# ---- block 1 ----
**Block 1: signal wires on met3**

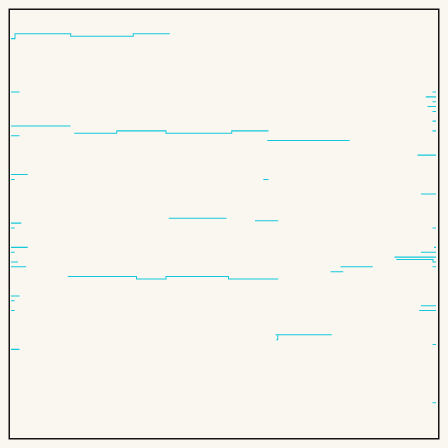

`config.mk`:
```
export PLATFORM = sky130hd
export DESIGN_NAME = controlador_botones
export DESIGN_NICKNAME = d
export VERILOG_FILES = /design/src/rtl/controlador_botones_pkg.sv /design/src/rtl/controlador_botones_sincronizador.sv /design/src/rtl/controlador_botones.sv
export SDC_FILE = /design/constraint.sdc
export NUM_CORES = 1
export LEC_CHECK = 0
export CAP_MARGIN = 40
export CORE_UTILIZATION = 25
export CTS_CLUSTER_DIAMETER = 60
export DETAILED_ROUTE_END_ITERATION = 10
export PLACE_DENSITY_LB_ADDON = 0.05
export SYNTH_ARGS = -nofsm -noshare
export SYNTH_HDL_FRONTEND = slang
export SYNTH_SLANG_ARGS = --single-unit
```
`constraint.sdc`:
```
create_clock -name clck_i -period 5.2 [get_ports clck_i]
set_input_delay 1.04 -clock clck_i [delete_from_list [all_inputs] [get_ports clck_i]]
set_output_delay 1.04 -clock clck_i [all_outputs]
set_load 0.05 [all_outputs]
```
`src/rtl/controlador_botones_pkg.sv`:
```
// Shared constants for controlador_botones: register map addresses,
// event bit positions and an edge-count helper.
package controlador_botones_pkg;

  // Register map
  localparam logic [1:0] ADDR_ESTADO = 2'd0;
  localparam logic [1:0] ADDR_PEND   = 2'd1;
  localparam logic [1:0] ADDR_MASK   = 2'd2;
  localparam logic [1:0] ADDR_CNT    = 2'd3;

  // Event bit positions inside PEND / MASK
  localparam int EV_BTN0 = 0;
  localparam int EV_BTN1 = 1;
  localparam int EV_BTN2 = 2;
  localparam int EV_BTN3 = 3;
  localparam int EV_SW   = 4;
  localparam int N_EV    = 5;

  // Number of simultaneous button rising edges in one cycle
  function automatic logic [2:0] count_edges(input logic [3:0] v);
    logic [2:0] n;
    n = 3'd0;
    for (int i = 0; i < 4; i++) begin
      n = n + {2'b00, v[i]};
    end
    return n;
  endfunction

endpackage

```
`src/rtl/controlador_botones_sincronizador.sv`:
```
// Two-flop synchroniser, parameterised width, asynchronous active-high reset.
module sincronizador #(
  parameter int W = 1
) (
  input  logic         clk,
  input  logic         rst,
  input  logic [W-1:0] din,
  output logic [W-1:0] dout
);

  logic [W-1:0] meta;

  // Two-stage shift: first stage may go metastable, second stage is the clean output
  always_ff @(posedge clk or posedge rst) begin
    if (rst) begin
      meta <= '0;
      dout <= '0;
    end else begin
      meta <= din;
      dout <= meta;
    end
  end

endmodule

```
`src/rtl/controlador_botones.sv`:
```
// Memory-mapped switch/button event controller.
// Synchronises inputs, latches button rising edges as sticky pending events,
// applies a CPU mask to drive a level interrupt and counts presses.
// Optional feature: define SWITCH_CHANGE_EVENT_EN to raise pend[4] on any
// switch change (maskable by mask[4]); otherwise pend[4]/mask[4] stay 0.
// The register map has room for four buttons, so N_BTN must not exceed 4.
module controlador_botones
  import controlador_botones_pkg::*;
#(
  parameter int N_SW  = 16,
  parameter int N_BTN = 4,
  parameter int CNT_W = 16
) (
  input  logic             clck_i,
  input  logic             rst_i,
  input  logic [N_SW-1:0]  switches_i,
  input  logic [N_BTN-1:0] botones_i,
  input  logic [1:0]       addr_i,
  input  logic             we_i,
  input  logic             re_i,
  input  logic [31:0]      wdata_i,
  output logic [31:0]      rdata_o,
  output logic             irq_o
);

`ifdef SWITCH_CHANGE_EVENT_EN
  localparam logic [N_EV-1:0] MASK_WRITABLE = 5'h1F;
`else
  localparam logic [N_EV-1:0] MASK_WRITABLE = 5'h0F;
`endif

  logic [N_SW-1:0]  sw_sync;
  logic [N_BTN-1:0] btn_sync;
  logic [N_BTN-1:0] btn_hist;
  logic [3:0]       btn_rise;
  logic             sw_change;

  logic [N_EV-1:0]  pend;
  logic [N_EV-1:0]  mask;
  logic [CNT_W-1:0] cnt;

  logic [N_EV-1:0]  set_ev;
  logic [N_EV-1:0]  clr_ev;
  logic [N_EV-1:0]  pend_next;
  logic [N_EV-1:0]  mask_next;
  logic [CNT_W-1:0] cnt_inc;
  logic [CNT_W-1:0] cnt_next;
  logic [31:0]      rd_val;

  // Upper write-data bits have no destination in this register map
  logic unused_wdata;
  assign unused_wdata = ^wdata_i[31:N_EV];

  sincronizador #(.W(N_SW)) u_sync_sw (
    .clk  (clck_i),
    .rst  (rst_i),
    .din  (switches_i),
    .dout (sw_sync)
  );

  sincronizador #(.W(N_BTN)) u_sync_btn (
    .clk  (clck_i),
    .rst  (rst_i),
    .din  (botones_i),
    .dout (btn_sync)
  );

  assign btn_rise = 4'(btn_sync & ~btn_hist);

`ifdef SWITCH_CHANGE_EVENT_EN
  logic [N_SW-1:0] sw_hist;

  // Switch history for change detection in either direction
  always_ff @(posedge clck_i or posedge rst_i) begin
    if (rst_i) begin
      sw_hist <= '0;
    end else begin
      sw_hist <= sw_sync;
    end
  end

  assign sw_change = |(sw_sync ^ sw_hist);
`else
  assign sw_change = 1'b0;
`endif

  // Next-state for events, mask, counter and the read mux (read sees pre-write values)
  always_comb begin
    set_ev                  = '0;
    set_ev[EV_BTN3:EV_BTN0] = btn_rise;
    set_ev[EV_SW]           = sw_change;

    clr_ev = (we_i && (addr_i == ADDR_PEND)) ? wdata_i[N_EV-1:0] : 5'b00000;
    // A new event in the same cycle as its W1C wins
    pend_next = (pend & ~clr_ev) | set_ev;

    mask_next = (we_i && (addr_i == ADDR_MASK)) ? (wdata_i[N_EV-1:0] & MASK_WRITABLE) : mask;

    cnt_inc = CNT_W'(count_edges(btn_rise));
    // A clear coinciding with presses loads the press count so none is lost
    cnt_next = (we_i && (addr_i == ADDR_CNT)) ? cnt_inc : (cnt + cnt_inc);

    case (addr_i)
      ADDR_ESTADO: rd_val = {{(32-N_SW-N_BTN){1'b0}}, btn_sync, sw_sync};
      ADDR_PEND:   rd_val = {{(32-N_EV){1'b0}}, pend};
      ADDR_MASK:   rd_val = {{(32-N_EV){1'b0}}, mask};
      ADDR_CNT:    rd_val = 32'(cnt);
      default:     rd_val = 32'h0000_0000;
    endcase
  end

  // Architectural state and registered outputs
  always_ff @(posedge clck_i or posedge rst_i) begin
    if (rst_i) begin
      btn_hist <= '0;
      pend     <= '0;
      mask     <= '0;
      cnt      <= '0;
      irq_o    <= 1'b0;
      rdata_o  <= 32'h0000_0000;
    end else begin
      btn_hist <= btn_sync;
      pend     <= pend_next;
      mask     <= mask_next;
      cnt      <= cnt_next;
      irq_o    <= |(pend & mask);
      if (re_i) begin
        rdata_o <= rd_val;
      end else begin
        rdata_o <= rdata_o;
      end
    end
  end

endmodule
```
# ---- block 2 ----
### src/rtl/regfile_scoreboard_pkg.sv
// Shared types and constants for the register-file read-side scoreboard.
package regfile_scoreboard_pkg;

  typedef enum logic [1:0] {
    FWD_RF  = 2'b00,
    FWD_WB  = 2'b01,
    FWD_MEM = 2'b10
  } fwd_sel_t;

  localparam int unsigned AGE_W       = 2;
  localparam int unsigned ISSUE_AGE_C = 3;

  // Operand source for a producer that is still in flight (forwarding build).
  function automatic fwd_sel_t fwd_classify(input logic [AGE_W-1:0] age, input logic ld);
    if (age == AGE_W'(3) && !ld) return FWD_MEM;
    else if (age == AGE_W'(2))   return FWD_WB;
    else                         return FWD_RF;
  endfunction

endpackage

### src/rtl/regfile_scoreboard_age.sv
// Per-register in-flight age and load flag; a new issue takes priority over decrement.
module sb_age_cell
  import regfile_scoreboard_pkg::*;
#(
  parameter int unsigned ISSUE_AGE = ISSUE_AGE_C
) (
  input  logic             clk,
  input  logic             rst_n,
  input  logic             set,
  input  logic             set_ld,
  output logic [AGE_W-1:0] age,
  output logic             ld
);

  always_ff @(posedge clk or negedge rst_n) begin
    if (!rst_n) begin
      age <= '0;
      ld  <= 1'b0;
    end else if (set) begin
      age <= AGE_W'(ISSUE_AGE);
      ld  <= set_ld;
    end else if (age != '0) begin
      age <= age - 1'b1;
    end
  end

endmodule

### src/rtl/regfile_scoreboard.sv
// ID-stage hazard controller: combinational stall plus registered EX forwarding selects.
// Define REGFILE_FWD_EN for forwarding; otherwise the block interlocks until writeback.
module regfile_scoreboard
  import regfile_scoreboard_pkg::*;
#(
  parameter int unsigned REG_COUNT = 32,
  parameter int unsigned ADDR_W    = 5,
  parameter int unsigned ISSUE_AGE = 3
) (
  input  logic                 clk,
  input  logic                 rst_n,
  input  logic                 id_valid,
  input  logic [ADDR_W-1:0]    id_rs1,
  input  logic [ADDR_W-1:0]    id_rs2,
  input  logic                 id_use_rs1,
  input  logic                 id_use_rs2,
  input  logic [ADDR_W-1:0]    id_rd,
  input  logic                 id_reg_write,
  input  logic                 id_is_load,
  input  logic                 ex_flush,
  output logic                 stall,
  output logic [1:0]           fwd_a_ex,
  output logic [1:0]           fwd_b_ex,
  output logic [REG_COUNT-1:0] pending_mask
);

  logic [AGE_W-1:0]     age [REG_COUNT];
  logic [REG_COUNT-1:0] ld;
  logic                 issue;
  logic                 haz_a, haz_b, stall_a, stall_b;
  logic [AGE_W-1:0]     age_a, age_b;
  logic                 ld_a, ld_b;
  fwd_sel_t             sel_a, sel_b, fwd_a_q, fwd_b_q;

  assign age[0] = '0;
  assign ld[0]  = 1'b0;

  assign issue = id_valid & id_reg_write & (id_rd != '0) & ~stall & ~ex_flush;

  for (genvar r = 1; r < REG_COUNT; r++) begin : g_cell
    sb_age_cell #(.ISSUE_AGE(ISSUE_AGE)) u_cell (
      .clk    (clk),
      .rst_n  (rst_n),
      .set    (issue && (id_rd == ADDR_W'(r))),
      .set_ld (id_is_load),
      .age    (age[r]),
      .ld     (ld[r])
    );
  end

  always_comb begin
    for (int unsigned r = 0; r < REG_COUNT; r++) begin
      pending_mask[r] = (age[r] > AGE_W'(1));
    end
  end

  always_comb begin
    haz_a = id_valid & id_use_rs1 & (id_rs1 != '0);
    haz_b = id_valid & id_use_rs2 & (id_rs2 != '0);
    age_a = age[id_rs1];
    age_b = age[id_rs2];
    ld_a  = ld[id_rs1];
    ld_b  = ld[id_rs2];
`ifdef REGFILE_FWD_EN
    stall_a = haz_a & (age_a == AGE_W'(3)) & ld_a;
    stall_b = haz_b & (age_b == AGE_W'(3)) & ld_b;
    sel_a   = haz_a ? fwd_classify(age_a, ld_a) : FWD_RF;
    sel_b   = haz_b ? fwd_classify(age_b, ld_b) : FWD_RF;
`else
    // Load producers wait exactly like ALU producers; the load term is subsumed by age >= 2.
    stall_a = haz_a & (((age_a == AGE_W'(3)) & ld_a) | (age_a >= AGE_W'(2)));
    stall_b = haz_b & (((age_b == AGE_W'(3)) & ld_b) | (age_b >= AGE_W'(2)));
    sel_a   = FWD_RF;
    sel_b   = FWD_RF;
`endif
    stall = stall_a | stall_b;
  end

  always_ff @(posedge clk or negedge rst_n) begin
    if (!rst_n) begin
      fwd_a_q <= FWD_RF;
      fwd_b_q <= FWD_RF;
    end else if (stall || ex_flush || !id_valid) begin
      fwd_a_q <= FWD_RF;
      fwd_b_q <= FWD_RF;
    end else begin
      fwd_a_q <= sel_a;
      fwd_b_q <= sel_b;
    end
  end

  assign fwd_a_ex = fwd_a_q;
  assign fwd_b_ex = fwd_b_q;

endmodule

### config.mk
export PLATFORM = sky130hd
export DESIGN_NAME = regfile_scoreboard
export DESIGN_NICKNAME = d
export VERILOG_FILES = /design/src/rtl/regfile_scoreboard_pkg.sv /design/src/rtl/regfile_scoreboard_age.sv /design/src/rtl/regfile_scoreboard.sv
export SDC_FILE = /design/constraint.sdc
export NUM_CORES = 1
export LEC_CHECK = 0
export CORE_MARGIN = 2
export CORE_UTILIZATION = 55
export CTS_CLUSTER_SIZE = 10
export DETAILED_ROUTE_END_ITERATION = 16
export PLACE_DENSITY = 0.8
export SLEW_MARGIN = 0
export SYNTH_ARGS = -nofsm -noshare
export SYNTH_HDL_FRONTEND = slang
export SYNTH_SLANG_ARGS = --single-unit
export TNS_END_PERCENT = 1
### constraint.sdc
create_clock -name clk -period 3.1 [get_ports clk]
set_clock_uncertainty 0.1 [all_clocks]
set_input_delay 0.62 -clock clk [delete_from_list [all_inputs] [get_ports clk]]
set_output_delay 0.62 -clock clk [all_outputs]
set_load 0.05 [all_outputs]
**Block 1: metal 2**

Cells faint in the background.
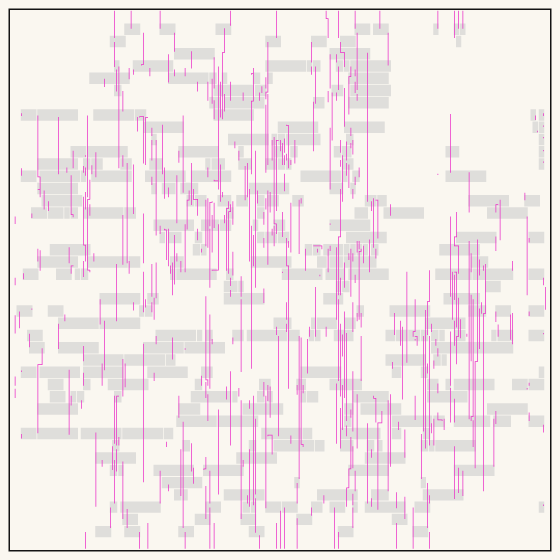
longest straight run: 39.4 µm
share of all routed wire: 43%

## Picture notes: 'signal wires on met3' of block 1
longest straight run: 22.8 µm
nets with wire on the layer: 38
wire length on this layer: 338 µm
main direction: horizontal

==> reports/metrics.json, block 1 <==
{
  "outcome": {"value": "complete, no violations"},
  "pwr-share-seq": {"value": 46.0, "unit": "%"},
  "placement_rows": {"value": 42},
  "setup_viol": {"value": 0},
  "yosysSeqAreaShare": {"value": 64.8, "unit": "%"},
  "global_route_congestion_overflow_total": {"value": 0},
  "vias_per_cell": {"value": 4.12},
  "final.signal_buffer_count": {"value": 54},
  "netlist_top_cells_area": {"value": "sky130_fd_sc_hd__dfrtp_1, sky130_fd_sc_hd__a21oi_1, sky130_fd_sc_hd__a22oi_1"},
  "cts-resized-gates": {"value": 0},
  "grt_util_met2": {"value": 16.0, "unit": "%"},
  "design_area": {"value": 4430, "unit": "µm²"},
  "detailroute.via_count": {"value": 2121},
  "synthesis.area_per_instance": {"value": 12.4, "unit": "µm²"},
  "ys_sh_xor": {"value": 2.27, "unit": "%"},
  "layout_min_cycle_time": {"value": 3.43, "unit": "ns"},
  "totalWireLength": {"value": 7260, "unit": "µm"},
  "cts-root-buf": {"value": "sky130_fd_sc_hd__clkbuf_16"},
  "most_common_cell": {"value": "sky130_fd_sc_hd__dfrtp_1"},
  "layout.non_clock_inverters": {"value": 13},
  "io_buffer_count": {"value": 51},
  "max_slew_margin": {"value": 52.9, "unit": "%"},
  "ys_area": {"value": 3470, "unit": "µm²"},
  "synthFlopType": {"value": "sky130_fd_sc_hd__dfrtp_1"},
  "grt_start_max_net_pins": {"value": 52},
  "setup-tns-final": {"value": 0, "unit": "ns"},
  "cts_sinks": {"value": 90},
  "powerDensity": {"value": 405, "unit": "nW/µm²"},
  "synthArstFlopShare": {"value": 100, "unit": "%"},
  "detailed_place.area": {"value": 4140, "unit": "µm²"},
  "drt_first_pass_iters": {"value": 4},
  "initialDrtViolationCount": {"value": 123}
}
block 1: registers in the layout, summed over array words and instances, names as in the netlist:
signal           count
u_sync_sw.dout      16
irq_o                1
pend                 5
cnt                 16
u_sync_btn.dout      4
u_sync_btn.meta      4
btn_hist             4
rdata_o             20
u_sync_sw.meta      16
mask                 4
block 1: worst min-delay path by stage:
stage / start / cells past startpoint / end
2_1_floorplan: u_sync_btn.meta[0]$_DFF_PP0_ / 0 / u_sync_btn.dout[0]$_DFF_PP0_
3_3_place_gp: u_sync_sw.meta[9]$_DFF_PP0_ / 0 / u_sync_sw.dout[9]$_DFF_PP0_
3_5_place_dp: u_sync_sw.meta[15]$_DFF_PP0_ / 0 / u_sync_sw.dout[15]$_DFF_PP0_
4_1_cts: u_sync_sw.meta[5]$_DFF_PP0_ / 0 / u_sync_sw.dout[5]$_DFF_PP0_
5_1_grt: u_sync_sw.meta[14]$_DFF_PP0_ / 0 / u_sync_sw.dout[14]$_DFF_PP0_
6_report: u_sync_sw.meta[14]$_DFF_PP0_ / 0 / u_sync_sw.dout[14]$_DFF_PP0_
block 1: per-layer routing:
layer  part of all wire (%)  wire (µm)
met1                     50       3660
met2                     43       3150
met3                    4.6        337
met4                    1.5        108
met5                      0          0
**Block 2: the metal 4 layer**

Bar = 20 µm. Supply wires on this layer in grey.
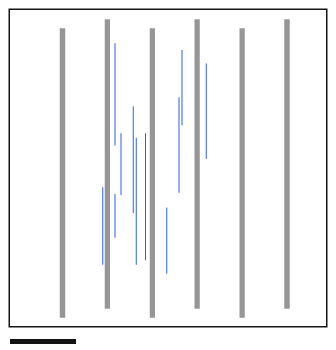
longest straight run: 38.1 µm
wire length on this layer: 292 µm
share of all routed wire: 2.9%
nets with wire on the layer: 9
main direction: vertical

**Block 2: metal 2**

Cells faint in the background.
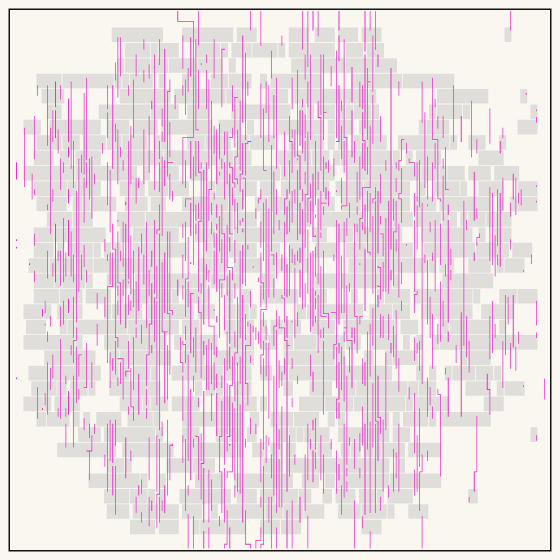
main direction: vertical
longest straight run: 40.1 µm
nets with wire on the layer: 518
share of all routed wire: 51%
wire length on this layer: 5,110 µm

==> reports/metrics.json, block 2 <==
{
  "holdWs": {"value": 0.0493, "unit": "ns"},
  "openroad.warnings": {"value": 58},
  "final_common_cell": {"value": "sky130_fd_sc_hd__inv_1"},
  "yosys_warnings": {"value": 0},
  "timing.final.crit_share": {"value": 97.6, "unit": "%"},
  "fin_ws": {"value": 0.0748, "unit": "ns"},
  "coreArea": {"value": 8180, "unit": "µm²"},
  "final-comb-area": {"value": 2720, "unit": "µm²"},
  "yosys.area.top_type_share": {"value": 33.7, "unit": "%"},
  "detailroute.via_count": {"value": 3482},
  "setup-tns-final": {"value": 0, "unit": "ns"},
  "critical_path.reg2reg.startpoint": {"value": "g_cell[15].u_cell.age[1]$_DFFE_PN0P_"},
  "rr_endpoint": {"value": "g_cell[23].u_cell.age[1]$_DFFE_PN0P_"},
  "most_common_cell": {"value": "sky130_fd_sc_hd__inv_1"},
  "synthDominantAreaCellType": {"value": "sky130_fd_sc_hd__dfrtp_1"},
  "worst-r2r-setup-slack": {"value": 0.64, "unit": "ns"},
  "power_switching_share": {"value": 47.6, "unit": "%"},
  "layout.buffer.nonclock.area_share": {"value": 12.9, "unit": "%"},
  "utilization": {"value": 67.3, "unit": "%"},
  "path_clk_slew": {"value": 0.07, "unit": "ns"},
  "powerClk": {"value": 605, "unit": "µW"},
  "netlist_instances": {"value": 462},
  "cts-root-buf": {"value": "sky130_fd_sc_hd__clkbuf_8"},
  "sequential_cell_total": {"value": 62},
  "critPathSlowestCell": {"value": "sky130_fd_sc_hd__or4_1"},
  "outcome": {"value": "complete, no violations"},
  "syn_to_final_growth": {"value": 19.5, "unit": "%"},
  "critPathRequiredTime": {"value": 2.38, "unit": "ns"},
  "antenna_cells": {"value": 0}
}
==> block 2: per-layer routing <==
layer	vias to the layer above	wire (µm)	global-route usage (%)	share of wire [%]
li1	1684	-	-	-
met1	1688	4210	28.4	42
met2	86	5110	41.4	51
met3	24	485	5.38	4.8
met4	0	292	9.64	2.9
met5	-	0	0	0
==> block 2: worst max-delay path by stage <==
stage | from | to | slack, ns | depth (start not counted)
after CTS | id_rs2[4] | stall | 0.08 | 7
after floorplan | id_rs1[2] | stall | 0.05 | 7
final | id_rs2[4] | stall | 0.07 | 7
after global routing | id_rs1[2] | stall | 0.01 | 8
after global placement | id_rs1[0] | stall | -0.28 | 8
after detailed placement | id_rs1[0] | stall | -0.32 | 7
==> block 2: cell families after synthesis <==
group / count (synthesis)
simple gates: 139
fa+ha+maj: 62
mux: 54
compound gates: 31
buf+inv: 82
other cells: 1
flops: 62
xor+xnor: 31
==> block 2: worst max-delay path, delay by kind of cell <==
kind	cells	cell delay (ns)
AND/OR/NAND/NOR	3	0.77
buffers and inverters	2	0.61
AND-OR/OR-AND	2	0.30

# ---- block 3 ----
**Block 3: the metal 4 layer**

Bar = 20 µm. Supply wires on this layer in grey.
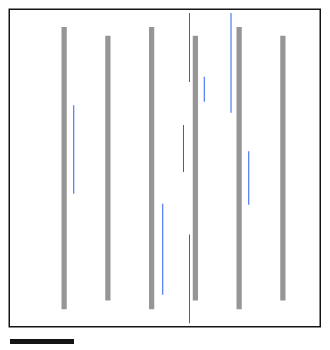

`src/rtl/uart_tx_arbiter.sv`:
```
// Round-robin arbiter sharing one UART transmitter between NUM_REQ byte streams,
// with optional packet locking and deferred bit-period updates.
`timescale 1ns/1ps

module uart_tx_arbiter #(
    parameter int NUM_REQ      = 4,
    parameter bit LOCK_PACKETS = 1'b1,
    parameter int CNT_W        = 32,
    localparam int GW          = (NUM_REQ > 1) ? $clog2(NUM_REQ) : 1
) (
    input  logic                 clk,
    input  logic                 rst_n,
    input  logic [NUM_REQ-1:0]   req_valid_i,
    input  logic [NUM_REQ*8-1:0] req_data_i,
    input  logic [NUM_REQ-1:0]   req_last_i,
    output logic [NUM_REQ-1:0]   req_ready_o,
    input  logic                 cfg_wr_i,
    input  logic [15:0]          cfg_bit_period_i,
    output logic                 cfg_pending_o,
    output logic                 tx_en_o,
    output logic [7:0]           tx_data_o,
    input  logic                 tx_busy_i,
    output logic                 wr_bit_period_o,
    output logic [15:0]          bit_period_o,
    output logic [GW-1:0]        grant_o,
    output logic                 locked_o,
    output logic [CNT_W-1:0]     tx_count_o
);

    // state     | meaning
    // ARB       | pick next requester, or divert to CFG when a period change is due
    // CFG       | one-cycle bit-period write strobe to the UART
    // ISSUE     | one-cycle tx_en pulse with the captured byte
    // WAIT_BUSY | wait for the UART to report busy
    // WAIT_DONE | wait for the UART to finish the frame
    typedef enum logic [2:0] {
        ARB       = 3'd0,
        CFG       = 3'd1,
        ISSUE     = 3'd2,
        WAIT_BUSY = 3'd3,
        WAIT_DONE = 3'd4
    } state_t;

    state_t state_q, state_d;

    logic [GW-1:0]    ptr_q;
    logic [GW-1:0]    grant_q;
    logic [7:0]       data_q;
    logic             last_q;
    logic             lock_q;
    logic [CNT_W-1:0] count_q;
    logic [15:0]      cfg_store_q;
    logic             cfg_pending_q;
    logic [15:0]      applied_q;

    logic             found;
    logic [GW-1:0]    pick;
    logic [GW-1:0]    pick_next;
    logic             accept;

    // Eligible requester: the locked one, else first valid at or after the pointer.
    always_comb begin
        int idx;
        idx   = 0;
        found = 1'b0;
        pick  = '0;
        if (lock_q) begin
            found = req_valid_i[grant_q];
            pick  = grant_q;
        end else begin
            for (int k = 0; k < NUM_REQ; k++) begin
                idx = int'(ptr_q) + k;
                if (idx >= NUM_REQ) idx = idx - NUM_REQ;
                if (!found && req_valid_i[idx]) begin
                    found = 1'b1;
                    pick  = GW'(idx);
                end
            end
        end
    end

    assign pick_next = (pick == GW'(NUM_REQ - 1)) ? '0 : pick + 1'b1;

    always_comb begin
        state_d         = state_q;
        req_ready_o     = '0;
        tx_en_o         = 1'b0;
        wr_bit_period_o = 1'b0;
        accept          = 1'b0;
        case (state_q)
            ARB: begin
                if (cfg_pending_q && !lock_q && !tx_busy_i) begin
                    state_d = CFG;
                end else if (found && !tx_busy_i) begin
                    accept            = 1'b1;
                    req_ready_o[pick] = 1'b1;
                    state_d           = ISSUE;
                end
            end
            CFG: begin
                wr_bit_period_o = 1'b1;
                state_d         = ARB;
            end
            ISSUE: begin
                tx_en_o = 1'b1;
                state_d = WAIT_BUSY;
            end
            WAIT_BUSY: begin
                if (tx_busy_i) state_d = WAIT_DONE;
            end
            WAIT_DONE: begin
                if (!tx_busy_i) state_d = ARB;
            end
            default: state_d = ARB;
        endcase
    end

    always_ff @(posedge clk or negedge rst_n) begin
        if (!rst_n) state_q <= ARB;
        else        state_q <= state_d;
    end

    always_ff @(posedge clk or negedge rst_n) begin
        if (!rst_n) begin
            ptr_q         <= '0;
            grant_q       <= '0;
            data_q        <= '0;
            last_q        <= 1'b0;
            lock_q        <= 1'b0;
            count_q       <= '0;
            cfg_store_q   <= '0;
            cfg_pending_q <= 1'b0;
            applied_q     <= '0;
        end else begin
            if (accept) begin
                data_q  <= req_data_i[8*pick +: 8];
                last_q  <= req_last_i[pick];
                grant_q <= pick;
                ptr_q   <= pick_next;
            end
            if (state_q == ISSUE) begin
                count_q <= count_q + 1'b1;
                lock_q  <= LOCK_PACKETS & ~last_q;
            end
            if (state_q == CFG) applied_q <= cfg_store_q;
            // A write landing in the CFG cycle stays pending for another visit.
            if (cfg_wr_i) begin
                cfg_store_q   <= cfg_bit_period_i;
                cfg_pending_q <= 1'b1;
            end else if (state_q == CFG) begin
                cfg_pending_q <= 1'b0;
            end
        end
    end

    assign tx_data_o     = data_q;
    assign grant_o       = grant_q;
    assign locked_o      = lock_q;
    assign tx_count_o    = count_q;
    assign cfg_pending_o = cfg_pending_q;
    assign bit_period_o  = (state_q == CFG) ? cfg_store_q : applied_q;

endmodule

```
`config.mk`:
```
export PLATFORM = sky130hd
export DESIGN_NAME = uart_tx_arbiter
export DESIGN_NICKNAME = d
export VERILOG_FILES = /design/src/rtl/uart_tx_arbiter.sv
export SDC_FILE = /design/constraint.sdc
export NUM_CORES = 1
export LEC_CHECK = 0
export CAP_MARGIN = 30
export CORE_AREA = 3 3 93 95
export CTS_BUF_LIST = sky130_fd_sc_hd__clkbuf_16
export DETAILED_ROUTE_END_ITERATION = 10
export DIE_AREA = 0 0 96 98
export PLACE_DENSITY = 0.84
export SLEW_MARGIN = 5
export SYNTH_ARGS = -nofsm -noshare
export SYNTH_HDL_FRONTEND = slang
export SYNTH_SLANG_ARGS = --single-unit
```
`constraint.sdc`:
```
create_clock -name clk -period 3.3 [get_ports clk]
set_input_delay 0.495 -clock clk [delete_from_list [all_inputs] [get_ports clk]]
set_output_delay 0.495 -clock clk [all_outputs]
set_load 0.02 [all_outputs]
```
# ---- block 4 ----
[src/rtl/clk_speed_detect.sv]
// clk_speed_detect: measures the edge-to-edge interval of an asynchronous
// toggling input and decodes it into a 2-bit speed code. A code is reported
// as Valid only after two consecutive intervals agree on it. A missing edge
// for longer than the slowest nominal half-period plus tolerance drops lock
// and raises Timeout.
module clk_speed_detect #(
    parameter int unsigned N   = 12500000,
    parameter int unsigned TOL = 1000
) (
    input  logic        CLK_in,
    input  logic        RST,
    input  logic        Sig_in,
    output logic [1:0]  Sp_out,
    output logic        Valid,
    output logic        Timeout,
    output logic [31:0] Half_period
);

    // Counter saturation point: longest acceptable half-period
    localparam logic [31:0] TLIM = 32'(4 * N + 1 + TOL);

    typedef enum logic [1:0] {IDLE, ARMED, LOCK} state_t;

    state_t      state_q, state_d;
    logic        s1_q, s1_d;
    logic        s2_q, s2_d;
    logic        s3_q, s3_d;
    logic [31:0] cnt_q, cnt_d;
    logic [2:0]  cand_q, cand_d;      // {valid, code}
    logic [1:0]  sp_q, sp_d;
    logic        valid_q, valid_d;
    logic        tout_q, tout_d;
    logic [31:0] hp_q, hp_d;

    logic        edge_det;
    logic [31:0] p_meas;
    logic        match_hit;
    logic [1:0]  match_code;
    logic [31:0] t_nom;

    assign edge_det = s2_q ^ s3_q;
    assign p_meas   = cnt_q + 32'd1;

    // Classify the interval that ends at this edge against the four windows
    always_comb begin
        match_hit  = 1'b0;
        match_code = 2'd0;
        t_nom      = 32'd0;
        for (int k = 0; k < 4; k++) begin
            t_nom = 32'((k + 1) * N + 1);
            if (p_meas >= t_nom - TOL && p_meas <= t_nom + TOL) begin
                match_hit  = 1'b1;
                match_code = k[1:0];
            end
        end
    end

    // Next-state: synchronizer, interval counter and lock FSM
    always_comb begin
        s1_d    = Sig_in;
        s2_d    = s1_q;
        s3_d    = s2_q;
        state_d = state_q;
        cand_d  = cand_q;
        sp_d    = sp_q;
        valid_d = valid_q;
        tout_d  = tout_q;
        hp_d    = hp_q;

        if (edge_det)
            cnt_d = 32'd0;
        else if (cnt_q == TLIM)
            cnt_d = cnt_q;
        else
            cnt_d = cnt_q + 32'd1;

        // Any detected edge ends a timeout indication
        if (edge_det)
            tout_d = 1'b0;

        case (state_q)
            IDLE: begin
                // First edge only starts a measurement; no interval yet
                if (edge_det) begin
                    state_d = ARMED;
                    cand_d  = 3'b000;
                end
            end
            ARMED: begin
                if (edge_det) begin
                    hp_d = p_meas;
                    if (match_hit && cand_q[2] && cand_q[1:0] == match_code) begin
                        state_d = LOCK;
                        sp_d    = match_code;
                        valid_d = 1'b1;
                    end else if (match_hit) begin
                        cand_d = {1'b1, match_code};
                    end else begin
                        cand_d = 3'b000;
                    end
                end else if (cnt_q == TLIM) begin
                    state_d = IDLE;
                    valid_d = 1'b0;
                    tout_d  = 1'b1;
                    cand_d  = 3'b000;
                end
            end
            LOCK: begin
                if (edge_det) begin
                    hp_d = p_meas;
                    if (!(match_hit && match_code == sp_q)) begin
                        // Sp_out keeps the old code while unlocked
                        state_d = ARMED;
                        valid_d = 1'b0;
                        cand_d  = match_hit ? {1'b1, match_code} : 3'b000;
                    end
                end else if (cnt_q == TLIM) begin
                    state_d = IDLE;
                    valid_d = 1'b0;
                    tout_d  = 1'b1;
                    cand_d  = 3'b000;
                end
            end
            default: begin
                state_d = IDLE;
                valid_d = 1'b0;
                cand_d  = 3'b000;
            end
        endcase
    end

    // State registers with asynchronous reset
    always_ff @(posedge CLK_in or posedge RST) begin
        if (RST) begin
            state_q <= IDLE;
            s1_q    <= 1'b0;
            s2_q    <= 1'b0;
            s3_q    <= 1'b0;
            cnt_q   <= 32'd0;
            cand_q  <= 3'b000;
            sp_q    <= 2'd0;
            valid_q <= 1'b0;
            tout_q  <= 1'b0;
            hp_q    <= 32'd0;
        end else begin
            state_q <= state_d;
            s1_q    <= s1_d;
            s2_q    <= s2_d;
            s3_q    <= s3_d;
            cnt_q   <= cnt_d;
            cand_q  <= cand_d;
            sp_q    <= sp_d;
            valid_q <= valid_d;
            tout_q  <= tout_d;
            hp_q    <= hp_d;
        end
    end

    assign Sp_out      = sp_q;
    assign Valid       = valid_q;
    assign Timeout     = tout_q;
    assign Half_period = hp_q;

endmodule

[config.mk]
export PLATFORM = sky130hd
export DESIGN_NAME = clk_speed_detect
export DESIGN_NICKNAME = d
export VERILOG_FILES = /design/src/rtl/clk_speed_detect.sv
export SDC_FILE = /design/constraint.sdc
export NUM_CORES = 1
export LEC_CHECK = 0
export ABC_CLOCK_PERIOD_IN_PS = 4900
export CORE_UTILIZATION = 42
export CTS_CLUSTER_DIAMETER = 30
export DETAILED_ROUTE_END_ITERATION = 7
export DONT_BUFFER_PORTS = 1
export PLACE_DENSITY = 0.55
export SETUP_SLACK_MARGIN = 0.05
export SYNTH_ARGS = -nofsm -noshare
export SYNTH_HDL_FRONTEND = slang
export SYNTH_SLANG_ARGS = --single-unit
[constraint.sdc]
create_clock -name CLK_in -period 4.9 [get_ports CLK_in]
set_input_delay 0.49 -clock CLK_in [delete_from_list [all_inputs] [get_ports CLK_in]]
set_output_delay 0.49 -clock CLK_in [all_outputs]
set_load 0.005 [all_outputs]
# ---- block 5 ----
==> src/rtl/pipe_stage_buf.sv <==
// Two-entry pipeline stage buffer (main + skid) with registered ready, flush and a
// saturating count of entries discarded by flush. All state updates on the falling clock edge.
module pipe_stage_buf #(
  parameter int unsigned WIDTH  = 32,
  parameter int unsigned CTRL_W = 8,
  parameter int unsigned CNT_W  = 8
) (
  input  logic              Clk,
  input  logic              Clr,
  input  logic              Flush,
  input  logic              In_Valid,
  output logic              In_Ready,
  input  logic [WIDTH-1:0]  In_Data,
  input  logic [CTRL_W-1:0] In_Ctrl,
  output logic              Out_Valid,
  input  logic              Out_Ready,
  output logic [WIDTH-1:0]  Out_Data,
  output logic [CTRL_W-1:0] Out_Ctrl,
  output logic [1:0]        Occupancy,
  output logic [CNT_W-1:0]  Drop_Cnt
);

  // Encoding doubles as the occupancy count.
  typedef enum logic [1:0] {
    StEmpty = 2'd0,
    StOne   = 2'd1,
    StFull  = 2'd2
  } state_e;

  localparam int unsigned SumW = CNT_W + 2;

  state_e              r_state, w_state_next;
  logic [WIDTH-1:0]    r_main_data, w_main_data_next;
  logic [CTRL_W-1:0]   r_main_ctrl, w_main_ctrl_next;
  logic [WIDTH-1:0]    r_skid_data, w_skid_data_next;
  logic [CTRL_W-1:0]   r_skid_ctrl, w_skid_ctrl_next;
  logic [CNT_W-1:0]    r_drop_cnt, w_drop_cnt_next;
  logic [SumW-1:0]     w_drop_sum;
  logic [CNT_W-1:0]    w_drop_sat;
  logic                w_accept;
  logic                w_pop;

  assign Occupancy = r_state;
  assign In_Ready  = (r_state != StFull);
  assign Out_Valid = (r_state != StEmpty);
  assign Out_Data  = (r_state == StEmpty) ? '0 : r_main_data;
  assign Out_Ctrl  = (r_state == StEmpty) ? '0 : r_main_ctrl;
  assign Drop_Cnt  = r_drop_cnt;

  assign w_accept = In_Valid && In_Ready;
  assign w_pop    = Out_Valid && Out_Ready;

  assign w_drop_sum = {{CNT_W{1'b0}}, Occupancy} + {2'b00, r_drop_cnt};
  assign w_drop_sat = (|w_drop_sum[SumW-1:CNT_W]) ? {CNT_W{1'b1}} : w_drop_sum[CNT_W-1:0];

  always_comb begin
    w_state_next     = r_state;
    w_main_data_next = r_main_data;
    w_main_ctrl_next = r_main_ctrl;
    w_skid_data_next = r_skid_data;
    w_skid_ctrl_next = r_skid_ctrl;
    w_drop_cnt_next  = r_drop_cnt;
    if (Flush) begin
      // Flush wins over accept and pop; an entry offered on this edge is dropped silently.
      w_state_next     = StEmpty;
      w_main_data_next = '0;
      w_main_ctrl_next = '0;
      w_skid_data_next = '0;
      w_skid_ctrl_next = '0;
      w_drop_cnt_next  = w_drop_sat;
    end else begin
      unique case (r_state)
        StEmpty: begin
          if (w_accept) begin
            w_main_data_next = In_Data;
            w_main_ctrl_next = In_Ctrl;
            w_state_next     = StOne;
          end
        end
        StOne: begin
          if (w_accept && !w_pop) begin
            w_skid_data_next = In_Data;
            w_skid_ctrl_next = In_Ctrl;
            w_state_next     = StFull;
          end else if (!w_accept && w_pop) begin
            w_state_next = StEmpty;
          end else if (w_accept && w_pop) begin
            w_main_data_next = In_Data;
            w_main_ctrl_next = In_Ctrl;
          end
        end
        StFull: begin
          if (w_pop) begin
            w_main_data_next = r_skid_data;
            w_main_ctrl_next = r_skid_ctrl;
            w_state_next     = StOne;
          end
        end
        default: w_state_next = StEmpty;
      endcase
    end
  end

  always_ff @(negedge Clk) begin
    if (Clr) begin
      r_state     <= StEmpty;
      r_main_data <= '0;
      r_main_ctrl <= '0;
      r_skid_data <= '0;
      r_skid_ctrl <= '0;
      r_drop_cnt  <= '0;
    end else begin
      r_state     <= w_state_next;
      r_main_data <= w_main_data_next;
      r_main_ctrl <= w_main_ctrl_next;
      r_skid_data <= w_skid_data_next;
      r_skid_ctrl <= w_skid_ctrl_next;
      r_drop_cnt  <= w_drop_cnt_next;
    end
  end

endmodule

==> config.mk <==
export PLATFORM = sky130hd
export DESIGN_NAME = pipe_stage_buf
export DESIGN_NICKNAME = d
export VERILOG_FILES = /design/src/rtl/pipe_stage_buf.sv
export SDC_FILE = /design/constraint.sdc
export NUM_CORES = 1
export LEC_CHECK = 0
export CORE_MARGIN = 2
export CORE_UTILIZATION = 55
export DETAILED_ROUTE_END_ITERATION = 16
export HOLD_SLACK_MARGIN = 0.03
export PLACE_DENSITY_LB_ADDON = 0.3
export SLEW_MARGIN = 10
export SYNTH_ARGS = -nofsm -noshare
export SYNTH_HDL_FRONTEND = slang
export SYNTH_SLANG_ARGS = --single-unit
==> constraint.sdc <==
create_clock -name Clk -period 5.4 [get_ports Clk]
set_clock_uncertainty 0.2 [all_clocks]
set_input_delay 1.08 -clock Clk [delete_from_list [all_inputs] [get_ports Clk]]
set_output_delay 1.08 -clock Clk [all_outputs]
set_load 0.05 [all_outputs]
# ---- block 6 ----
[src/rtl/gskew_param_predictor.sv]
// gskew_param_predictor: three-bank gskew branch predictor with bimodal,
// gshare and gselect tables of 2-bit saturating counters. The three bank
// votes are combined by majority.
// The predictor keeps its own speculative global history register. It trains
// from the execute-stage resolve port. After reset, a hardware sweep
// initialises every table entry.
// Optional feature: define GSKEW_PARTIAL_UPDATE_EN to train only the banks
// that voted correctly when the overall prediction was right.
module gskew_param_predictor #(
  parameter int PC_W   = 8,
  parameter int HIST_W = 8,
  parameter int IDX_W  = 6
) (
  input  logic              clk,
  input  logic              reset,
  output logic              ready,
  input  logic              pred_req,
  input  logic [PC_W-1:0]   pred_pc,
  output logic              pred_valid,
  output logic              pred_taken,
  output logic [HIST_W-1:0] pred_ghr,
  input  logic              upd_valid,
  input  logic [PC_W-1:0]   upd_pc,
  input  logic [HIST_W-1:0] upd_ghr,
  input  logic              upd_pred,
  input  logic              upd_taken,
  output logic              mispredict
);

  localparam int unsigned DEPTH = 2 ** IDX_W;
  localparam int          G     = IDX_W / 2;

  typedef enum logic {ST_INIT, ST_RUN} state_t;

  state_t              state_q, state_d;
  logic [IDX_W-1:0]    cnt_q, cnt_d;
  logic [HIST_W-1:0]   ghr_q, ghr_d;
  logic                pred_valid_q, pred_valid_d;
  logic                pred_taken_q, pred_taken_d;
  logic [HIST_W-1:0]   pred_ghr_q, pred_ghr_d;
  logic                mispredict_q, mispredict_d;

  logic [1:0]          bim_q  [DEPTH];
  logic [1:0]          gsh_q  [DEPTH];
  logic [1:0]          gsel_q [DEPTH];

  logic                init_we, upd_we;
  logic [IDX_W-1:0]    p_bim_idx, p_gsh_idx, p_gsel_idx;
  logic [IDX_W-1:0]    u_bim_idx, u_gsh_idx, u_gsel_idx;
  logic [1:0]          u_bim_cur, u_gsh_cur, u_gsel_cur;
  logic                pred_taken_comb, upd_mis;
  logic                train_bim, train_gsh, train_gsel;
  logic                unused_hi;

  function automatic logic [IDX_W-1:0] idx_gsel(input logic [PC_W-1:0] pc,
                                                input logic [HIST_W-1:0] ghr);
    return {pc[IDX_W-G-1:0], ghr[G-1:0]};
  endfunction

  function automatic logic [1:0] sat2(input logic [1:0] c, input logic t);
    if (t) return (c == 2'b11) ? c : c + 2'b01;
    return (c == 2'b00) ? c : c - 2'b01;
  endfunction

  // The upper PC and history bits feed no index. They are gathered here so
  // that it is clear they are left unused on purpose.
  assign unused_hi = ^{pred_pc, upd_pc, upd_ghr};

  // Compute the lookup indices and the majority vote from the pre-edge tables.
  always_comb begin
    p_bim_idx       = pred_pc[IDX_W-1:0];
    p_gsh_idx       = pred_pc[IDX_W-1:0] ^ ghr_q[IDX_W-1:0];
    p_gsel_idx      = idx_gsel(pred_pc, ghr_q);
    pred_taken_comb = (bim_q[p_bim_idx][1] & gsh_q[p_gsh_idx][1]) |
                      (bim_q[p_bim_idx][1] & gsel_q[p_gsel_idx][1]) |
                      (gsh_q[p_gsh_idx][1] & gsel_q[p_gsel_idx][1]);
  end

  // Compute the update indices, the current counters and the per-bank
  // training enables.
  always_comb begin
    u_bim_idx  = upd_pc[IDX_W-1:0];
    u_gsh_idx  = upd_pc[IDX_W-1:0] ^ upd_ghr[IDX_W-1:0];
    u_gsel_idx = idx_gsel(upd_pc, upd_ghr);
    u_bim_cur  = bim_q[u_bim_idx];
    u_gsh_cur  = gsh_q[u_gsh_idx];
    u_gsel_cur = gsel_q[u_gsel_idx];
    upd_mis    = upd_valid & (upd_pred ^ upd_taken);
`ifdef GSKEW_PARTIAL_UPDATE_EN
    train_bim  = upd_mis | (u_bim_cur[1] == upd_taken);
    train_gsh  = upd_mis | (u_gsh_cur[1] == upd_taken);
    train_gsel = upd_mis | (u_gsel_cur[1] == upd_taken);
`else
    train_bim  = 1'b1;
    train_gsh  = 1'b1;
    train_gsel = 1'b1;
`endif
  end

  // Compute the next state: the init sweep, the prediction issue and the
  // speculative history with its repair.
  always_comb begin
    state_d      = state_q;
    cnt_d        = cnt_q;
    ghr_d        = ghr_q;
    pred_valid_d = 1'b0;
    pred_taken_d = pred_taken_q;
    pred_ghr_d   = pred_ghr_q;
    mispredict_d = 1'b0;
    init_we      = 1'b0;
    upd_we       = 1'b0;
    unique case (state_q)
      ST_INIT: begin
        init_we = 1'b1;
        cnt_d   = cnt_q + IDX_W'(1);
        if (cnt_q == '1) state_d = ST_RUN;
      end
      ST_RUN: begin
        if (pred_req) begin
          pred_valid_d = 1'b1;
          pred_taken_d = pred_taken_comb;
          pred_ghr_d   = ghr_q;
          ghr_d        = {ghr_q[HIST_W-2:0], pred_taken_comb};
        end
        if (upd_valid) begin
          upd_we       = 1'b1;
          mispredict_d = upd_mis;
          // A repair overrides any speculative shift from this cycle.
          if (upd_mis) ghr_d = {upd_ghr[HIST_W-2:0], upd_taken};
        end
      end
      default: state_d = ST_INIT;
    endcase
  end

  // Register the control state and the outputs, with synchronous reset.
  always_ff @(posedge clk) begin
    if (reset) begin
      state_q      <= ST_INIT;
      cnt_q        <= '0;
      ghr_q        <= '0;
      pred_valid_q <= 1'b0;
      pred_taken_q <= 1'b0;
      pred_ghr_q   <= '0;
      mispredict_q <= 1'b0;
    end else begin
      state_q      <= state_d;
      cnt_q        <= cnt_d;
      ghr_q        <= ghr_d;
      pred_valid_q <= pred_valid_d;
      pred_taken_q <= pred_taken_d;
      pred_ghr_q   <= pred_ghr_d;
      mispredict_q <= mispredict_d;
    end
  end

  // Write the counter tables. The init write comes last so that it wins any
  // same-entry conflict.
  always_ff @(posedge clk) begin
    if (!reset) begin
      if (upd_we) begin
        if (train_bim)  bim_q[u_bim_idx]   <= sat2(u_bim_cur, upd_taken);
        if (train_gsh)  gsh_q[u_gsh_idx]   <= sat2(u_gsh_cur, upd_taken);
        if (train_gsel) gsel_q[u_gsel_idx] <= sat2(u_gsel_cur, upd_taken);
      end
      if (init_we) begin
        bim_q[cnt_q]  <= 2'b01;
        gsh_q[cnt_q]  <= 2'b01;
        gsel_q[cnt_q] <= 2'b01;
      end
    end
  end

  assign ready      = (state_q == ST_RUN);
  assign pred_valid = pred_valid_q;
  assign pred_taken = pred_taken_q;
  assign pred_ghr   = pred_ghr_q;
  assign mispredict = mispredict_q;

endmodule

[config.mk]
export PLATFORM = sky130hd
export DESIGN_NAME = gskew_param_predictor
export DESIGN_NICKNAME = d
export VERILOG_FILES = /design/src/rtl/gskew_param_predictor.sv
export SDC_FILE = /design/constraint.sdc
export NUM_CORES = 1
export LEC_CHECK = 0
export ABC_AREA = 1
export CELL_PAD_IN_SITES_DETAIL_PLACEMENT = 1
export CELL_PAD_IN_SITES_GLOBAL_PLACEMENT = 2
export CORE_UTILIZATION = 40
export DETAILED_ROUTE_END_ITERATION = 12
export GPL_ROUTABILITY_DRIVEN = 0
export PLACE_DENSITY_LB_ADDON = 0.1
export SLEW_MARGIN = 20
export SYNTH_ARGS = -nofsm -noshare
export SYNTH_HDL_FRONTEND = slang
export SYNTH_SLANG_ARGS = --single-unit
[constraint.sdc]
create_clock -name clk -period 4.6 [get_ports clk]
set_input_delay 0.92 -clock clk [delete_from_list [all_inputs] [get_ports clk]]
set_output_delay 0.92 -clock clk [all_outputs]
set_load 0.005 [all_outputs]
# ---- block 7 ----
$ cat src/rtl/pooling_sampler.sv
// pooling_sampler: streaming max/average pooling over POOL_K x POOL_K windows
// with stride POOL_K. Pixels arrive in raster order. Each row is reduced
// horizontally in a running register, and that partial is merged vertically
// through a one-row line buffer. Results are registered, with 1-cycle latency.
module pooling_sampler #(
    parameter int DATA_W = 16,
    parameter int IMG_W  = 24,
    parameter int IMG_H  = 24,
    parameter int POOL_K = 2
) (
    input  logic              Clock,
    input  logic              Input_Reset,
    input  logic [DATA_W-1:0] Input_Pixel,
    input  logic              Input_Valid,
    input  logic              Input_Finish,
    input  logic              Input_Mode,
    output logic [DATA_W-1:0] Output_Pixel,
    output logic              Output_Valid,
    output logic              Output_Finish,
    output logic [15:0]       Watch
);

    localparam int LOG_K = (POOL_K == 4) ? 2 : 1;
    localparam int ACC_W = DATA_W + 2 * LOG_K;
    localparam int NCOL  = IMG_W / POOL_K;
    localparam int IDX_W = (NCOL > 1) ? $clog2(NCOL) : 1;

    localparam logic [7:0]       COL_LAST = 8'(IMG_W - 1);
    localparam logic [7:0]       ROW_LAST = 8'(IMG_H - 1);
    localparam logic [LOG_K-1:0] POS_LAST = '1;

    generate
        if (POOL_K != 2 && POOL_K != 4) begin : g_bad_pool_k
            $error("pooling_sampler: POOL_K must be 2 or 4");
        end
        if ((IMG_W % POOL_K) != 0 || IMG_W > 255 || IMG_W < POOL_K) begin : g_bad_img_w
            $error("pooling_sampler: IMG_W must be a multiple of POOL_K and at most 255");
        end
        if ((IMG_H % POOL_K) != 0 || IMG_H > 255 || IMG_H < POOL_K) begin : g_bad_img_h
            $error("pooling_sampler: IMG_H must be a multiple of POOL_K and at most 255");
        end
    endgenerate

    typedef enum logic {
        MODE_MAX = 1'b0,
        MODE_AVG = 1'b1
    } mode_e;

    logic [7:0]               col_q;
    logic [7:0]               row_q;
    mode_e                    mode_q;
    mode_e                    mode_cur;
    logic signed [ACC_W-1:0]  run_q;
    logic signed [ACC_W-1:0]  run_next;
    logic signed [ACC_W-1:0]  lb_rd;
    logic signed [ACC_W-1:0]  win_next;
    logic signed [ACC_W-1:0]  px_ext;
    logic [DATA_W-1:0]        out_next;
    logic signed [ACC_W-1:0]  lb_mem [NCOL];
    logic [IDX_W-1:0]         idx;
    logic                     frame_start;
    logic                     win_col_end;
    logic                     win_row_end;
    logic                     last_col;
    logic                     last_row;

    // Two pixels or partials folded according to the pooling mode.
    function automatic logic signed [ACC_W-1:0] merge(
        input mode_e                   m,
        input logic signed [ACC_W-1:0] a,
        input logic signed [ACC_W-1:0] b
    );
        if (m == MODE_AVG) begin
            return a + b;
        end
        return (a > b) ? a : b;
    endfunction

    assign px_ext      = {{(2 * LOG_K){Input_Pixel[DATA_W-1]}}, Input_Pixel};
    assign idx         = IDX_W'(col_q >> LOG_K);
    assign frame_start = (row_q == '0) && (col_q == '0);
    assign win_col_end = (col_q[LOG_K-1:0] == POS_LAST);
    assign win_row_end = (row_q[LOG_K-1:0] == POS_LAST);
    assign last_col    = (col_q == COL_LAST);
    assign last_row    = (row_q == ROW_LAST);
    assign Watch       = {row_q, col_q};

    // Datapath: horizontal fold, vertical merge with line buffer, final scaling.
    // The first row of a window takes the fresh partial, so stale buffer
    // contents (after reset or an abort) are never merged in.
    always_comb begin
        mode_cur = frame_start ? mode_e'(Input_Mode) : mode_q;
        run_next = (col_q[LOG_K-1:0] == '0) ? px_ext : merge(mode_cur, run_q, px_ext);
        lb_rd    = lb_mem[idx];
        win_next = (row_q[LOG_K-1:0] == '0) ? run_next : merge(mode_cur, lb_rd, run_next);
        out_next = (mode_cur == MODE_AVG) ? DATA_W'(win_next >>> (2 * LOG_K))
                                          : DATA_W'(win_next);
    end

    // Line buffer write of each completed horizontal partial; contents need no reset.
    always_ff @(posedge Clock) begin
        if (Input_Valid && win_col_end) begin
            lb_mem[idx] <= win_next;
        end
    end

    // Counters, mode latch, running register, and registered outputs.
    always_ff @(posedge Clock or negedge Input_Reset) begin
        if (!Input_Reset) begin
            col_q         <= '0;
            row_q         <= '0;
            mode_q        <= MODE_MAX;
            run_q         <= '0;
            Output_Pixel  <= '0;
            Output_Valid  <= 1'b0;
            Output_Finish <= 1'b0;
        end else begin
            Output_Valid  <= 1'b0;
            Output_Finish <= Input_Finish || (Input_Valid && last_col && last_row);
            if (Input_Valid) begin
                if (frame_start) begin
                    mode_q <= mode_e'(Input_Mode);
                end
                run_q <= run_next;
                if (win_col_end && win_row_end) begin
                    Output_Valid <= 1'b1;
                    Output_Pixel <= out_next;
                end
                if (last_col) begin
                    col_q <= '0;
                    row_q <= last_row ? '0 : row_q + 8'd1;
                end else begin
                    col_q <= col_q + 8'd1;
                end
            end
            // The pixel accepted alongside Input_Finish is processed first;
            // the frame then restarts from (0,0).
            if (Input_Finish) begin
                col_q <= '0;
                row_q <= '0;
                run_q <= '0;
            end
        end
    end

endmodule

$ cat config.mk
export PLATFORM = sky130hd
export DESIGN_NAME = pooling_sampler
export DESIGN_NICKNAME = d
export VERILOG_FILES = /design/src/rtl/pooling_sampler.sv
export SDC_FILE = /design/constraint.sdc
export NUM_CORES = 1
export LEC_CHECK = 0
export CORE_MARGIN = 2
export CORE_UTILIZATION = 55
export DETAILED_ROUTE_END_ITERATION = 6
export GPL_TIMING_DRIVEN = 0
export HOLD_SLACK_MARGIN = 0.08
export PLACE_DENSITY = 0.76
export SLEW_MARGIN = 20
export SYNTH_ARGS = -nofsm -noshare
export SYNTH_HDL_FRONTEND = slang
export SYNTH_SLANG_ARGS = --single-unit
$ cat constraint.sdc
create_clock -name Clock -period 5.8 [get_ports Clock]
set_clock_uncertainty 0.05 [all_clocks]
set_input_delay 0.58 -clock Clock [delete_from_list [all_inputs] [get_ports Clock]]
set_output_delay 0.58 -clock Clock [all_outputs]
set_load 0.02 [all_outputs]
**Block 6: signal wires on met3**

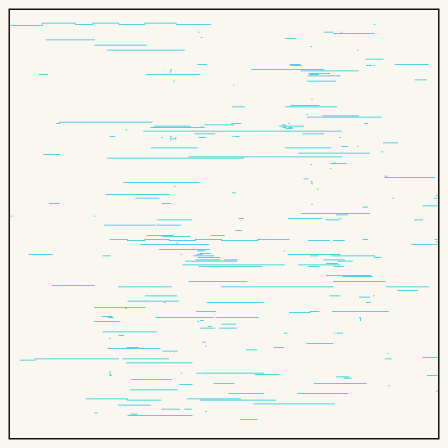
longest straight run: 105 µm
share of all routed wire: 4.5%
main direction: horizontal

==> reports/metrics.json, block 6 <==
{
  "setup_viol": {"value": 0},
  "yosys.area_share.adder": {"value": 0.0622, "unit": "%"},
  "layout.non_clock_inverters": {"value": 101},
  "reg2regPathDepth": {"value": 14},
  "critPathRequiredTime": {"value": 5.00, "unit": "ns"},
  "outcome": {"value": "complete, no violations"},
  "max_slew_margin": {"value": 37.2, "unit": "%"},
  "yosysSeqAreaShare": {"value": 59.9, "unit": "%"},
  "worst-endpoint-arrival": {"value": 3.99, "unit": "ns"},
  "cp_common_cell": {"value": "sky130_fd_sc_hd__nand3_1"},
  "number_of_routed_nets_with_antenna_violations": {"value": 0},
  "criticalPathCategory": {"value": "input pin to flip-flop"},
  "initialDrtViolationCount": {"value": 1102},
  "maxSlewViolCount": {"value": 0},
  "path_clk_slew": {"value": 0.06, "unit": "ns"},
  "n_tap_cell": {"value": 664},
  "cts_max_level": {"value": 2},
  "worst-slew-pin-transition": {"value": 0.938, "unit": "ns"},
  "worstHoldPathType": {"value": "flip-flop to flip-flop"},
  "die_height": {"value": 226, "unit": "µm"},
  "chip_area": {"value": 51200, "unit": "µm²"},
  "ys_cells": {"value": 2144},
  "totalWireLength": {"value": 69800, "unit": "µm"},
  "cp_top_family": {"value": "buffers and inverters"},
  "rsz_0062_raised_after_global_routing": {"value": "no"},
  "cts-root-buf": {"value": "sky130_fd_sc_hd__clkbuf_16"},
  "regArea": {"value": 12100, "unit": "µm²"},
  "grt_start_max_net_pins": {"value": 74}
}
==> block 6: cells in the mapped netlist (all sizes together) (18+ instances only) <==
cell type / count / area, µm²
nand2: 457 / 1760
o21ai: 186 / 931
nor2: 367 / 1410
nand3: 305 / 1560
a21oi: 41 / 273
dfxtp: 26 / 521
buf: 88 / 538
nor3: 18 / 90.1
o211ai: 21 / 158
clkbuf: 31 / 118
o22ai: 66 / 413
inv: 98 / 370
edfxtp: 384 / 11500
==> block 6: stage by stage <==
step                std cells  power (µW)  util [%]  cell area (µm²)
floorplan                2144        4890         -            20100
global placement         2788        5300      43.2            21300
detailed placement       2788        5330      43.2            21300
CTS                      2873        9280      46.5            22900
global route             2873        9510      46.5            22900
finish                   2873        9210      46.5            22900
==> block 6: per-layer routing <==
metal / global-route usage [%] / wire length, µm / vias up
met5: 0 / 0 / -
met4: 10.1 / 2260 / 0
met3: 3.14 / 3100 / 116
met2: 48.9 / 34600 / 390
met1: 35.6 / 29700 / 8191
li1: - / - / 7551
==> block 6: power by group <==
group          total, µW  switching, µW  internal, µW
logic               1050            781           267
clock network       3970           1530          2430
registers           4200           9.98          4190
**Block 4: signal wires on met3**

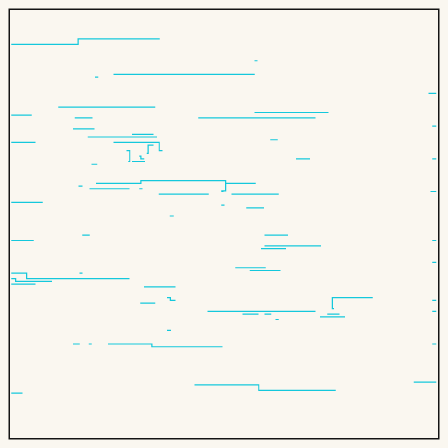
wire length on this layer: 553 µm
longest straight run: 35.0 µm
nets with wire on the layer: 49
share of all routed wire: 4.6%
main direction: horizontal

==> reports/metrics.json, block 4 <==
{
  "n_tap_cell": {"value": 136},
  "initial_core_util": {"value": 43.9, "unit": "%"},
  "outcome": {"value": "complete, no violations"},
  "insertion_delay": {"value": 0.38, "unit": "ns"},
  "critical-path-max-stage-delay": {"value": 0.75, "unit": "ns"},
  "antenna_cells": {"value": 0},
  "global_route_congestion_overflow_total": {"value": 0},
  "netlist_instances": {"value": 519},
  "clkbuf_count": {"value": 11},
  "n_multi_input_combinational_cell": {"value": 397},
  "cts_sinks": {"value": 76},
  "cts-root-to-sink-buffers": {"value": 2},
  "cts_setup_buffers": {"value": 0},
  "setup-tns-final": {"value": 0, "unit": "ns"},
  "final-comb-area": {"value": 2520, "unit": "µm²"},
  "sh_comb_area": {"value": 51.4, "unit": "%"},
  "cts-root-buf": {"value": "sky130_fd_sc_hd__clkbuf_8"},
  "critPathSlowestCell": {"value": "sky130_fd_sc_hd__or4_1"},
  "totalWireLength": {"value": 12000, "unit": "µm"},
  "worst-r2r-setup-slack": {"value": 0.46, "unit": "ns"}
}
[block 4: layer usage]
layer  up-vias  GRT usage [%]  wire [µm]
met4         0           9.88        352
met5         -              0          0
met3        24           6.57        553
li1       1836              -          -
met2        98           34.6       5450
met1      1797           31.2       5620
[block 4: power breakdown]
part / total (µW) / leakage, µW / switching [µW] / internal [µW]
registers: 684 / 0.00104 / 29.9 / 655
logic: 296 / 0.000832 / 200 / 95.9
clock network: 445 / 0.0000872 / 239 / 207
[block 4: registers in the layout (all words and copies together) (netlist names)]
name         count
Half_period     32
Sp_out           2
Timeout          1
Valid            1
cand_q           3
cnt_q           32
s1_q             1
s2_q             1
s3_q             1
state_q          2
[block 4: timing repair]
action / CTS / global route
setup endpoints to repair: 0 / 3
endpoints found under the hold margin: 0 / 0
gates resized: 0 / 2
[block 4: critical path: cells and delay by family, from the launching register on]
| kind | cells | cell delay, ns |
|---|---|---|
| and+or+nand+nor | 7 | 2.61 |
| AOI/OAI and AO/OA | 2 | 0.43 |
| xor gates and xnor gates | 1 | 0.20 |
| DFF | 1 | 0.52 |
| muxes | 2 | 0.57 |
**Block 7: routing congestion**

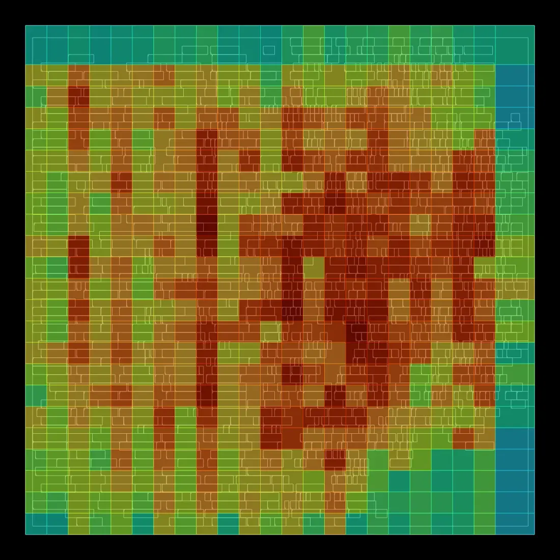
fraction of met1 tracks used by global routing: 39.6%
met2 Use GR: 50.9%
aggregate global-route resource usage: 30.2%
busiest layer in global routing: met2

==> reports/metrics.json, block 7 <==
{
  "outcome": {"value": "complete, no violations"},
  "power_leakage": {"value": 0.00646, "unit": "µW"},
  "layout_top_registers": {"value": "lb_mem (216), run_q (18), Output_Pixel (16)"},
  "dp_cells": {"value": 1502},
  "yosys.area_share.adder": {"value": 6.91, "unit": "%"},
  "synthFlopType": {"value": "sky130_fd_sc_hd__edfxtp_1"},
  "ir_drop": {"value": 0.300, "unit": "mV"},
  "die_x": {"value": 164, "unit": "µm"},
  "final_cells": {"value": 1601},
  "final_nets": {"value": 1349},
  "drive_above_1_share": {"value": 23.5, "unit": "%"},
  "vias_per_cell": {"value": 6.48},
  "detailroute.wirelength.met3": {"value": 2990, "unit": "µm"},
  "drt-met1-wl": {"value": 15800, "unit": "µm"},
  "critPathRequiredTime": {"value": 5.99, "unit": "ns"},
  "grt_start_max_net_pins": {"value": 54},
  "syn_area": {"value": 14200, "unit": "µm²"},
  "netlist_instances": {"value": 1109},
  "synthDominantAreaCellType": {"value": "sky130_fd_sc_hd__edfxtp_1"},
  "critPathCaptureType": {"value": "flip-flop"},
  "initialDrtViolationCount": {"value": 1056},
  "maxSlewViolCount": {"value": 0},
  "most_common_cell": {"value": "sky130_fd_sc_hd__edfxtp_1"},
  "grt_use_met3": {"value": 3.87, "unit": "%"},
  "cp_common_cell": {"value": "sky130_fd_sc_hd__inv_1"},
  "crit_path_end": {"value": "lb_mem[7][0]$_DFFE_PP_"},
  "openroad.warnings": {"value": 64},
  "ys_sh_xor": {"value": 1.67, "unit": "%"},
  "initial_antenna_violation_count": {"value": 0}
}
[block 7: timing repair]
item,in CTS,in global routing
endpoints found under the hold margin,29,0
hold buffers,1,0
gates resized,120,55
gates cloned,0,2
setup buffers,32,18
endpoints found under the setup margin,232,231
pin swaps,17,21
[block 7: cell families after synthesis]
kind of cell	Yosys count
DFF	269
muxes	84
AOI/OAI and AO/OA	257
and+or+nand+nor	275
buffers and inverters	120
adders and majority gates	77
xor gates and xnor gates	27
[block 7: power breakdown]
group	switching [µW]	leakage, µW	internal [µW]
logic	922	0.00338	642
registers	27.9	0.00266	2200
clock network	726	0.000414	951
total	1680	0.00646	3790
[block 7: worst max-delay path: cells and delay by family]
family / cells / cell delay [ns]
adder cells (fa/ha/maj): 2 / 0.77
AND-OR/OR-AND: 7 / 1.87
AND/OR/NAND/NOR: 5 / 1.67
buffers and inverters: 3 / 0.72
multiplexers: 1 / 0.25
[block 7: cell type report]
type	count	area [µm²]
flip-flops and latches	269	7810
fillers	1731	7810
multi-input cells	721	6670
repair buffers	115	1160
clock buffers	34	702
well taps	330	413
plain buffers	46	275
inverters	71	268
clock inverters	15	139
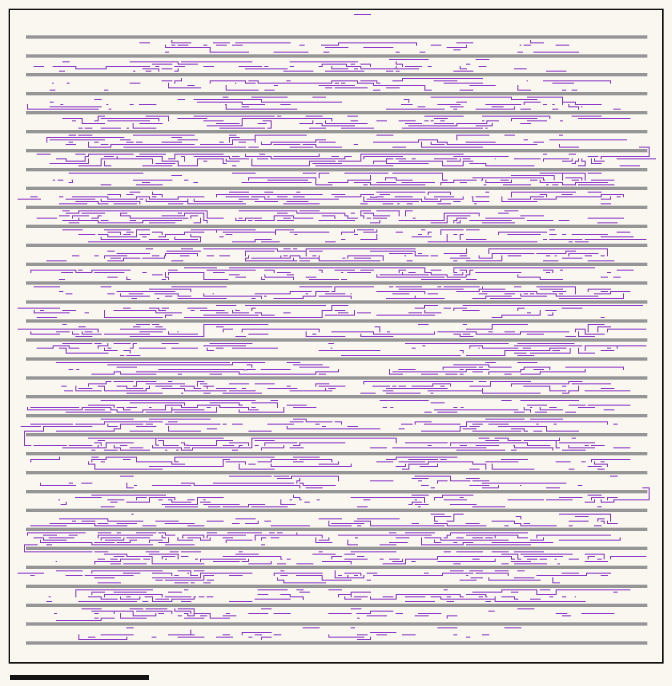
**Above:** block 5 (M1 wires).
Bar = 20 µm. Supply wires on this layer in grey.
longest straight run: 28.1 µm
wire length on this layer: 5,570 µm

**Block 5: routing congestion**

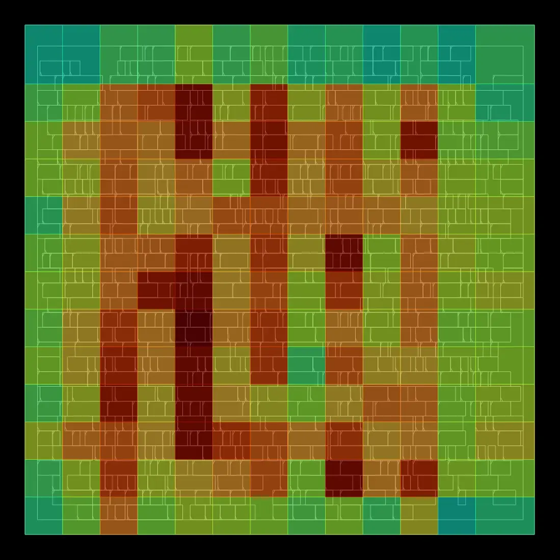
busiest layer in global routing: met2
met2 Use GR: 55.1%
aggregate global-route resource usage: 32.0%
mean routed wirelength per cell: 18.4 µm
met3 GRT Util: 9.43%

==> reports/metrics.json, block 5 <==
{
  "outcome": {"value": "complete, but fails checks"},
  "violated_checks": {"value": "negative setup slack"},
  "critical_path_buf_inv_count": {"value": 3},
  "postCtsHoldBufs": {"value": 0},
  "most-common-layout-cells": {"value": "sky130_fd_sc_hd__inv_1, sky130_fd_sc_hd__dfxtp_1, sky130_fd_sc_hd__nand2_1"},
  "chip_area": {"value": 8770, "unit": "µm²"},
  "n_multi_input_combinational_cell": {"value": 331},
  "cp_top_family": {"value": "buffers and inverters"},
  "fin_ws": {"value": -0.0405, "unit": "ns"},
  "setup_viol": {"value": 31},
  "cts_sinks": {"value": 90},
  "synthFlopType": {"value": "sky130_fd_sc_hd__dfxtp_1"},
  "critical-path-max-stage-delay": {"value": 0.35, "unit": "ns"},
  "crit_chain": {"value": "nor2_4 -> buf_12 -> clkbuf_16 -> nor2b_4 -> buf_6"},
  "ys_sh_xor": {"value": 0, "unit": "%"},
  "topRoutingLayerUsed": {"value": "met4"},
  "detailroute.wirelength.met3": {"value": 891, "unit": "µm"},
  "openroad.warnings": {"value": 118},
  "floorplan.io_pins": {"value": 97},
  "coreArea": {"value": 7770, "unit": "µm²"},
  "cts-root-buf": {"value": "sky130_fd_sc_hd__clkbuf_8"},
  "insertion_delay": {"value": 0.41, "unit": "ns"},
  "initialDrtViolationCount": {"value": 204},
  "setup-tns-final": {"value": -0.802, "unit": "ns"},
  "final_common_cell": {"value": "sky130_fd_sc_hd__inv_1"},
  "vias_per_cell": {"value": 5.87},
  "ys_cells": {"value": 477},
  "sequential_cell_total": {"value": 90},
  "drc_violation_count_after_routing": {"value": 0},
  "synth.net_count": {"value": 525},
  "global_route_congestion_overflow_total": {"value": 0},
  "synthDominantAreaCellType": {"value": "sky130_fd_sc_hd__dfxtp_1"}
}
-- block 5: final timing paths --
check,start,end,slack (ns),cells past startpoint
max,Occupancy[0]$_SDFFE_NP0P_,Out_Data[0],-0.04,5
min,r_skid_data[7]$_SDFFE_NP0P_,r_skid_data[7]$_SDFFE_NP0P_,0.25,2
min reg2reg,r_skid_data[7]$_SDFFE_NP0P_,r_skid_data[7]$_SDFFE_NP0P_,0.25,2
max reg2reg,Occupancy[0]$_SDFFE_NP0P_,r_main_ctrl[7]$_SDFFE_NP0P_,3.24,5
-- block 5: flip-flops by register name, summed over array words and instances (netlist names) --
name and cells:
Occupancy 2, Drop_Cnt 8, r_skid_ctrl 8, r_main_ctrl 8, r_main_data 32, r_skid_data 32
-- block 5: layer usage --
layer,global-route usage (%),vias up
li1,-,2063
met1,35.7,2157
met2,55.1,232
met3,9.43,39
met4,16.8,0
met5,0,-
-- block 5: report_power, final --
part           internal, µW  switching [µW]  total [µW]
Clock                   307             484         791
Sequential              684            12.2         697
Combinational           124             133         258
-- block 5: stage by stage --
step,instances,instance area (µm²)
final,765,6710
after global routing,765,6710
after CTS,764,6620
after detailed placement,652,5830
after global placement,652,5830
after floorplan,477,4720
**Block 3: signal wires on met3**

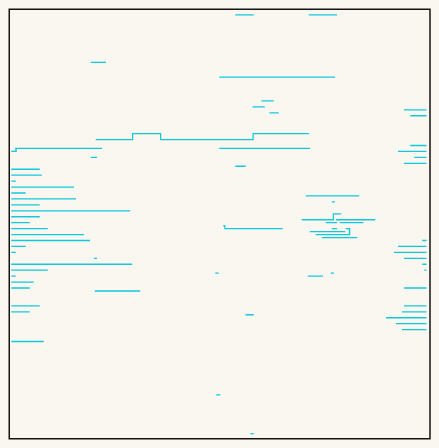
main direction: horizontal
share of all routed wire: 5.5%
wire length on this layer: 516 µm
longest straight run: 27.4 µm
nets with wire on the layer: 60

## Picture notes: 'the metal 4 layer' of block 3
main direction: vertical
longest straight run: 30.6 µm
wire length on this layer: 172 µm
nets with wire on the layer: 6
share of all routed wire: 1.8%

==> reports/metrics.json, block 3 <==
{
  "grt_pass1_wl": {"value": 15400, "unit": "µm"},
  "dp_cells": {"value": 536},
  "final_common_cell": {"value": "sky130_fd_sc_hd__clkdlybuf4s50_1"},
  "outcome": {"value": "complete, no violations"},
  "combinationalPowerShare": {"value": 42.8, "unit": "%"},
  "synthArstFlopShare": {"value": 100, "unit": "%"},
  "sw_power": {"value": 1550, "unit": "µW"},
  "coreArea": {"value": 7810, "unit": "µm²"},
  "path_clk_slew": {"value": 0.06, "unit": "ns"},
  "final_cells": {"value": 552},
  "totalWireLength": {"value": 9400, "unit": "µm"},
  "grt_use_met3": {"value": 5.62, "unit": "%"},
  "powerDensity": {"value": 792, "unit": "nW/µm²"},
  "powerClk": {"value": 1080, "unit": "µW"},
  "worst-slew-pin-transition": {"value": 0.768, "unit": "ns"},
  "number_of_routed_nets_with_antenna_violations": {"value": 0},
  "io_buffer_count": {"value": 125},
  "cp_common_cell": {"value": "sky130_fd_sc_hd__inv_1"},
  "initial_core_util": {"value": 50.1, "unit": "%"},
  "drive_above_1_share": {"value": 18.2, "unit": "%"},
  "maxClockFrequency": {"value": 315, "unit": "MHz"},
  "most-common-layout-cells": {"value": "sky130_fd_sc_hd__clkdlybuf4s50_1, sky130_fd_sc_hd__dfrtp_1, sky130_fd_sc_hd__mux2_2"},
  "postCtsHoldBufs": {"value": 0}
}
## block 3: worst max-delay path, delay by kind of cell
family,cells,cell delay [ns]
AND-OR/OR-AND,2,0.43
AND/OR/NAND/NOR,2,0.45
buffers and inverters,5,1.08
adder cells (fa/ha/maj),1,0.22
## block 3: layout make-up
type | instances | area (µm²) | area share [%]
clock buffers | 9 | 225 | 4.00
repair buffers | 137 | 1360 | 24.1
inverters | 6 | 22.5 | 0.400
flip-flops and latches | 82 | 2050 | 36.5
clock inverters | 7 | 101 | 1.80
well taps | 102 | 128 | 2.27
multi-input cells | 209 | 1740 | 31.0
## block 3: metrics by stage
step / instance area, µm² / util (%) / hold slack (ns) / worst slack [ns] / TNS (ns)
3_3_place_gp: 5280 / 67.6 / 0.440 / -0.0378 / -0.0511
3_5_place_dp: 5300 / 67.9 / 0.392 / -0.108 / -0.272
2_1_floorplan: 3910 / - / 0.199 / 0.554 / 0
4_1_cts: 5630 / 72.1 / 0.0343 / 0.138 / 0
6_report: 5630 / 72.1 / 0.0342 / 0.128 / 0
5_1_grt: 5630 / 72.1 / 0.0372 / 0.0407 / 0

# ---- block 8 ----
### config.mk
export PLATFORM = sky130hd
export DESIGN_NAME = button_conditioner
export DESIGN_NICKNAME = d
export VERILOG_FILES = /design/src/rtl/button_conditioner.sv
export SDC_FILE = /design/constraint.sdc
export NUM_CORES = 1
export LEC_CHECK = 0
export CAP_MARGIN = 10
export CORE_ASPECT_RATIO = 1.75
export CORE_MARGIN = 1.5
export CORE_UTILIZATION = 40
export DETAILED_ROUTE_END_ITERATION = 7
export PLACE_DENSITY = 0.57
export SLEW_MARGIN = 20
export SYNTH_ARGS = -nofsm -noshare
export SYNTH_HDL_FRONTEND = slang
export SYNTH_SLANG_ARGS = --single-unit
### constraint.sdc
create_clock -name clk -period 1.75 [get_ports clk]
set_input_delay 0.35 -clock clk [delete_from_list [all_inputs] [get_ports clk]]
set_output_delay 0.35 -clock clk [all_outputs]
set_load 0.01 [all_outputs]
### src/rtl/button_conditioner.sv
// Button front end: 2-flop sync, per-channel debounce, rising-edge pulses with lowest-index arbitration.
// Define BTN_AUTO_REPEAT_EN to compile in auto-repeat on the add channels (bits 0..3).
module button_conditioner #(
    parameter int DB_CYCLES     = 3,
    parameter int REPEAT_DELAY  = 100,
    parameter int REPEAT_PERIOD = 25
) (
    input  logic       clk,
    input  logic       rst,
    input  logic [5:0] btn_raw,
    output logic [5:0] pulse,
    output logic [5:0] held,
    output logic       any_pulse
);

    localparam int         NCH     = 6;
    localparam logic [7:0] DB_LAST = 8'(DB_CYCLES - 1);

    generate
        if (DB_CYCLES < 1 || DB_CYCLES > 255 ||
            REPEAT_DELAY < 2 || REPEAT_DELAY > 4095 ||
            REPEAT_PERIOD < 2 || REPEAT_PERIOD > 4095) begin : g_bad_params
            $error("button_conditioner: parameter out of legal range");
        end
    endgenerate

    logic [5:0] r_sync1;
    logic [5:0] r_sync2;
    logic [5:0] r_heldPrev;
    logic [7:0] r_dbCnt [NCH];
    logic [5:0] w_rise;
    logic [5:0] w_req;
    logic [5:0] w_grant;

    always_ff @(posedge clk) begin
        if (rst) begin
            r_sync1 <= '0;
            r_sync2 <= '0;
        end else begin
            r_sync1 <= btn_raw;
            r_sync2 <= r_sync1;
        end
    end

    // held only flips after DB_CYCLES consecutive samples disagreeing with it.
    always_ff @(posedge clk) begin
        if (rst) begin
            held <= '0;
            for (int i = 0; i < NCH; i++) r_dbCnt[i] <= '0;
        end else begin
            for (int i = 0; i < NCH; i++) begin
                if (r_sync2[i] == held[i]) begin
                    r_dbCnt[i] <= '0;
                end else if (r_dbCnt[i] == DB_LAST) begin
                    held[i]    <= ~held[i];
                    r_dbCnt[i] <= '0;
                end else begin
                    r_dbCnt[i] <= r_dbCnt[i] + 8'd1;
                end
            end
        end
    end

    always_ff @(posedge clk) begin
        if (rst) r_heldPrev <= '0;
        else     r_heldPrev <= held;
    end

    assign w_rise = held & ~r_heldPrev;

`ifdef BTN_AUTO_REPEAT_EN
    typedef enum logic [1:0] {IDLE, DELAY, REPEAT} repState_t;

    localparam logic [11:0] DELAY_LAST  = 12'(REPEAT_DELAY - 1);
    localparam logic [11:0] PERIOD_LAST = 12'(REPEAT_PERIOD - 1);

    repState_t   r_repState [4];
    repState_t   w_repNext  [4];
    logic [11:0] r_repCnt   [4];
    logic [3:0]  w_repReq;

    // The timer keeps running even when arbitration drops a repeat request.
    always_ff @(posedge clk) begin
        if (rst) begin
            for (int i = 0; i < 4; i++) begin
                r_repState[i] <= IDLE;
                r_repCnt[i]   <= '0;
            end
        end else begin
            for (int i = 0; i < 4; i++) begin
                r_repState[i] <= w_repNext[i];
                if (w_repNext[i] != r_repState[i] ||
                    (r_repState[i] == REPEAT && r_repCnt[i] == PERIOD_LAST))
                    r_repCnt[i] <= '0;
                else if (r_repState[i] != IDLE)
                    r_repCnt[i] <= r_repCnt[i] + 12'd1;
            end
        end
    end

    always_comb begin
        w_repNext = r_repState;
        for (int i = 0; i < 4; i++) begin
            case (r_repState[i])
                IDLE:    if (w_rise[i]) w_repNext[i] = DELAY;
                DELAY:   if (!held[i]) w_repNext[i] = IDLE;
                         else if (r_repCnt[i] == DELAY_LAST) w_repNext[i] = REPEAT;
                REPEAT:  if (!held[i]) w_repNext[i] = IDLE;
                default: w_repNext[i] = IDLE;
            endcase
        end
    end

    always_comb begin
        w_repReq = '0;
        for (int i = 0; i < 4; i++) begin
            w_repReq[i] = held[i] &&
                          ((r_repState[i] == DELAY  && r_repCnt[i] == DELAY_LAST) ||
                           (r_repState[i] == REPEAT && r_repCnt[i] == PERIOD_LAST));
        end
    end

    assign w_req = w_rise | {2'b00, w_repReq};
`else
    assign w_req = w_rise;
`endif

    // Isolate the lowest set request bit; everything else is dropped.
    assign w_grant = w_req & (~w_req + 6'd1);

    always_ff @(posedge clk) begin
        if (rst) begin
            pulse     <= '0;
            any_pulse <= 1'b0;
        end else begin
            pulse     <= w_grant;
            any_pulse <= |w_grant;
        end
    end

endmodule

# ---- block 9 ----
===== src/rtl/amba_axi_pkg.sv =====
// Minimal AXI4 single-beat channel bundles shared by the interconnect-facing peripherals.
package amba_axi_pkg;
  localparam int AXI_ID_W   = 8;
  localparam int AXI_ADDR_W = 32;
  localparam int AXI_DATA_W = 32;

  typedef logic [1:0] axi_resp_t;
  localparam axi_resp_t AXI_OKAY = 2'b00;

  typedef struct packed {
    logic [AXI_ID_W-1:0]     awid;
    logic [AXI_ADDR_W-1:0]   awaddr;
    logic                    awvalid;
    logic [AXI_DATA_W-1:0]   wdata;
    logic [AXI_DATA_W/8-1:0] wstrb;
    logic                    wvalid;
    logic                    bready;
    logic [AXI_ID_W-1:0]     arid;
    logic [AXI_ADDR_W-1:0]   araddr;
    logic                    arvalid;
    logic                    rready;
  } s_axi_mosi_t;

  typedef struct packed {
    logic                    awready;
    logic                    wready;
    logic [AXI_ID_W-1:0]     bid;
    axi_resp_t               bresp;
    logic                    bvalid;
    logic                    arready;
    logic [AXI_ID_W-1:0]     rid;
    logic [AXI_DATA_W-1:0]   rdata;
    axi_resp_t               rresp;
    logic                    rlast;
    logic                    rvalid;
  } s_axi_miso_t;
endpackage


===== src/rtl/boot_ctrl_pkg.sv =====
// Register map, CTRL bit positions, FSM states and STATUS layout of the boot sequencer.
package boot_ctrl_pkg;
  localparam logic [15:0] BOOT_ADDR_OFF = 16'h0000;
  localparam logic [15:0] CTRL_OFF      = 16'h0004;
  localparam logic [15:0] STATUS_OFF    = 16'h0008;

  localparam int CTRL_RUN_BIT  = 0;
  localparam int CTRL_HALT_BIT = 1;

  typedef enum logic [1:0] {
    HOLD   = 2'd0,
    RUN    = 2'd1,
    HALTED = 2'd2
  } boot_st_t;

  typedef struct packed {
    logic [15:0] rsvd_hi;
    logic [7:0]  restart_cnt;
    logic [4:0]  rsvd_lo;
    logic        halted;
    logic        busy;
    logic        running;
  } status_t;
endpackage


===== src/rtl/boot_seq_ctrl_if.sv =====
// AXI request/response bundle between the interconnect and the boot sequencer CSR window.
interface boot_seq_ctrl_if;
  amba_axi_pkg::s_axi_mosi_t axi_mosi;
  amba_axi_pkg::s_axi_miso_t axi_miso;

  modport master (output axi_mosi, input axi_miso);
  modport slave  (input axi_mosi, output axi_miso);
endinterface


===== src/rtl/boot_csr_axi.sv =====
// Single-outstanding AXI register front-end: turns AW/W into a write strobe and AR into a
// registered read of the offset presented on rd_off_o.
module boot_csr_axi
  import amba_axi_pkg::*;
(
  input  logic           clk,
  input  logic           rst,
  boot_seq_ctrl_if.slave axi,
  output logic           wr_en_o,
  output logic [15:0]    wr_off_o,
  output logic [31:0]    wr_data_o,
  output logic [3:0]     wr_strb_o,
  output logic [15:0]    rd_off_o,
  input  logic [31:0]    rd_data_i
);
  logic        aw_pend_q, aw_pend_d;
  logic [7:0]  awid_q, awid_d;
  logic [15:0] awoff_q, awoff_d;
  logic        bvalid_q, bvalid_d;
  logic        rvalid_q, rvalid_d;
  logic [7:0]  rid_q, rid_d;
  logic [31:0] rdata_q, rdata_d;
  logic        aw_fire, w_fire, b_fire, ar_fire, r_fire, wready;
  s_axi_miso_t miso;
  logic        unused_addr_hi;

  assign aw_fire = axi.axi_mosi.awvalid & ~aw_pend_q;
  // W may ride along with AW in the same cycle, so wready also opens on a live awvalid.
  assign wready  = ~bvalid_q & (aw_pend_q | axi.axi_mosi.awvalid);
  assign w_fire  = wready & axi.axi_mosi.wvalid;
  assign b_fire  = bvalid_q & axi.axi_mosi.bready;
  assign ar_fire = axi.axi_mosi.arvalid & ~rvalid_q;
  assign r_fire  = rvalid_q & axi.axi_mosi.rready;

  assign wr_en_o   = w_fire;
  assign wr_off_o  = aw_pend_q ? awoff_q : axi.axi_mosi.awaddr[15:0];
  assign wr_data_o = axi.axi_mosi.wdata;
  assign wr_strb_o = axi.axi_mosi.wstrb;
  assign rd_off_o  = axi.axi_mosi.araddr[15:0];

  assign unused_addr_hi = ^{axi.axi_mosi.awaddr[31:16], axi.axi_mosi.araddr[31:16]};

  always_comb begin
    aw_pend_d = aw_pend_q;
    awid_d    = awid_q;
    awoff_d   = awoff_q;
    bvalid_d  = bvalid_q;
    rvalid_d  = rvalid_q;
    rid_d     = rid_q;
    rdata_d   = rdata_q;
    if (aw_fire) begin
      aw_pend_d = 1'b1;
      awid_d    = axi.axi_mosi.awid;
      awoff_d   = axi.axi_mosi.awaddr[15:0];
    end else if (b_fire) begin
      aw_pend_d = 1'b0;
    end
    if (w_fire) begin
      bvalid_d = 1'b1;
    end else if (b_fire) begin
      bvalid_d = 1'b0;
    end
    if (ar_fire) begin
      rvalid_d = 1'b1;
      rid_d    = axi.axi_mosi.arid;
      rdata_d  = rd_data_i;
    end else if (r_fire) begin
      rvalid_d = 1'b0;
    end
  end

  always_ff @(posedge clk) begin
    if (rst) begin
      aw_pend_q <= 1'b0;
      awid_q    <= '0;
      awoff_q   <= '0;
      bvalid_q  <= 1'b0;
      rvalid_q  <= 1'b0;
      rid_q     <= '0;
      rdata_q   <= '0;
    end else begin
      aw_pend_q <= aw_pend_d;
      awid_q    <= awid_d;
      awoff_q   <= awoff_d;
      bvalid_q  <= bvalid_d;
      rvalid_q  <= rvalid_d;
      rid_q     <= rid_d;
      rdata_q   <= rdata_d;
    end
  end

  always_comb begin
    miso         = '0;
    miso.awready = ~aw_pend_q;
    miso.wready  = wready;
    miso.bid     = awid_q;
    miso.bresp   = AXI_OKAY;
    miso.bvalid  = bvalid_q;
    miso.arready = ~rvalid_q;
    miso.rid     = rid_q;
    miso.rdata   = rdata_q;
    miso.rresp   = AXI_OKAY;
    miso.rlast   = rvalid_q;
    miso.rvalid  = rvalid_q;
  end

  assign axi.axi_miso = miso;
endmodule


===== src/rtl/boot_seq_ctrl.sv =====
// Boot sequencer: holds the core in reset for a fixed time on every boot, then releases it
// with a boot vector latched at hold entry.
//   state  | meaning
//   HOLD   | core in reset, counter running, boot vector frozen
//   RUN    | core released; CTRL may restart (HOLD) or halt (HALTED)
//   HALTED | core in reset until software writes RUN
module boot_seq_ctrl
  import boot_ctrl_pkg::*;
#(
  parameter int unsigned RST_HOLD_CYCLES = 16,
  parameter logic [31:0] DEF_BOOT_ADDR   = 32'h0000_0000
) (
  input  logic           clk,
  input  logic           rst,
  boot_seq_ctrl_if.slave axi,
  output logic           cpu_rst_n_o,
  output logic [31:0]    boot_addr_o,
  output logic           busy_o
);
  localparam int unsigned CNT_W = (RST_HOLD_CYCLES > 1) ? $clog2(RST_HOLD_CYCLES) : 1;
  localparam logic [CNT_W-1:0] CNT_LOAD = CNT_W'(RST_HOLD_CYCLES - 1);

  boot_st_t         state_q, state_d;
  logic [CNT_W-1:0] cnt_q, cnt_d;
  logic [7:0]       restart_q, restart_d;
  logic [31:0]      boot_addr_q, boot_addr_d;
  logic [31:0]      boot_vec_q, boot_vec_d;

  logic        wr_en;
  logic [15:0] wr_off, rd_off;
  logic [31:0] wr_data, rd_data;
  logic [3:0]  wr_strb;
  logic        ctrl_wr, run_req, halt_req;
  status_t     status;

  boot_csr_axi u_csr (
    .clk       (clk),
    .rst       (rst),
    .axi       (axi),
    .wr_en_o   (wr_en),
    .wr_off_o  (wr_off),
    .wr_data_o (wr_data),
    .wr_strb_o (wr_strb),
    .rd_off_o  (rd_off),
    .rd_data_i (rd_data)
  );

  assign ctrl_wr  = wr_en && (wr_off == CTRL_OFF);
  assign run_req  = ctrl_wr && wr_data[CTRL_RUN_BIT];
  assign halt_req = ctrl_wr && wr_data[CTRL_HALT_BIT];

  always_comb begin
    state_d     = state_q;
    cnt_d       = cnt_q;
    restart_d   = restart_q;
    boot_addr_d = boot_addr_q;
    boot_vec_d  = boot_vec_q;
    if (wr_en && (wr_off == BOOT_ADDR_OFF)) begin
      for (int b = 0; b < 4; b++) begin
        if (wr_strb[b]) boot_addr_d[8*b +: 8] = wr_data[8*b +: 8];
      end
    end
    case (state_q)
      HOLD: begin
        if (cnt_q == '0) state_d = RUN;
        else             cnt_d   = cnt_q - 1'b1;
      end
      RUN: begin
        if (halt_req) begin
          state_d = HALTED;
        end else if (run_req) begin
          state_d   = HOLD;
          restart_d = restart_q + 8'd1;
        end
      end
      HALTED: begin
        if (run_req && !halt_req) state_d = HOLD;
      end
      default: state_d = HOLD;
    endcase
    // The boot vector is only sampled here, so software edits in RUN stay invisible to the core.
    if ((state_d == HOLD) && (state_q != HOLD)) begin
      cnt_d      = CNT_LOAD;
      boot_vec_d = boot_addr_q;
    end
  end

  always_ff @(posedge clk) begin
    if (rst) begin
      state_q     <= HOLD;
      cnt_q       <= CNT_LOAD;
      restart_q   <= 8'd0;
      boot_addr_q <= DEF_BOOT_ADDR;
      boot_vec_q  <= DEF_BOOT_ADDR;
    end else begin
      state_q     <= state_d;
      cnt_q       <= cnt_d;
      restart_q   <= restart_d;
      boot_addr_q <= boot_addr_d;
      boot_vec_q  <= boot_vec_d;
    end
  end

  always_comb begin
    status             = '0;
    status.running     = (state_q == RUN);
    status.busy        = (state_q == HOLD);
    status.halted      = (state_q == HALTED);
    status.restart_cnt = restart_q;
  end

  always_comb begin
    case (rd_off)
      BOOT_ADDR_OFF: rd_data = boot_addr_q;
      STATUS_OFF:    rd_data = status;
      default:       rd_data = 32'h0;
    endcase
  end

  assign cpu_rst_n_o = (state_q == RUN);
  assign busy_o      = (state_q == HOLD);
  assign boot_addr_o = boot_vec_q;
endmodule


===== src/flat_wrapper.sv =====
// flat-port wrapper written by rule: the top's interface ports become plain ports
module boot_seq_ctrl_flat import boot_ctrl_pkg::*;
#(
  parameter int unsigned RST_HOLD_CYCLES = 16,
  parameter logic [31:0] DEF_BOOT_ADDR   = 32'h0000_0000
)
  (clk, rst, cpu_rst_n_o, boot_addr_o, busy_o, axi_axi_mosi, axi_axi_miso);
  boot_seq_ctrl_if axi_i ();
  input  logic clk;
  input  logic rst;
  output logic cpu_rst_n_o;
  output logic [31:0] boot_addr_o;
  output logic busy_o;
  input wire logic [$bits(axi_i.axi_mosi)-1:0] axi_axi_mosi;
  output wire logic [$bits(axi_i.axi_miso)-1:0] axi_axi_miso;
  assign axi_i.axi_mosi = axi_axi_mosi;
  assign axi_axi_miso = axi_i.axi_miso;
  boot_seq_ctrl #(.RST_HOLD_CYCLES(RST_HOLD_CYCLES), .DEF_BOOT_ADDR(DEF_BOOT_ADDR)) u_core (.clk(clk), .rst(rst), .axi(axi_i), .cpu_rst_n_o(cpu_rst_n_o), .boot_addr_o(boot_addr_o), .busy_o(busy_o));
endmodule

===== config.mk =====
export PLATFORM = sky130hd
export DESIGN_NAME = boot_seq_ctrl_flat
export DESIGN_NICKNAME = d
export VERILOG_FILES = /design/src/rtl/amba_axi_pkg.sv /design/src/rtl/boot_ctrl_pkg.sv /design/src/rtl/boot_seq_ctrl_if.sv /design/src/rtl/boot_csr_axi.sv /design/src/rtl/boot_seq_ctrl.sv /design/src/flat_wrapper.sv
export SDC_FILE = /design/constraint.sdc
export NUM_CORES = 1
export LEC_CHECK = 0
export CAP_MARGIN = 30
export CORE_MARGIN = 2
export CORE_UTILIZATION = 45
export CTS_CLUSTER_SIZE = 30
export DETAILED_ROUTE_END_ITERATION = 10
export GPL_TIMING_DRIVEN = 0
export PLACE_DENSITY = 0.8
export SYNTH_ARGS = -nofsm -noshare
export SYNTH_HDL_FRONTEND = slang
export SYNTH_SLANG_ARGS = --single-unit

===== constraint.sdc =====
create_clock -name clk -period 2.8 [get_ports clk]
set_input_delay 0.56 -clock clk [delete_from_list [all_inputs] [get_ports clk]]
set_output_delay 0.56 -clock clk [all_outputs]
set_load 0.005 [all_outputs]

# ---- block 10 ----
$ cat src/rtl/swap_arb2_ctl_if.sv
// Signal bundle between the round-robin token controller and the swap element's control port.
// The controller holds the master modport; the swap element / environment holds the slave modport.
interface swap_arb2_ctl_if;
    logic req0_i;
    logic req1_i;
    logic rctl_o;
    logic actl_i;
    logic dctl_o;
    logic busy_o;
    logic err_o;

    modport master (
        input  req0_i,
        input  req1_i,
        input  actl_i,
        output rctl_o,
        output dctl_o,
        output busy_o,
        output err_o
    );

    modport slave (
        output req0_i,
        output req1_i,
        output actl_i,
        input  rctl_o,
        input  dctl_o,
        input  busy_o,
        input  err_o
    );
endinterface

$ cat src/rtl/swap_arb2_ctl.sv
// Round-robin select-token generator for a two-input swap/merge element.
// It issues one dctl token per 4-phase rctl/actl handshake, with burst limiting and a sticky timeout flag.
module swap_arb2_ctl #(
    parameter int N_BURST = 1,
    parameter int TIMEOUT = 0,
    parameter int SYNC    = 1
) (
    input  logic            clk,
    input  logic            rst,
    swap_arb2_ctl_if.master bus
);

    localparam int BW = (N_BURST > 0) ? $clog2(N_BURST + 1) : 1;
    localparam int TW = (TIMEOUT > 0) ? $clog2(TIMEOUT + 1) : 1;
    localparam logic [BW-1:0] BURST_MAX = BW'(N_BURST);
    localparam logic [TW-1:0] TIME_MAX  = TW'(TIMEOUT);

    typedef enum logic [1:0] {
        IDLE  = 2'd0,
        SETUP = 2'd1,
        REQ   = 2'd2,
        RTZ   = 2'd3
    } state_t;

    // Input conditioning: bit 0 = req0, bit 1 = req1, bit 2 = actl.
    logic [2:0] raw_in;
    logic [2:0] seen;
    genvar gi;

    assign raw_in = {bus.actl_i, bus.req1_i, bus.req0_i};

    generate
        if (SYNC != 0) begin : g_sync
            for (gi = 0; gi < 3; gi++) begin : g_bit
                logic [1:0] sync_reg;
                always_ff @(posedge clk) begin
                    if (!rst) begin
                        sync_reg <= 2'b00;
                    end else begin
                        sync_reg <= {sync_reg[0], raw_in[gi]};
                    end
                end
                assign seen[gi] = sync_reg[1];
            end
        end else begin : g_raw
            assign seen = raw_in;
        end
    endgenerate

    logic p0;
    logic p1;
    logic ack;

    assign p0  = seen[0];
    assign p1  = seen[1];
    assign ack = seen[2];

    state_t          state_reg, state_next;
    logic            rctl_reg,  rctl_next;
    logic            dctl_reg,  dctl_next;
    logic            busy_reg,  busy_next;
    logic            err_reg,   err_next;
    logic            last_reg,  last_next;
    logic [BW-1:0]   burst_reg, burst_next;
    logic [TW-1:0]   tcnt_reg,  tcnt_next;

    always_ff @(posedge clk) begin
        if (!rst) begin
            state_reg <= IDLE;
            rctl_reg  <= 1'b0;
            dctl_reg  <= 1'b0;
            busy_reg  <= 1'b0;
            err_reg   <= 1'b0;
            last_reg  <= 1'b1;
            burst_reg <= '0;
            tcnt_reg  <= '0;
        end else begin
            state_reg <= state_next;
            rctl_reg  <= rctl_next;
            dctl_reg  <= dctl_next;
            busy_reg  <= busy_next;
            err_reg   <= err_next;
            last_reg  <= last_next;
            burst_reg <= burst_next;
            tcnt_reg  <= tcnt_next;
        end
    end

    // burst_reg==0 only before the first grant; treating it as "no run in progress"
    // makes the reset value last=1 hand the first tie to input 0.
    logic          keep_last;
    logic          win;
    logic [BW-1:0] burst_inc;
    logic [TW-1:0] tcnt_inc;

    always_comb begin
        keep_last = (burst_reg != '0) && (burst_reg < BURST_MAX);
        if (p0 && !p1) begin
            win = 1'b0;
        end else if (p1 && !p0) begin
            win = 1'b1;
        end else if (keep_last) begin
            win = last_reg;
        end else begin
            win = ~last_reg;
        end
    end

    assign burst_inc = (burst_reg >= BURST_MAX) ? BURST_MAX : burst_reg + BW'(1);
    assign tcnt_inc  = (tcnt_reg >= TIME_MAX) ? TIME_MAX : tcnt_reg + TW'(1);

    always_comb begin
        state_next = state_reg;
        rctl_next  = rctl_reg;
        dctl_next  = dctl_reg;
        last_next  = last_reg;
        burst_next = burst_reg;
        tcnt_next  = tcnt_reg;

        case (state_reg)
            IDLE: begin
                if (p0 || p1) begin
                    dctl_next  = win;
                    last_next  = win;
                    burst_next = (win == last_reg) ? burst_inc : BW'(1);
                    state_next = SETUP;
                end
            end
            SETUP: begin
                rctl_next  = 1'b1;
                tcnt_next  = '0;
                state_next = REQ;
            end
            REQ: begin
                if (ack) begin
                    rctl_next  = 1'b0;
                    tcnt_next  = '0;
                    state_next = RTZ;
                end else begin
                    tcnt_next  = tcnt_inc;
                end
            end
            RTZ: begin
                if (!ack) begin
                    state_next = IDLE;
                end else begin
                    tcnt_next  = tcnt_inc;
                end
            end
            default: begin
                rctl_next  = 1'b0;
                state_next = IDLE;
            end
        endcase
    end

    // The wait is never aborted; err only records that the handshake ran long.
    logic waiting;

    always_comb begin
        waiting   = (state_reg == REQ) || (state_reg == RTZ);
        err_next  = err_reg;
        if ((TIMEOUT != 0) && waiting && (tcnt_next == TIME_MAX)) begin
            err_next = 1'b1;
        end
        busy_next = (state_next != IDLE);
    end

    assign bus.rctl_o = rctl_reg;
    assign bus.dctl_o = dctl_reg;
    assign bus.busy_o = busy_reg;
    assign bus.err_o  = err_reg;

endmodule

$ cat src/flat_wrapper.sv
// flat-port wrapper written by rule: the top's interface ports become plain ports
module swap_arb2_ctl_flat 
#(
    parameter int N_BURST = 1,
    parameter int TIMEOUT = 0,
    parameter int SYNC    = 1
)
  (clk, rst, bus_req0_i, bus_req1_i, bus_actl_i, bus_rctl_o, bus_dctl_o, bus_busy_o, bus_err_o);
  swap_arb2_ctl_if bus_i ();
  input  logic clk;
  input  logic rst;
  input wire logic [$bits(bus_i.req0_i)-1:0] bus_req0_i;
  input wire logic [$bits(bus_i.req1_i)-1:0] bus_req1_i;
  input wire logic [$bits(bus_i.actl_i)-1:0] bus_actl_i;
  output wire logic [$bits(bus_i.rctl_o)-1:0] bus_rctl_o;
  output wire logic [$bits(bus_i.dctl_o)-1:0] bus_dctl_o;
  output wire logic [$bits(bus_i.busy_o)-1:0] bus_busy_o;
  output wire logic [$bits(bus_i.err_o)-1:0] bus_err_o;
  assign bus_i.req0_i = bus_req0_i;
  assign bus_i.req1_i = bus_req1_i;
  assign bus_i.actl_i = bus_actl_i;
  assign bus_rctl_o = bus_i.rctl_o;
  assign bus_dctl_o = bus_i.dctl_o;
  assign bus_busy_o = bus_i.busy_o;
  assign bus_err_o = bus_i.err_o;
  swap_arb2_ctl #(.N_BURST(N_BURST), .TIMEOUT(TIMEOUT), .SYNC(SYNC)) u_core (.clk(clk), .rst(rst), .bus(bus_i));
endmodule
$ cat config.mk
export PLATFORM = sky130hd
export DESIGN_NAME = swap_arb2_ctl_flat
export DESIGN_NICKNAME = d
export VERILOG_FILES = /design/src/rtl/swap_arb2_ctl_if.sv /design/src/rtl/swap_arb2_ctl.sv /design/src/flat_wrapper.sv
export SDC_FILE = /design/constraint.sdc
export NUM_CORES = 1
export LEC_CHECK = 0
export CAP_MARGIN = 20
export CORE_MARGIN = 8
export CORE_UTILIZATION = 25
export DETAILED_ROUTE_END_ITERATION = 8
export HOLD_SLACK_MARGIN = 0.02
export MAX_ROUTING_LAYER = met4
export RECOVER_POWER = 50
export SYNTH_ARGS = -nofsm -noshare
export SYNTH_HDL_FRONTEND = slang
export SYNTH_SLANG_ARGS = --single-unit
$ cat constraint.sdc
create_clock -name clk -period 2.73 [get_ports clk]
set_clock_uncertainty 0.15 [all_clocks]
set_input_delay 0.4095 -clock clk [delete_from_list [all_inputs] [get_ports clk]]
set_output_delay 0.4095 -clock clk [all_outputs]
set_load 0.02 [all_outputs]
# ---- block 11 ----
`src/rtl/uart_cmd_parser.sv`:
```
// Frames UART RX bytes into ALU/echo command beats with opcode/length validation.
// Optional inter-byte timeout is enabled by defining UART_CMD_PARSER_TIMEOUT_EN.
module uart_cmd_parser #(
   parameter int unsigned TIMEOUT_CYCLES = 100000
) (
   input  logic        clk,
   input  logic        rst,
   input  logic [7:0]  s_axis_tdata,
   input  logic        s_axis_tvalid,
   output logic        s_axis_tready,
   output logic        cmd_valid,
   input  logic        cmd_ready,
   output logic [7:0]  cmd_opcode,
   output logic [31:0] cmd_operand,
   output logic        cmd_first,
   output logic        cmd_last,
   output logic        err_o,
   output logic [1:0]  err_code
);

   typedef enum logic [2:0] {
      S_IDLE,
      S_RSV,
      S_LEN_L,
      S_LEN_H,
      S_PAYLOAD,
      S_DRAIN
   } state_t;

   localparam logic [7:0] OP_ECHO = 8'hEC;
   localparam logic [7:0] OP_ADD  = 8'hA8;
   localparam logic [7:0] OP_MUL  = 8'hAD;
   localparam logic [7:0] OP_DIV  = 8'hAE;

   state_t      r_state, w_state_nx;
   logic        r_rdy_en;
   logic [7:0]  r_opcode, w_opcode_nx;
   logic        r_op_bad, w_op_bad_nx;
   logic [7:0]  r_len_lo, w_len_lo_nx;
   logic [15:0] r_remain, w_remain_nx;
   logic [23:0] r_shift, w_shift_nx;
   logic [1:0]  r_bcnt, w_bcnt_nx;
   logic        r_first, w_first_nx;

   logic        r_cmd_valid;
   logic [7:0]  r_cmd_opcode;
   logic [31:0] r_cmd_operand;
   logic        r_cmd_first;
   logic        r_cmd_last;
   logic        r_err, w_err_nx;
   logic [1:0]  r_err_code, w_code_nx;

   logic        w_stall;
   logic        w_tready;
   logic        w_accept;
   logic [15:0] w_length;
   logic [15:0] w_payload;
   logic        w_is_echo;
   logic        w_len_short;
   logic        w_len_bad;
   logic        w_load;
   logic [31:0] w_ld_operand;
   logic        w_ld_last;
   logic        w_timeout;

   assign w_stall     = r_cmd_valid && !cmd_ready;
   assign w_tready    = r_rdy_en && !((r_state == S_PAYLOAD) && w_stall);
   assign w_accept    = s_axis_tvalid && w_tready;
   assign w_length    = {s_axis_tdata, r_len_lo};
   assign w_payload   = w_length - 16'd4;
   assign w_is_echo   = (r_opcode == OP_ECHO);
   assign w_len_short = (w_length < 16'd4);
   // Opcode validity is handled separately and takes precedence, so non-echo means arithmetic here.
   assign w_len_bad   = w_len_short ||
                        (!w_is_echo && ((w_payload < 16'd8) || (w_payload[1:0] != 2'b00)));

`ifdef UART_CMD_PARSER_TIMEOUT_EN
   localparam int unsigned TO_W = (TIMEOUT_CYCLES < 2) ? 1 : $clog2(TIMEOUT_CYCLES + 1);
   logic [TO_W-1:0] r_to_cnt;
   logic            w_to_run;

   assign w_to_run  = (r_state != S_IDLE) && !w_stall && !w_accept;
   assign w_timeout = w_to_run && (r_to_cnt == TO_W'(TIMEOUT_CYCLES - 1));

   always_ff @(posedge clk or posedge rst) begin
      if (rst) begin
         r_to_cnt <= '0;
      end else if (w_accept || w_timeout || (r_state == S_IDLE)) begin
         r_to_cnt <= '0;
      end else if (w_to_run) begin
         r_to_cnt <= r_to_cnt + TO_W'(1);
      end
   end
`else
   // Parameter still referenced so both builds elaborate identically; never fires.
   assign w_timeout = 1'b0 && (TIMEOUT_CYCLES != 0);
`endif

   always_comb begin
      w_state_nx   = r_state;
      w_opcode_nx  = r_opcode;
      w_op_bad_nx  = r_op_bad;
      w_len_lo_nx  = r_len_lo;
      w_remain_nx  = r_remain;
      w_shift_nx   = r_shift;
      w_bcnt_nx    = r_bcnt;
      w_first_nx   = r_first;
      w_load       = 1'b0;
      w_ld_operand = '0;
      w_ld_last    = 1'b0;
      w_err_nx     = 1'b0;
      w_code_nx    = r_err_code;

      case (r_state)
         S_IDLE: begin
            if (w_accept) begin
               w_opcode_nx = s_axis_tdata;
               w_op_bad_nx = !((s_axis_tdata == OP_ECHO) || (s_axis_tdata == OP_ADD) ||
                               (s_axis_tdata == OP_MUL)  || (s_axis_tdata == OP_DIV));
               w_state_nx  = S_RSV;
            end
         end
         S_RSV: begin
            if (w_accept) w_state_nx = S_LEN_L;
         end
         S_LEN_L: begin
            if (w_accept) begin
               w_len_lo_nx = s_axis_tdata;
               w_state_nx  = S_LEN_H;
            end
         end
         S_LEN_H: begin
            if (w_accept) begin
               w_remain_nx = w_payload;
               w_bcnt_nx   = '0;
               w_shift_nx  = '0;
               w_first_nx  = 1'b1;
               if (r_op_bad || w_len_bad) begin
                  w_err_nx   = 1'b1;
                  w_code_nx  = r_op_bad ? 2'd1 : 2'd2;
                  w_state_nx = (w_len_short || (w_payload == 16'd0)) ? S_IDLE : S_DRAIN;
               end else if (w_payload == 16'd0) begin
                  w_state_nx = S_IDLE;
               end else begin
                  w_state_nx = S_PAYLOAD;
               end
            end
         end
         S_PAYLOAD: begin
            if (w_accept) begin
               w_remain_nx = r_remain - 16'd1;
               w_bcnt_nx   = r_bcnt + 2'd1;
               w_shift_nx  = {s_axis_tdata, r_shift[23:8]};
               if (w_is_echo || (r_bcnt == 2'd3)) begin
                  w_load       = 1'b1;
                  w_ld_operand = w_is_echo ? {24'h0, s_axis_tdata} : {s_axis_tdata, r_shift};
                  w_ld_last    = (r_remain == 16'd1);
                  w_first_nx   = 1'b0;
               end
               if (r_remain == 16'd1) w_state_nx = S_IDLE;
            end
         end
         S_DRAIN: begin
            if (w_accept) begin
               w_remain_nx = r_remain - 16'd1;
               if (r_remain == 16'd1) w_state_nx = S_IDLE;
            end
         end
         default: w_state_nx = S_IDLE;
      endcase

      if (w_timeout) begin
         w_state_nx = S_IDLE;
         w_err_nx   = 1'b1;
         w_code_nx  = 2'd3;
         w_bcnt_nx  = '0;
         w_shift_nx = '0;
      end
   end

   always_ff @(posedge clk or posedge rst) begin
      if (rst) begin
         r_state       <= S_IDLE;
         r_rdy_en      <= 1'b0;
         r_opcode      <= '0;
         r_op_bad      <= 1'b0;
         r_len_lo      <= '0;
         r_remain      <= '0;
         r_shift       <= '0;
         r_bcnt        <= '0;
         r_first       <= 1'b0;
         r_cmd_valid   <= 1'b0;
         r_cmd_opcode  <= '0;
         r_cmd_operand <= '0;
         r_cmd_first   <= 1'b0;
         r_cmd_last    <= 1'b0;
         r_err         <= 1'b0;
         r_err_code    <= '0;
      end else begin
         r_state    <= w_state_nx;
         r_rdy_en   <= 1'b1;
         r_opcode   <= w_opcode_nx;
         r_op_bad   <= w_op_bad_nx;
         r_len_lo   <= w_len_lo_nx;
         r_remain   <= w_remain_nx;
         r_shift    <= w_shift_nx;
         r_bcnt     <= w_bcnt_nx;
         r_first    <= w_first_nx;
         r_err      <= w_err_nx;
         r_err_code <= w_code_nx;
         if (w_load) begin
            r_cmd_valid   <= 1'b1;
            r_cmd_opcode  <= r_opcode;
            r_cmd_operand <= w_ld_operand;
            r_cmd_first   <= r_first;
            r_cmd_last    <= w_ld_last;
         end else if (cmd_ready) begin
            r_cmd_valid <= 1'b0;
         end
      end
   end

   assign s_axis_tready = w_tready;
   assign cmd_valid     = r_cmd_valid;
   assign cmd_opcode    = r_cmd_opcode;
   assign cmd_operand   = r_cmd_operand;
   assign cmd_first     = r_cmd_first;
   assign cmd_last      = r_cmd_last;
   assign err_o         = r_err;
   assign err_code      = r_err_code;

endmodule

```
`config.mk`:
```
export PLATFORM = sky130hd
export DESIGN_NAME = uart_cmd_parser
export DESIGN_NICKNAME = d
export VERILOG_FILES = /design/src/rtl/uart_cmd_parser.sv
export SDC_FILE = /design/constraint.sdc
export NUM_CORES = 1
export LEC_CHECK = 0
export CAP_MARGIN = 20
export CORE_ASPECT_RATIO = 1.4
export CORE_MARGIN = 10
export CORE_UTILIZATION = 25
export CTS_CLUSTER_SIZE = 8
export DETAILED_ROUTE_END_ITERATION = 8
export HOLD_SLACK_MARGIN = 0.12
export PLACE_DENSITY = 0.48
export SETUP_SLACK_MARGIN = 0.1
export SLEW_MARGIN = 15
export SYNTH_ARGS = -nofsm -noshare
export SYNTH_HDL_FRONTEND = slang
export SYNTH_SLANG_ARGS = --single-unit
```
`constraint.sdc`:
```
create_clock -name clk -period 4.12 [get_ports clk]
set_input_delay 0.618 -clock clk [delete_from_list [all_inputs] [get_ports clk]]
set_output_delay 0.618 -clock clk [all_outputs]
set_load 0.05 [all_outputs]
```

==> notes/layouts.md <==
Pictures saved along the way, in no particular order.

M1 wires.
(a)
Bar = 20 µm. Supply wires on this layer in grey.
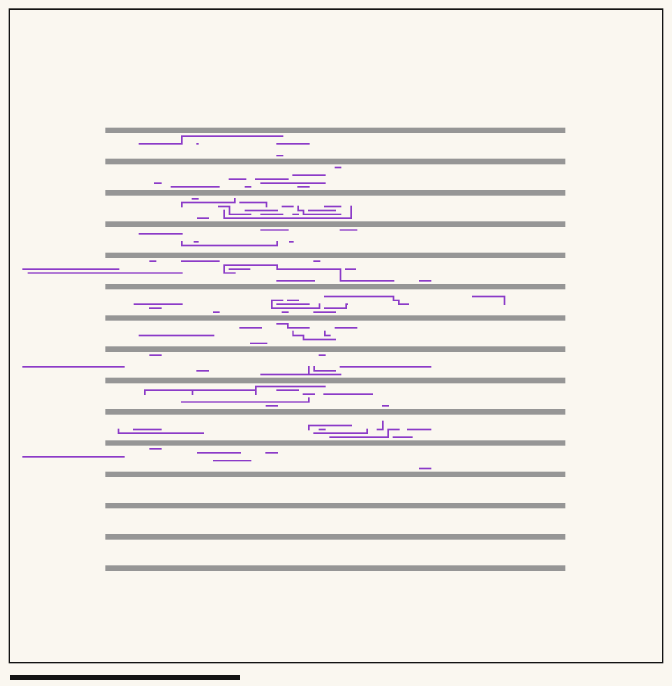
(b)
Bar = 50 µm. Supply wires on this layer in grey.
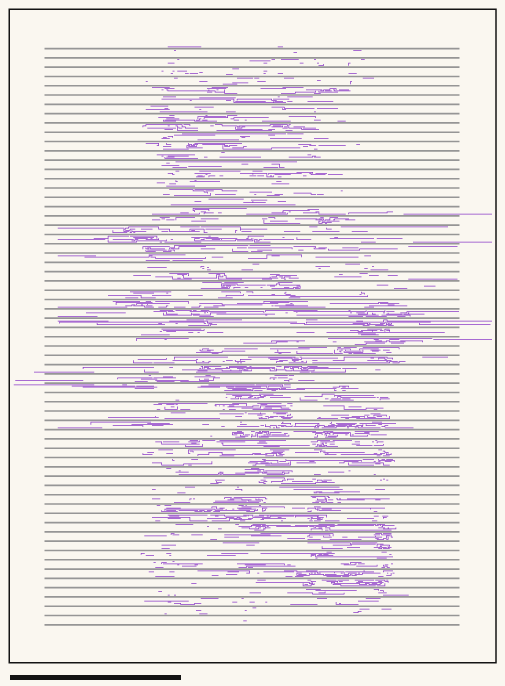
(c)
Bar = 20 µm. Supply wires on this layer in grey.
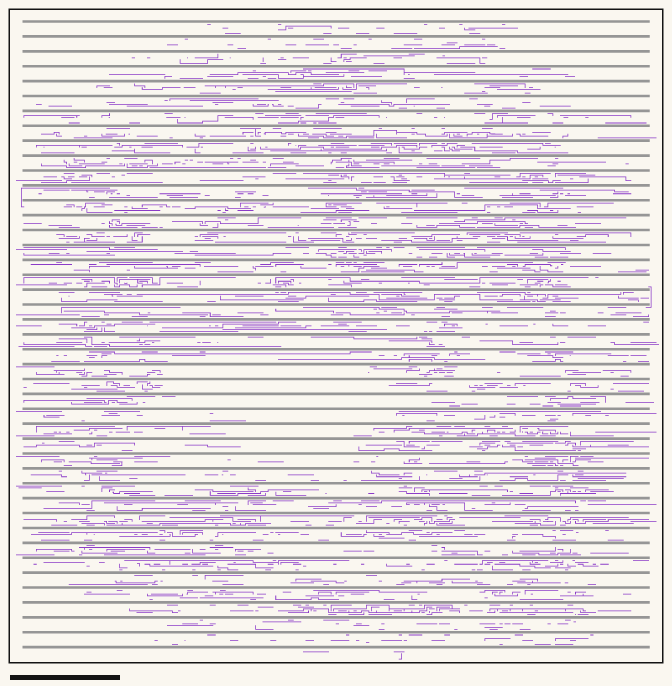
(d)
Bar = 20 µm. Supply wires on this layer in grey.
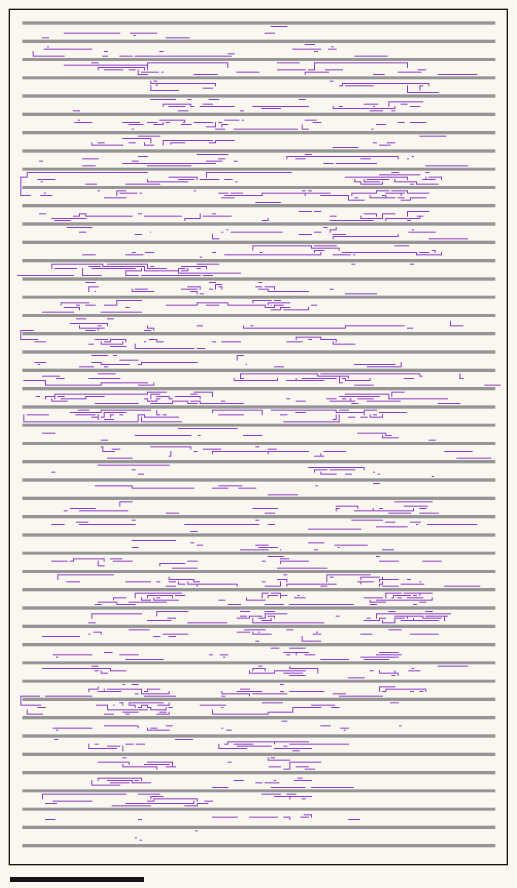
(b) -> block 11
(c) -> block 9
(d) -> block 8
(a) -> block 10
Of these, largest die: (b)
Of these, smallest die: (a)

Key to (d):
wire length on this layer: 2,490 µm
nets with wire on the layer: 384
longest straight run: 17.9 µm
share of all routed wire: 43%

**Block 11: signal wires on met3**

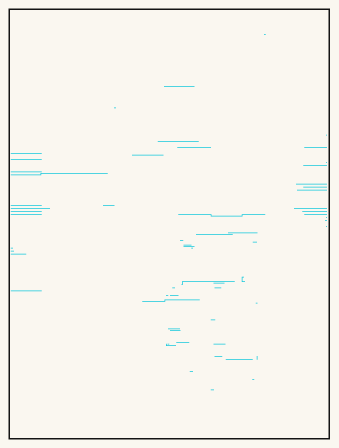
main direction: horizontal
share of all routed wire: 3.6%
wire length on this layer: 517 µm
longest straight run: 29.7 µm
nets with wire on the layer: 51

**Block 11: metal 2**

Cells faint in the background.
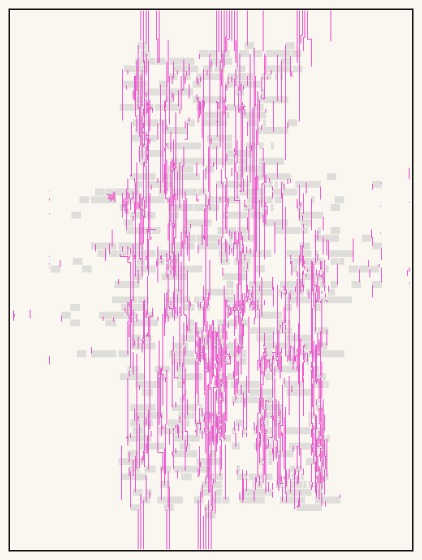
nets with wire on the layer: 450
main direction: vertical

==> reports/metrics.json, block 11 <==
{
  "outcome": {"value": "complete, no violations"},
  "highest_net_fanout_along_the_worst_path": {"value": 4},
  "setup-tns-final": {"value": 0, "unit": "ns"},
  "chip_area": {"value": 27100, "unit": "µm²"},
  "openroad.warnings": {"value": 28},
  "netlist_instances": {"value": 466},
  "cp_top_family": {"value": "buffers and inverters"},
  "n_multi_input_combinational_cell": {"value": 308},
  "final_hold_viol_count": {"value": 0},
  "number_of_routed_nets_with_antenna_violations": {"value": 0},
  "holdCritStartpoint": {"value": "r_first$_DFFE_PP0P_"},
  "place_worst_setup_slack": {"value": 1.05, "unit": "ns"},
  "most_common_library_cells_after_synthesis": {"value": "sky130_fd_sc_hd__dfrtp_1, sky130_fd_sc_hd__a22o_1, sky130_fd_sc_hd__nand2_1"},
  "critPathCaptureType": {"value": "output port"},
  "sw_power": {"value": 1250, "unit": "µW"},
  "pwr-share-seq": {"value": 46.4, "unit": "%"},
  "cts-root-buf": {"value": "sky130_fd_sc_hd__clkbuf_16"},
  "criticalPathCategory": {"value": "input pin to output port"},
  "startpoint_type": {"value": "input pin"},
  "holdWs": {"value": 0.476, "unit": "ns"},
  "detailed_place.area": {"value": 6100, "unit": "µm²"},
  "final_nets": {"value": 529}
}
## block 11: registers in the layout, indices dropped and copies added, names as in the netlist
| signal | count |
|---|---|
| cmd_first | 1 |
| r_first | 1 |
| r_opcode | 8 |
| r_len_lo | 8 |
| r_remain | 16 |
| err_o | 1 |
| cmd_opcode | 8 |
| r_op_bad | 1 |
| r_bcnt | 2 |
| r_shift | 24 |
| r_state | 3 |
| r_rdy_en | 1 |
| cmd_last | 1 |
| err_code | 2 |
| cmd_operand | 32 |
| cmd_valid | 1 |
## block 11: power groups by stage
| stage | sequential [µW] | clock, µW | combinational (µW) |
|---|---|---|---|
| 2_1_floorplan | 1520 | 0 | 719 |
| 3_3_place_gp | 1590 | 0 | 920 |
| 3_5_place_dp | 1590 | 0 | 939 |
| 4_1_cts | 1570 | 915 | 942 |
| 5_1_grt | 1620 | 957 | 1040 |
| 6_report | 1580 | 884 | 941 |
## block 11: routing by layer
metal,global-route usage [%],wire length (µm)
met1,13.8,6520
met2,17.1,7220
met3,1.92,516
met4,5.00,323
met5,0,0
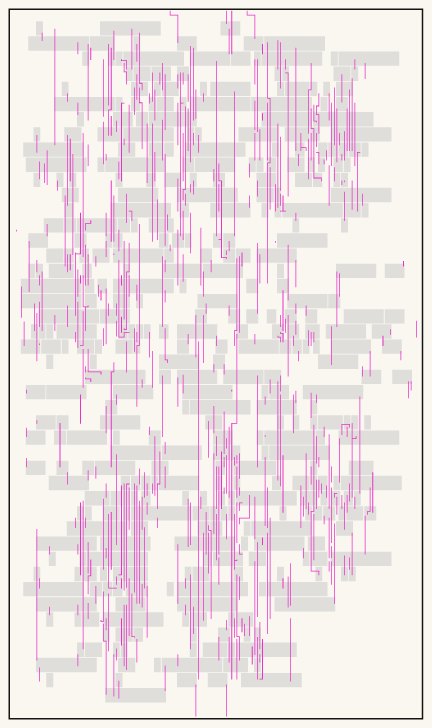
**Above:** block 8 (metal 2).
Cells faint in the background.
longest straight run: 60.5 µm
main direction: vertical

**Block 8: routing congestion**

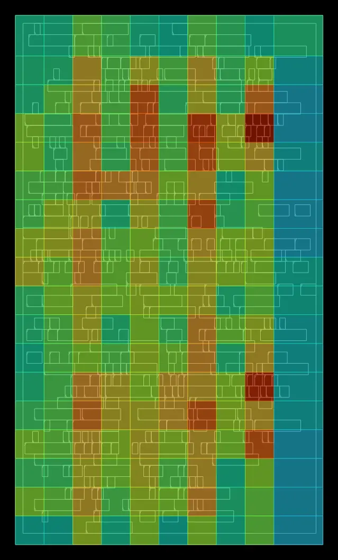
met2 Use GR: 23.3%
met3 GRT Util: 3.08%

==> reports/metrics.json, block 8 <==
{
  "final_cells": {"value": 520},
  "filler_cell_count": {"value": 818},
  "sequential_cell_total": {"value": 79},
  "synth.cellmix.compoundShare": {"value": 0.996, "unit": "%"},
  "outcome": {"value": "complete, no violations"},
  "sw_power": {"value": 841, "unit": "µW"},
  "initial_core_util": {"value": 40.8, "unit": "%"},
  "critPathSlowestCell": {"value": "sky130_fd_sc_hd__clkdlybuf4s50_1"},
  "critPathCaptureType": {"value": "output port"},
  "top_power_group": {"value": "sequential cells"},
  "cts-root-buf": {"value": "sky130_fd_sc_hd__clkbuf_16"},
  "sh_comb_area": {"value": 36.8, "unit": "%"},
  "path_clk_slew": {"value": 0.05, "unit": "ns"},
  "rsz_0062_raised_after_global_routing": {"value": "no"},
  "cts_max_level": {"value": 3},
  "coreArea": {"value": 8610, "unit": "µm²"},
  "totalWireLength": {"value": 5790, "unit": "µm"},
  "holdWs": {"value": 0.407, "unit": "ns"},
  "die_height": {"value": 127, "unit": "µm"}
}
## block 8: worst reg2reg max path, cell delays in order, from the launching register on
cell,delay [ns]
sky130_fd_sc_hd__edfxtp_1,0.43
sky130_fd_sc_hd__inv_1,0.08
sky130_fd_sc_hd__ha_1,0.15
sky130_fd_sc_hd__nor4b_2,0.26
sky130_fd_sc_hd__nand2_1,0.11
sky130_fd_sc_hd__nand2_1,0.22
sky130_fd_sc_hd__nor2_1,0.08
## block 8: registers in the layout, summed over array words and instances, names as in the netlist
signal,cells
r_dbCnt,48
held,6
pulse,6
r_heldPrev,6
r_sync1,6
r_sync2,6
any_pulse,1
## block 8: layer usage
metal / wire (µm) / part of all wire, % / track usage (%) / vias to the layer above
li1: - / - / - / 1205
met1: 2490 / 43 / 17.4 / 1045
met2: 2990 / 52 / 23.3 / 27
met3: 142 / 2.5 / 3.08 / 12
met4: 170 / 2.9 / 8.93 / 0
met5: 0 / 0 / 0 / -
**Block 9: signal wires on met3**

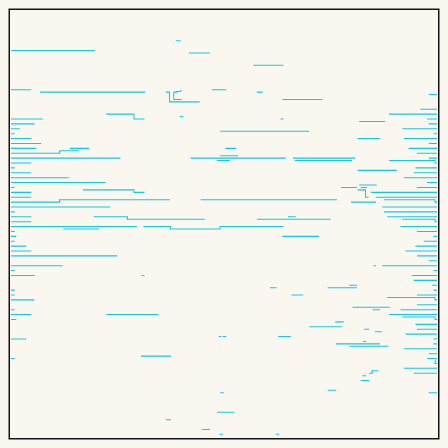
main direction: horizontal
wire length on this layer: 1,280 µm
longest straight run: 37.7 µm

**Block 9: metal 2**

Cells faint in the background.
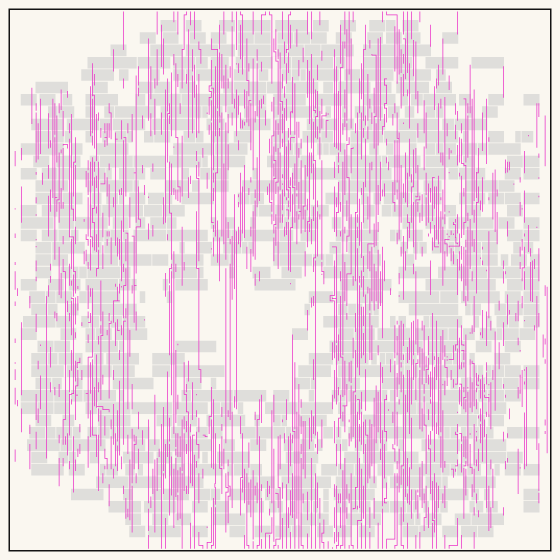
longest straight run: 42.5 µm
nets with wire on the layer: 824
main direction: vertical

==> reports/metrics.json, block 9 <==
{
  "outcome": {"value": "complete, no violations"},
  "netlist_top_cells_area": {"value": "sky130_fd_sc_hd__dfxtp_1, sky130_fd_sc_hd__nand2b_1, sky130_fd_sc_hd__mux2i_1"},
  "cts-resized-gates": {"value": 0},
  "clock_tree_from_tritoncts": {"value": "done"},
  "holdWs": {"value": 0.454, "unit": "ns"},
  "yosys_warnings": {"value": 0},
  "synthSimpleGateAreaFrac": {"value": 22.3, "unit": "%"},
  "final_nets": {"value": 968},
  "synthFlopType": {"value": "sky130_fd_sc_hd__dfxtp_1"},
  "postCtsHoldBufs": {"value": 0},
  "clock_power_share": {"value": 50.3, "unit": "%"},
  "drt_first_pass_iters": {"value": 5},
  "coreArea": {"value": 13100, "unit": "µm²"},
  "syn_area": {"value": 5960, "unit": "µm²"},
  "whs_endpoint": {"value": "u_core.u_csr.awid_q[2]$_SDFFE_PP0P_"},
  "ys_cells": {"value": 643},
  "worstHoldPathType": {"value": "flip-flop to flip-flop"},
  "drc_violation_count_after_routing": {"value": 0},
  "yosysSeqAreaShare": {"value": 48.7, "unit": "%"}
}
[block 9: through the flow]
step	cell area [µm²]	setup slack (ns)	setup TNS [ns]
after floorplan	5970	0.574	0
after global placement	7960	-0.335	-17.36
after detailed placement	7960	-0.348	-20.42
after CTS	8630	0.0866	0
after global routing	8640	-0.135	-1.18
final	8640	0.112	0
[block 9: state kept, by name, summed over array words and instances, names as in the netlist, 2 cells and up]
name                  cells
u_core.boot_addr_o       32
u_core.boot_addr_q       32
u_core.u_csr.rdata_q     32
u_core.u_csr.awoff_q     16
u_core.restart_q          8
u_core.u_csr.awid_q       8
u_core.u_csr.rid_q        8
u_core.cnt_q              4
u_core.state_q            2
[block 9: per-layer routing]
metal | wire length, µm | up-vias
li1 | - | 2622
met1 | 7060 | 2547
met2 | 8470 | 210
met3 | 1280 | 33
met4 | 365 | 0
met5 | 0 | -
**Block 10: metal 2**

Cells faint in the background.
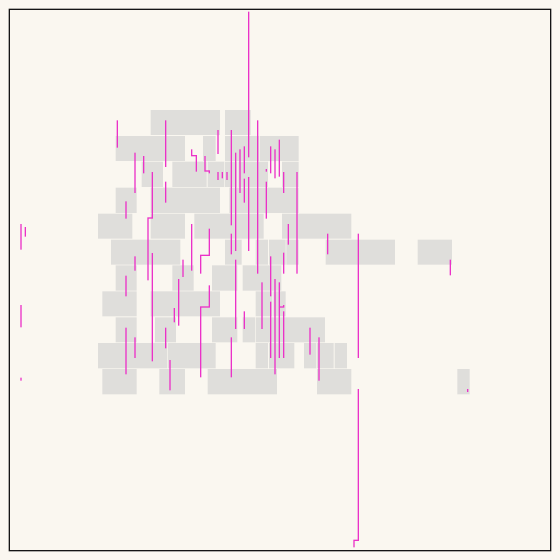
longest straight run: 16.0 µm
wire length on this layer: 290 µm
nets with wire on the layer: 43
main direction: vertical

==> reports/metrics.json, block 10 <==
{
  "route.detailed.wl_per_inst": {"value": 9.78, "unit": "µm"},
  "grt_start_max_net_pins": {"value": 13},
  "cts_max_level": {"value": 1},
  "detailroute.via_count": {"value": 297},
  "die_x": {"value": 56.7, "unit": "µm"},
  "place_worst_setup_slack": {"value": 1.09, "unit": "ns"},
  "cts-root-buf": {"value": "sky130_fd_sc_hd__clkbuf_4"},
  "register_bit_total_from_synthesis": {"value": 12},
  "drt_first_pass_iters": {"value": 4},
  "ys_cells": {"value": 42},
  "initialDrtViolationCount": {"value": 7},
  "seq_cell_power": {"value": 191, "unit": "µW"},
  "critPathCaptureType": {"value": "output port"},
  "outcome": {"value": "complete, no violations"},
  "critPathSlowestCell": {"value": "sky130_fd_sc_hd__clkdlybuf4s50_1"},
  "final_nets": {"value": 57},
  "startpoint_type": {"value": "flip-flop"},
  "worst-r2r-setup-slack": {"value": 1.62, "unit": "ns"},
  "powerDensity": {"value": 689, "unit": "nW/µm²"}
}
block 10: layout make-up:
class / count / area share [%]
multi-input combinational: 27 / 29.9
inverter: 1 / 0.711
tap: 16 / 3.79
timing repair buffer: 7 / 13.3
clock buffer: 4 / 6.87
sequential: 12 / 45.5
block 10: Yosys cell counts (2+ instances only):
cell                      count  share of area (%)
sky130_fd_sc_hd__nor2_1       3                2.7
sky130_fd_sc_hd__a21oi_1      4                4.8
sky130_fd_sc_hd__o21ai_0      2                2.4
sky130_fd_sc_hd__dfxtp_1     12                 58
sky130_fd_sc_hd__and2_1       6                9.1
sky130_fd_sc_hd__nand2_1      5                4.5
block 10: cells in the final DEF, fill, tap and decap left out, drive strengths merged:
master         netlist  final
dfxtp               12     12
clkdlybuf4s50        0      6
and2                 6      6
nand2                5      5
a21oi                4      4
nor2                 4      4
clkbuf               0      4
o21ai                3      3
a21boi               1      1
and3                 1      1
a41o                 1      1
inv                  1      1
nand3b               1      1
conb                 1      1
dlygate4sd3          0      1
block 10: per-layer routing:
layer | GRT usage [%] | share of wire [%]
met2 | 6.27 | 44
met3 | 3.15 | 8.7
met5 | - | 0
met4 | 4.12 | 0
met1 | 5.73 | 47


==> screenshots <==
M1 wires.
shot_01.png
Bar = 20 µm. Supply wires on this layer in grey.
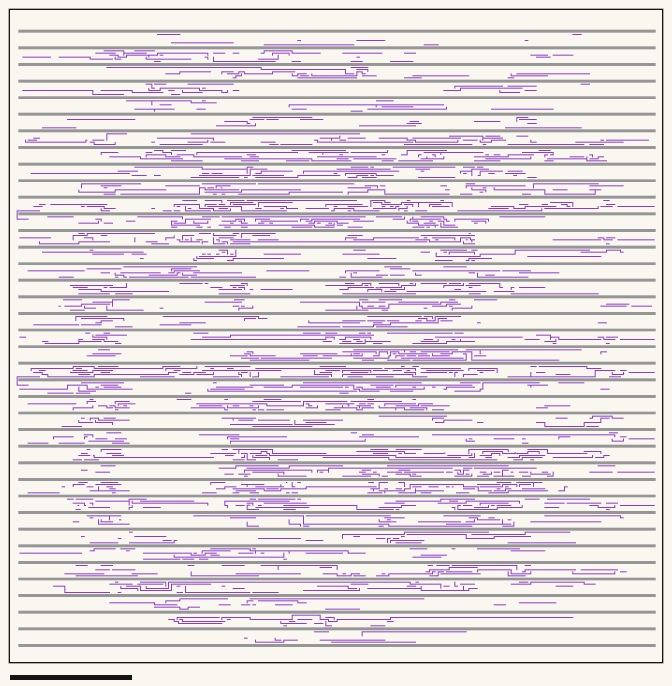
shot_02.png
Bar = 20 µm. Supply wires on this layer in grey.
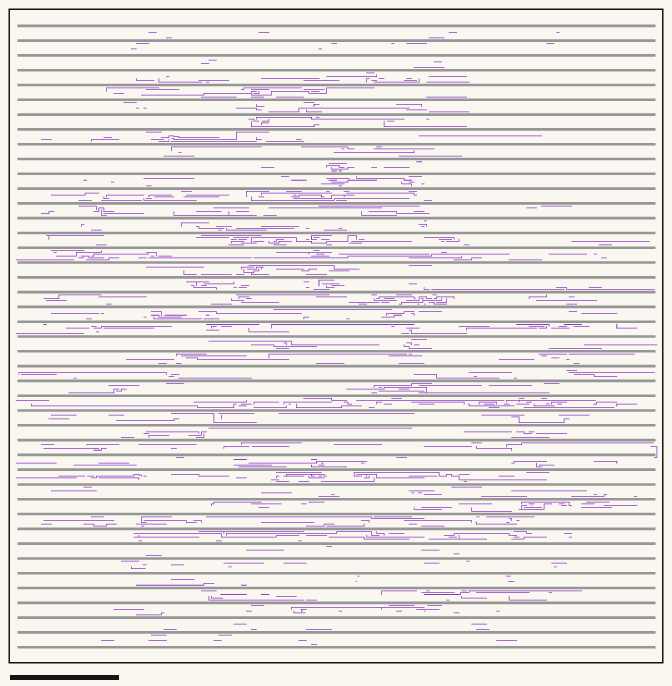
shot_03.png
Bar = 50 µm. Supply wires on this layer in grey.
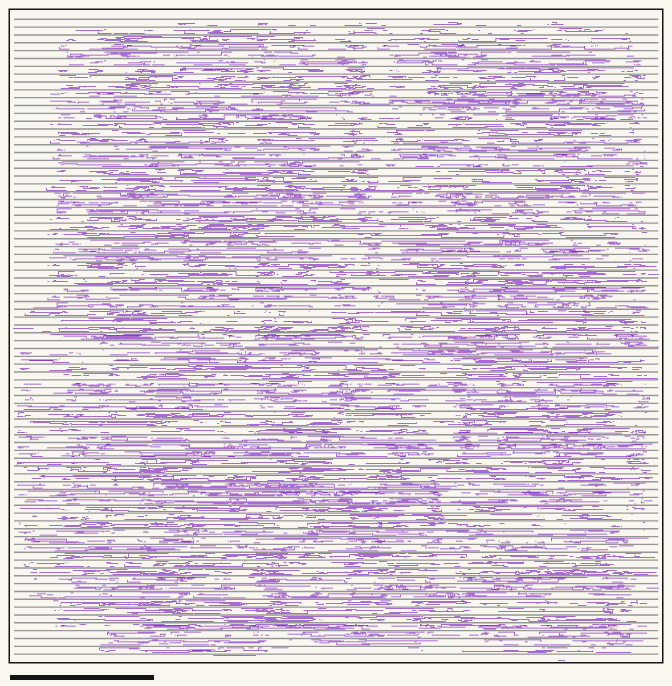
shot_04.png
Bar = 20 µm. Supply wires on this layer in grey.
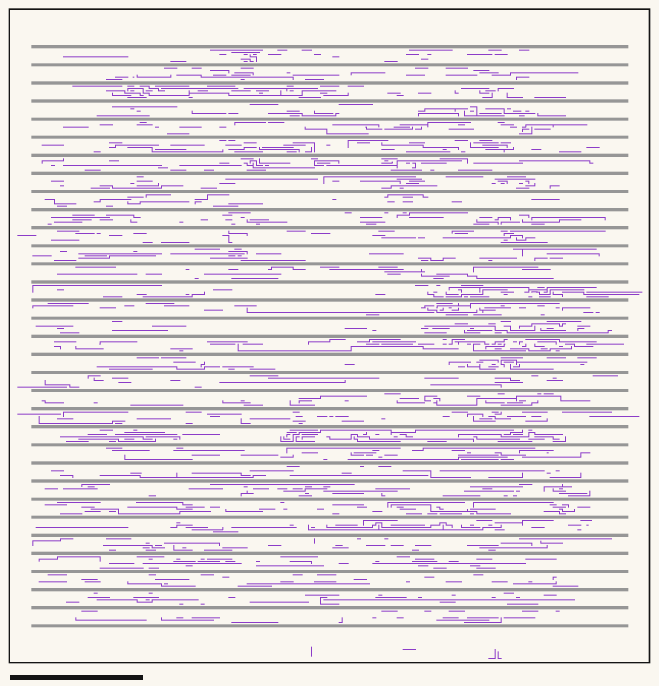
shot_05.png
Bar = 20 µm. Supply wires on this layer in grey.
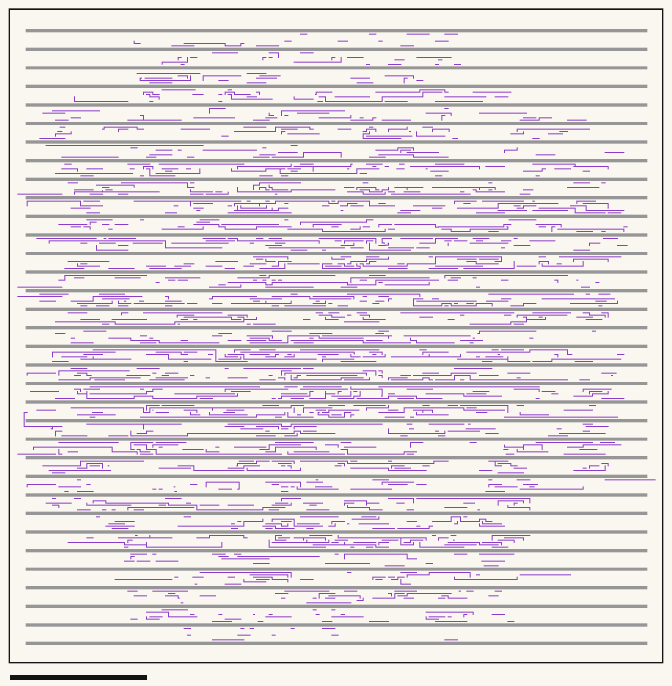
shot_06.png
Bar = 50 µm. Supply wires on this layer in grey.
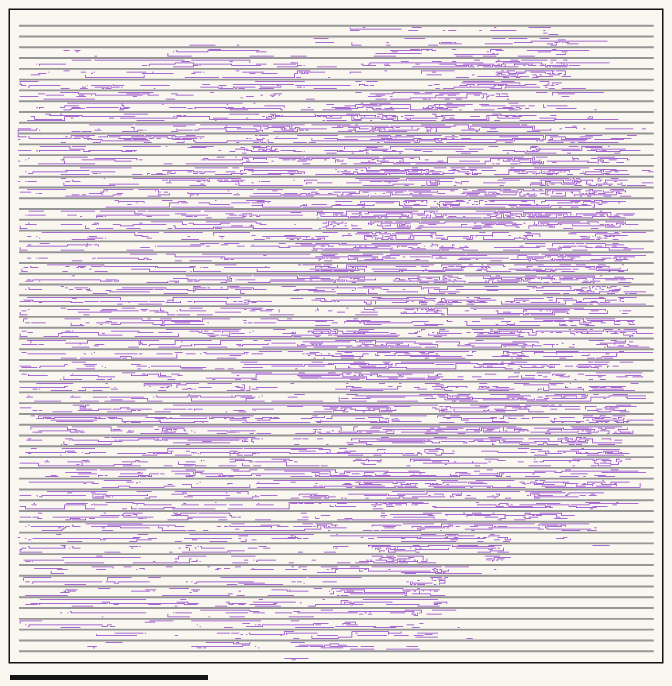
shot_02.png: block 1
shot_05.png: block 2
shot_03.png: block 6
shot_06.png: block 7
shot_04.png: block 3
shot_01.png: block 4

Key to shot_05.png:
main direction: horizontal
wire length on this layer: 4,210 µm
nets with wire on the layer: 537


## Gallery

The metal 4 layer.
panel A
Bar = 20 µm. Supply wires on this layer in grey.
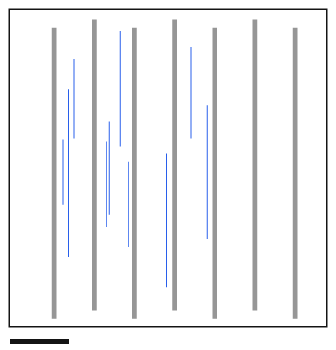
panel B
Bar = 20 µm. Supply wires on this layer in grey.
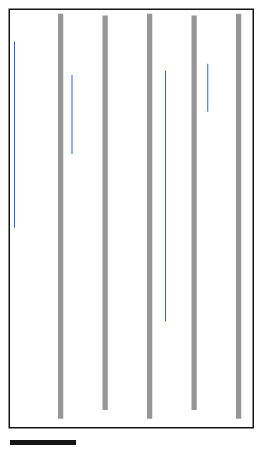
panel C
Bar = 20 µm. Supply wires on this layer in grey.
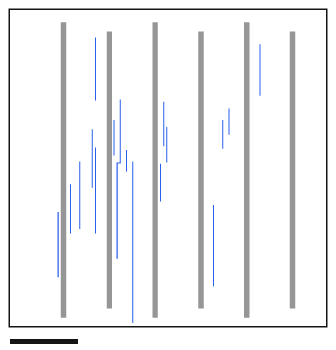
panel D
Bar = 50 µm. Supply wires on this layer in grey.
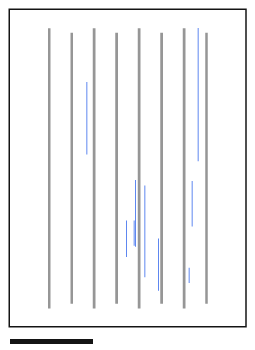
panel E
Bar = 50 µm. Supply wires on this layer in grey.
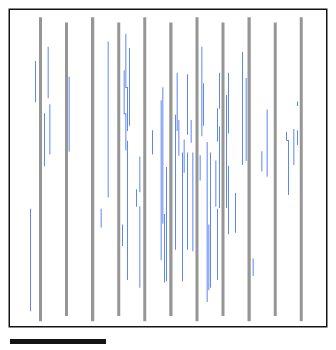
| picture | from |
|---|---|
| panel B | block 8 |
| panel E | block 7 |
| panel A | block 4 |
| panel D | block 11 |
| panel C | block 5 |

Key to panel A:
nets with wire on the layer: 8
main direction: vertical
share of all routed wire: 2.9%
longest straight run: 56.4 µm
wire length on this layer: 352 µm

Power figures rest on the tool's default switching activity, not on a simulated workload.
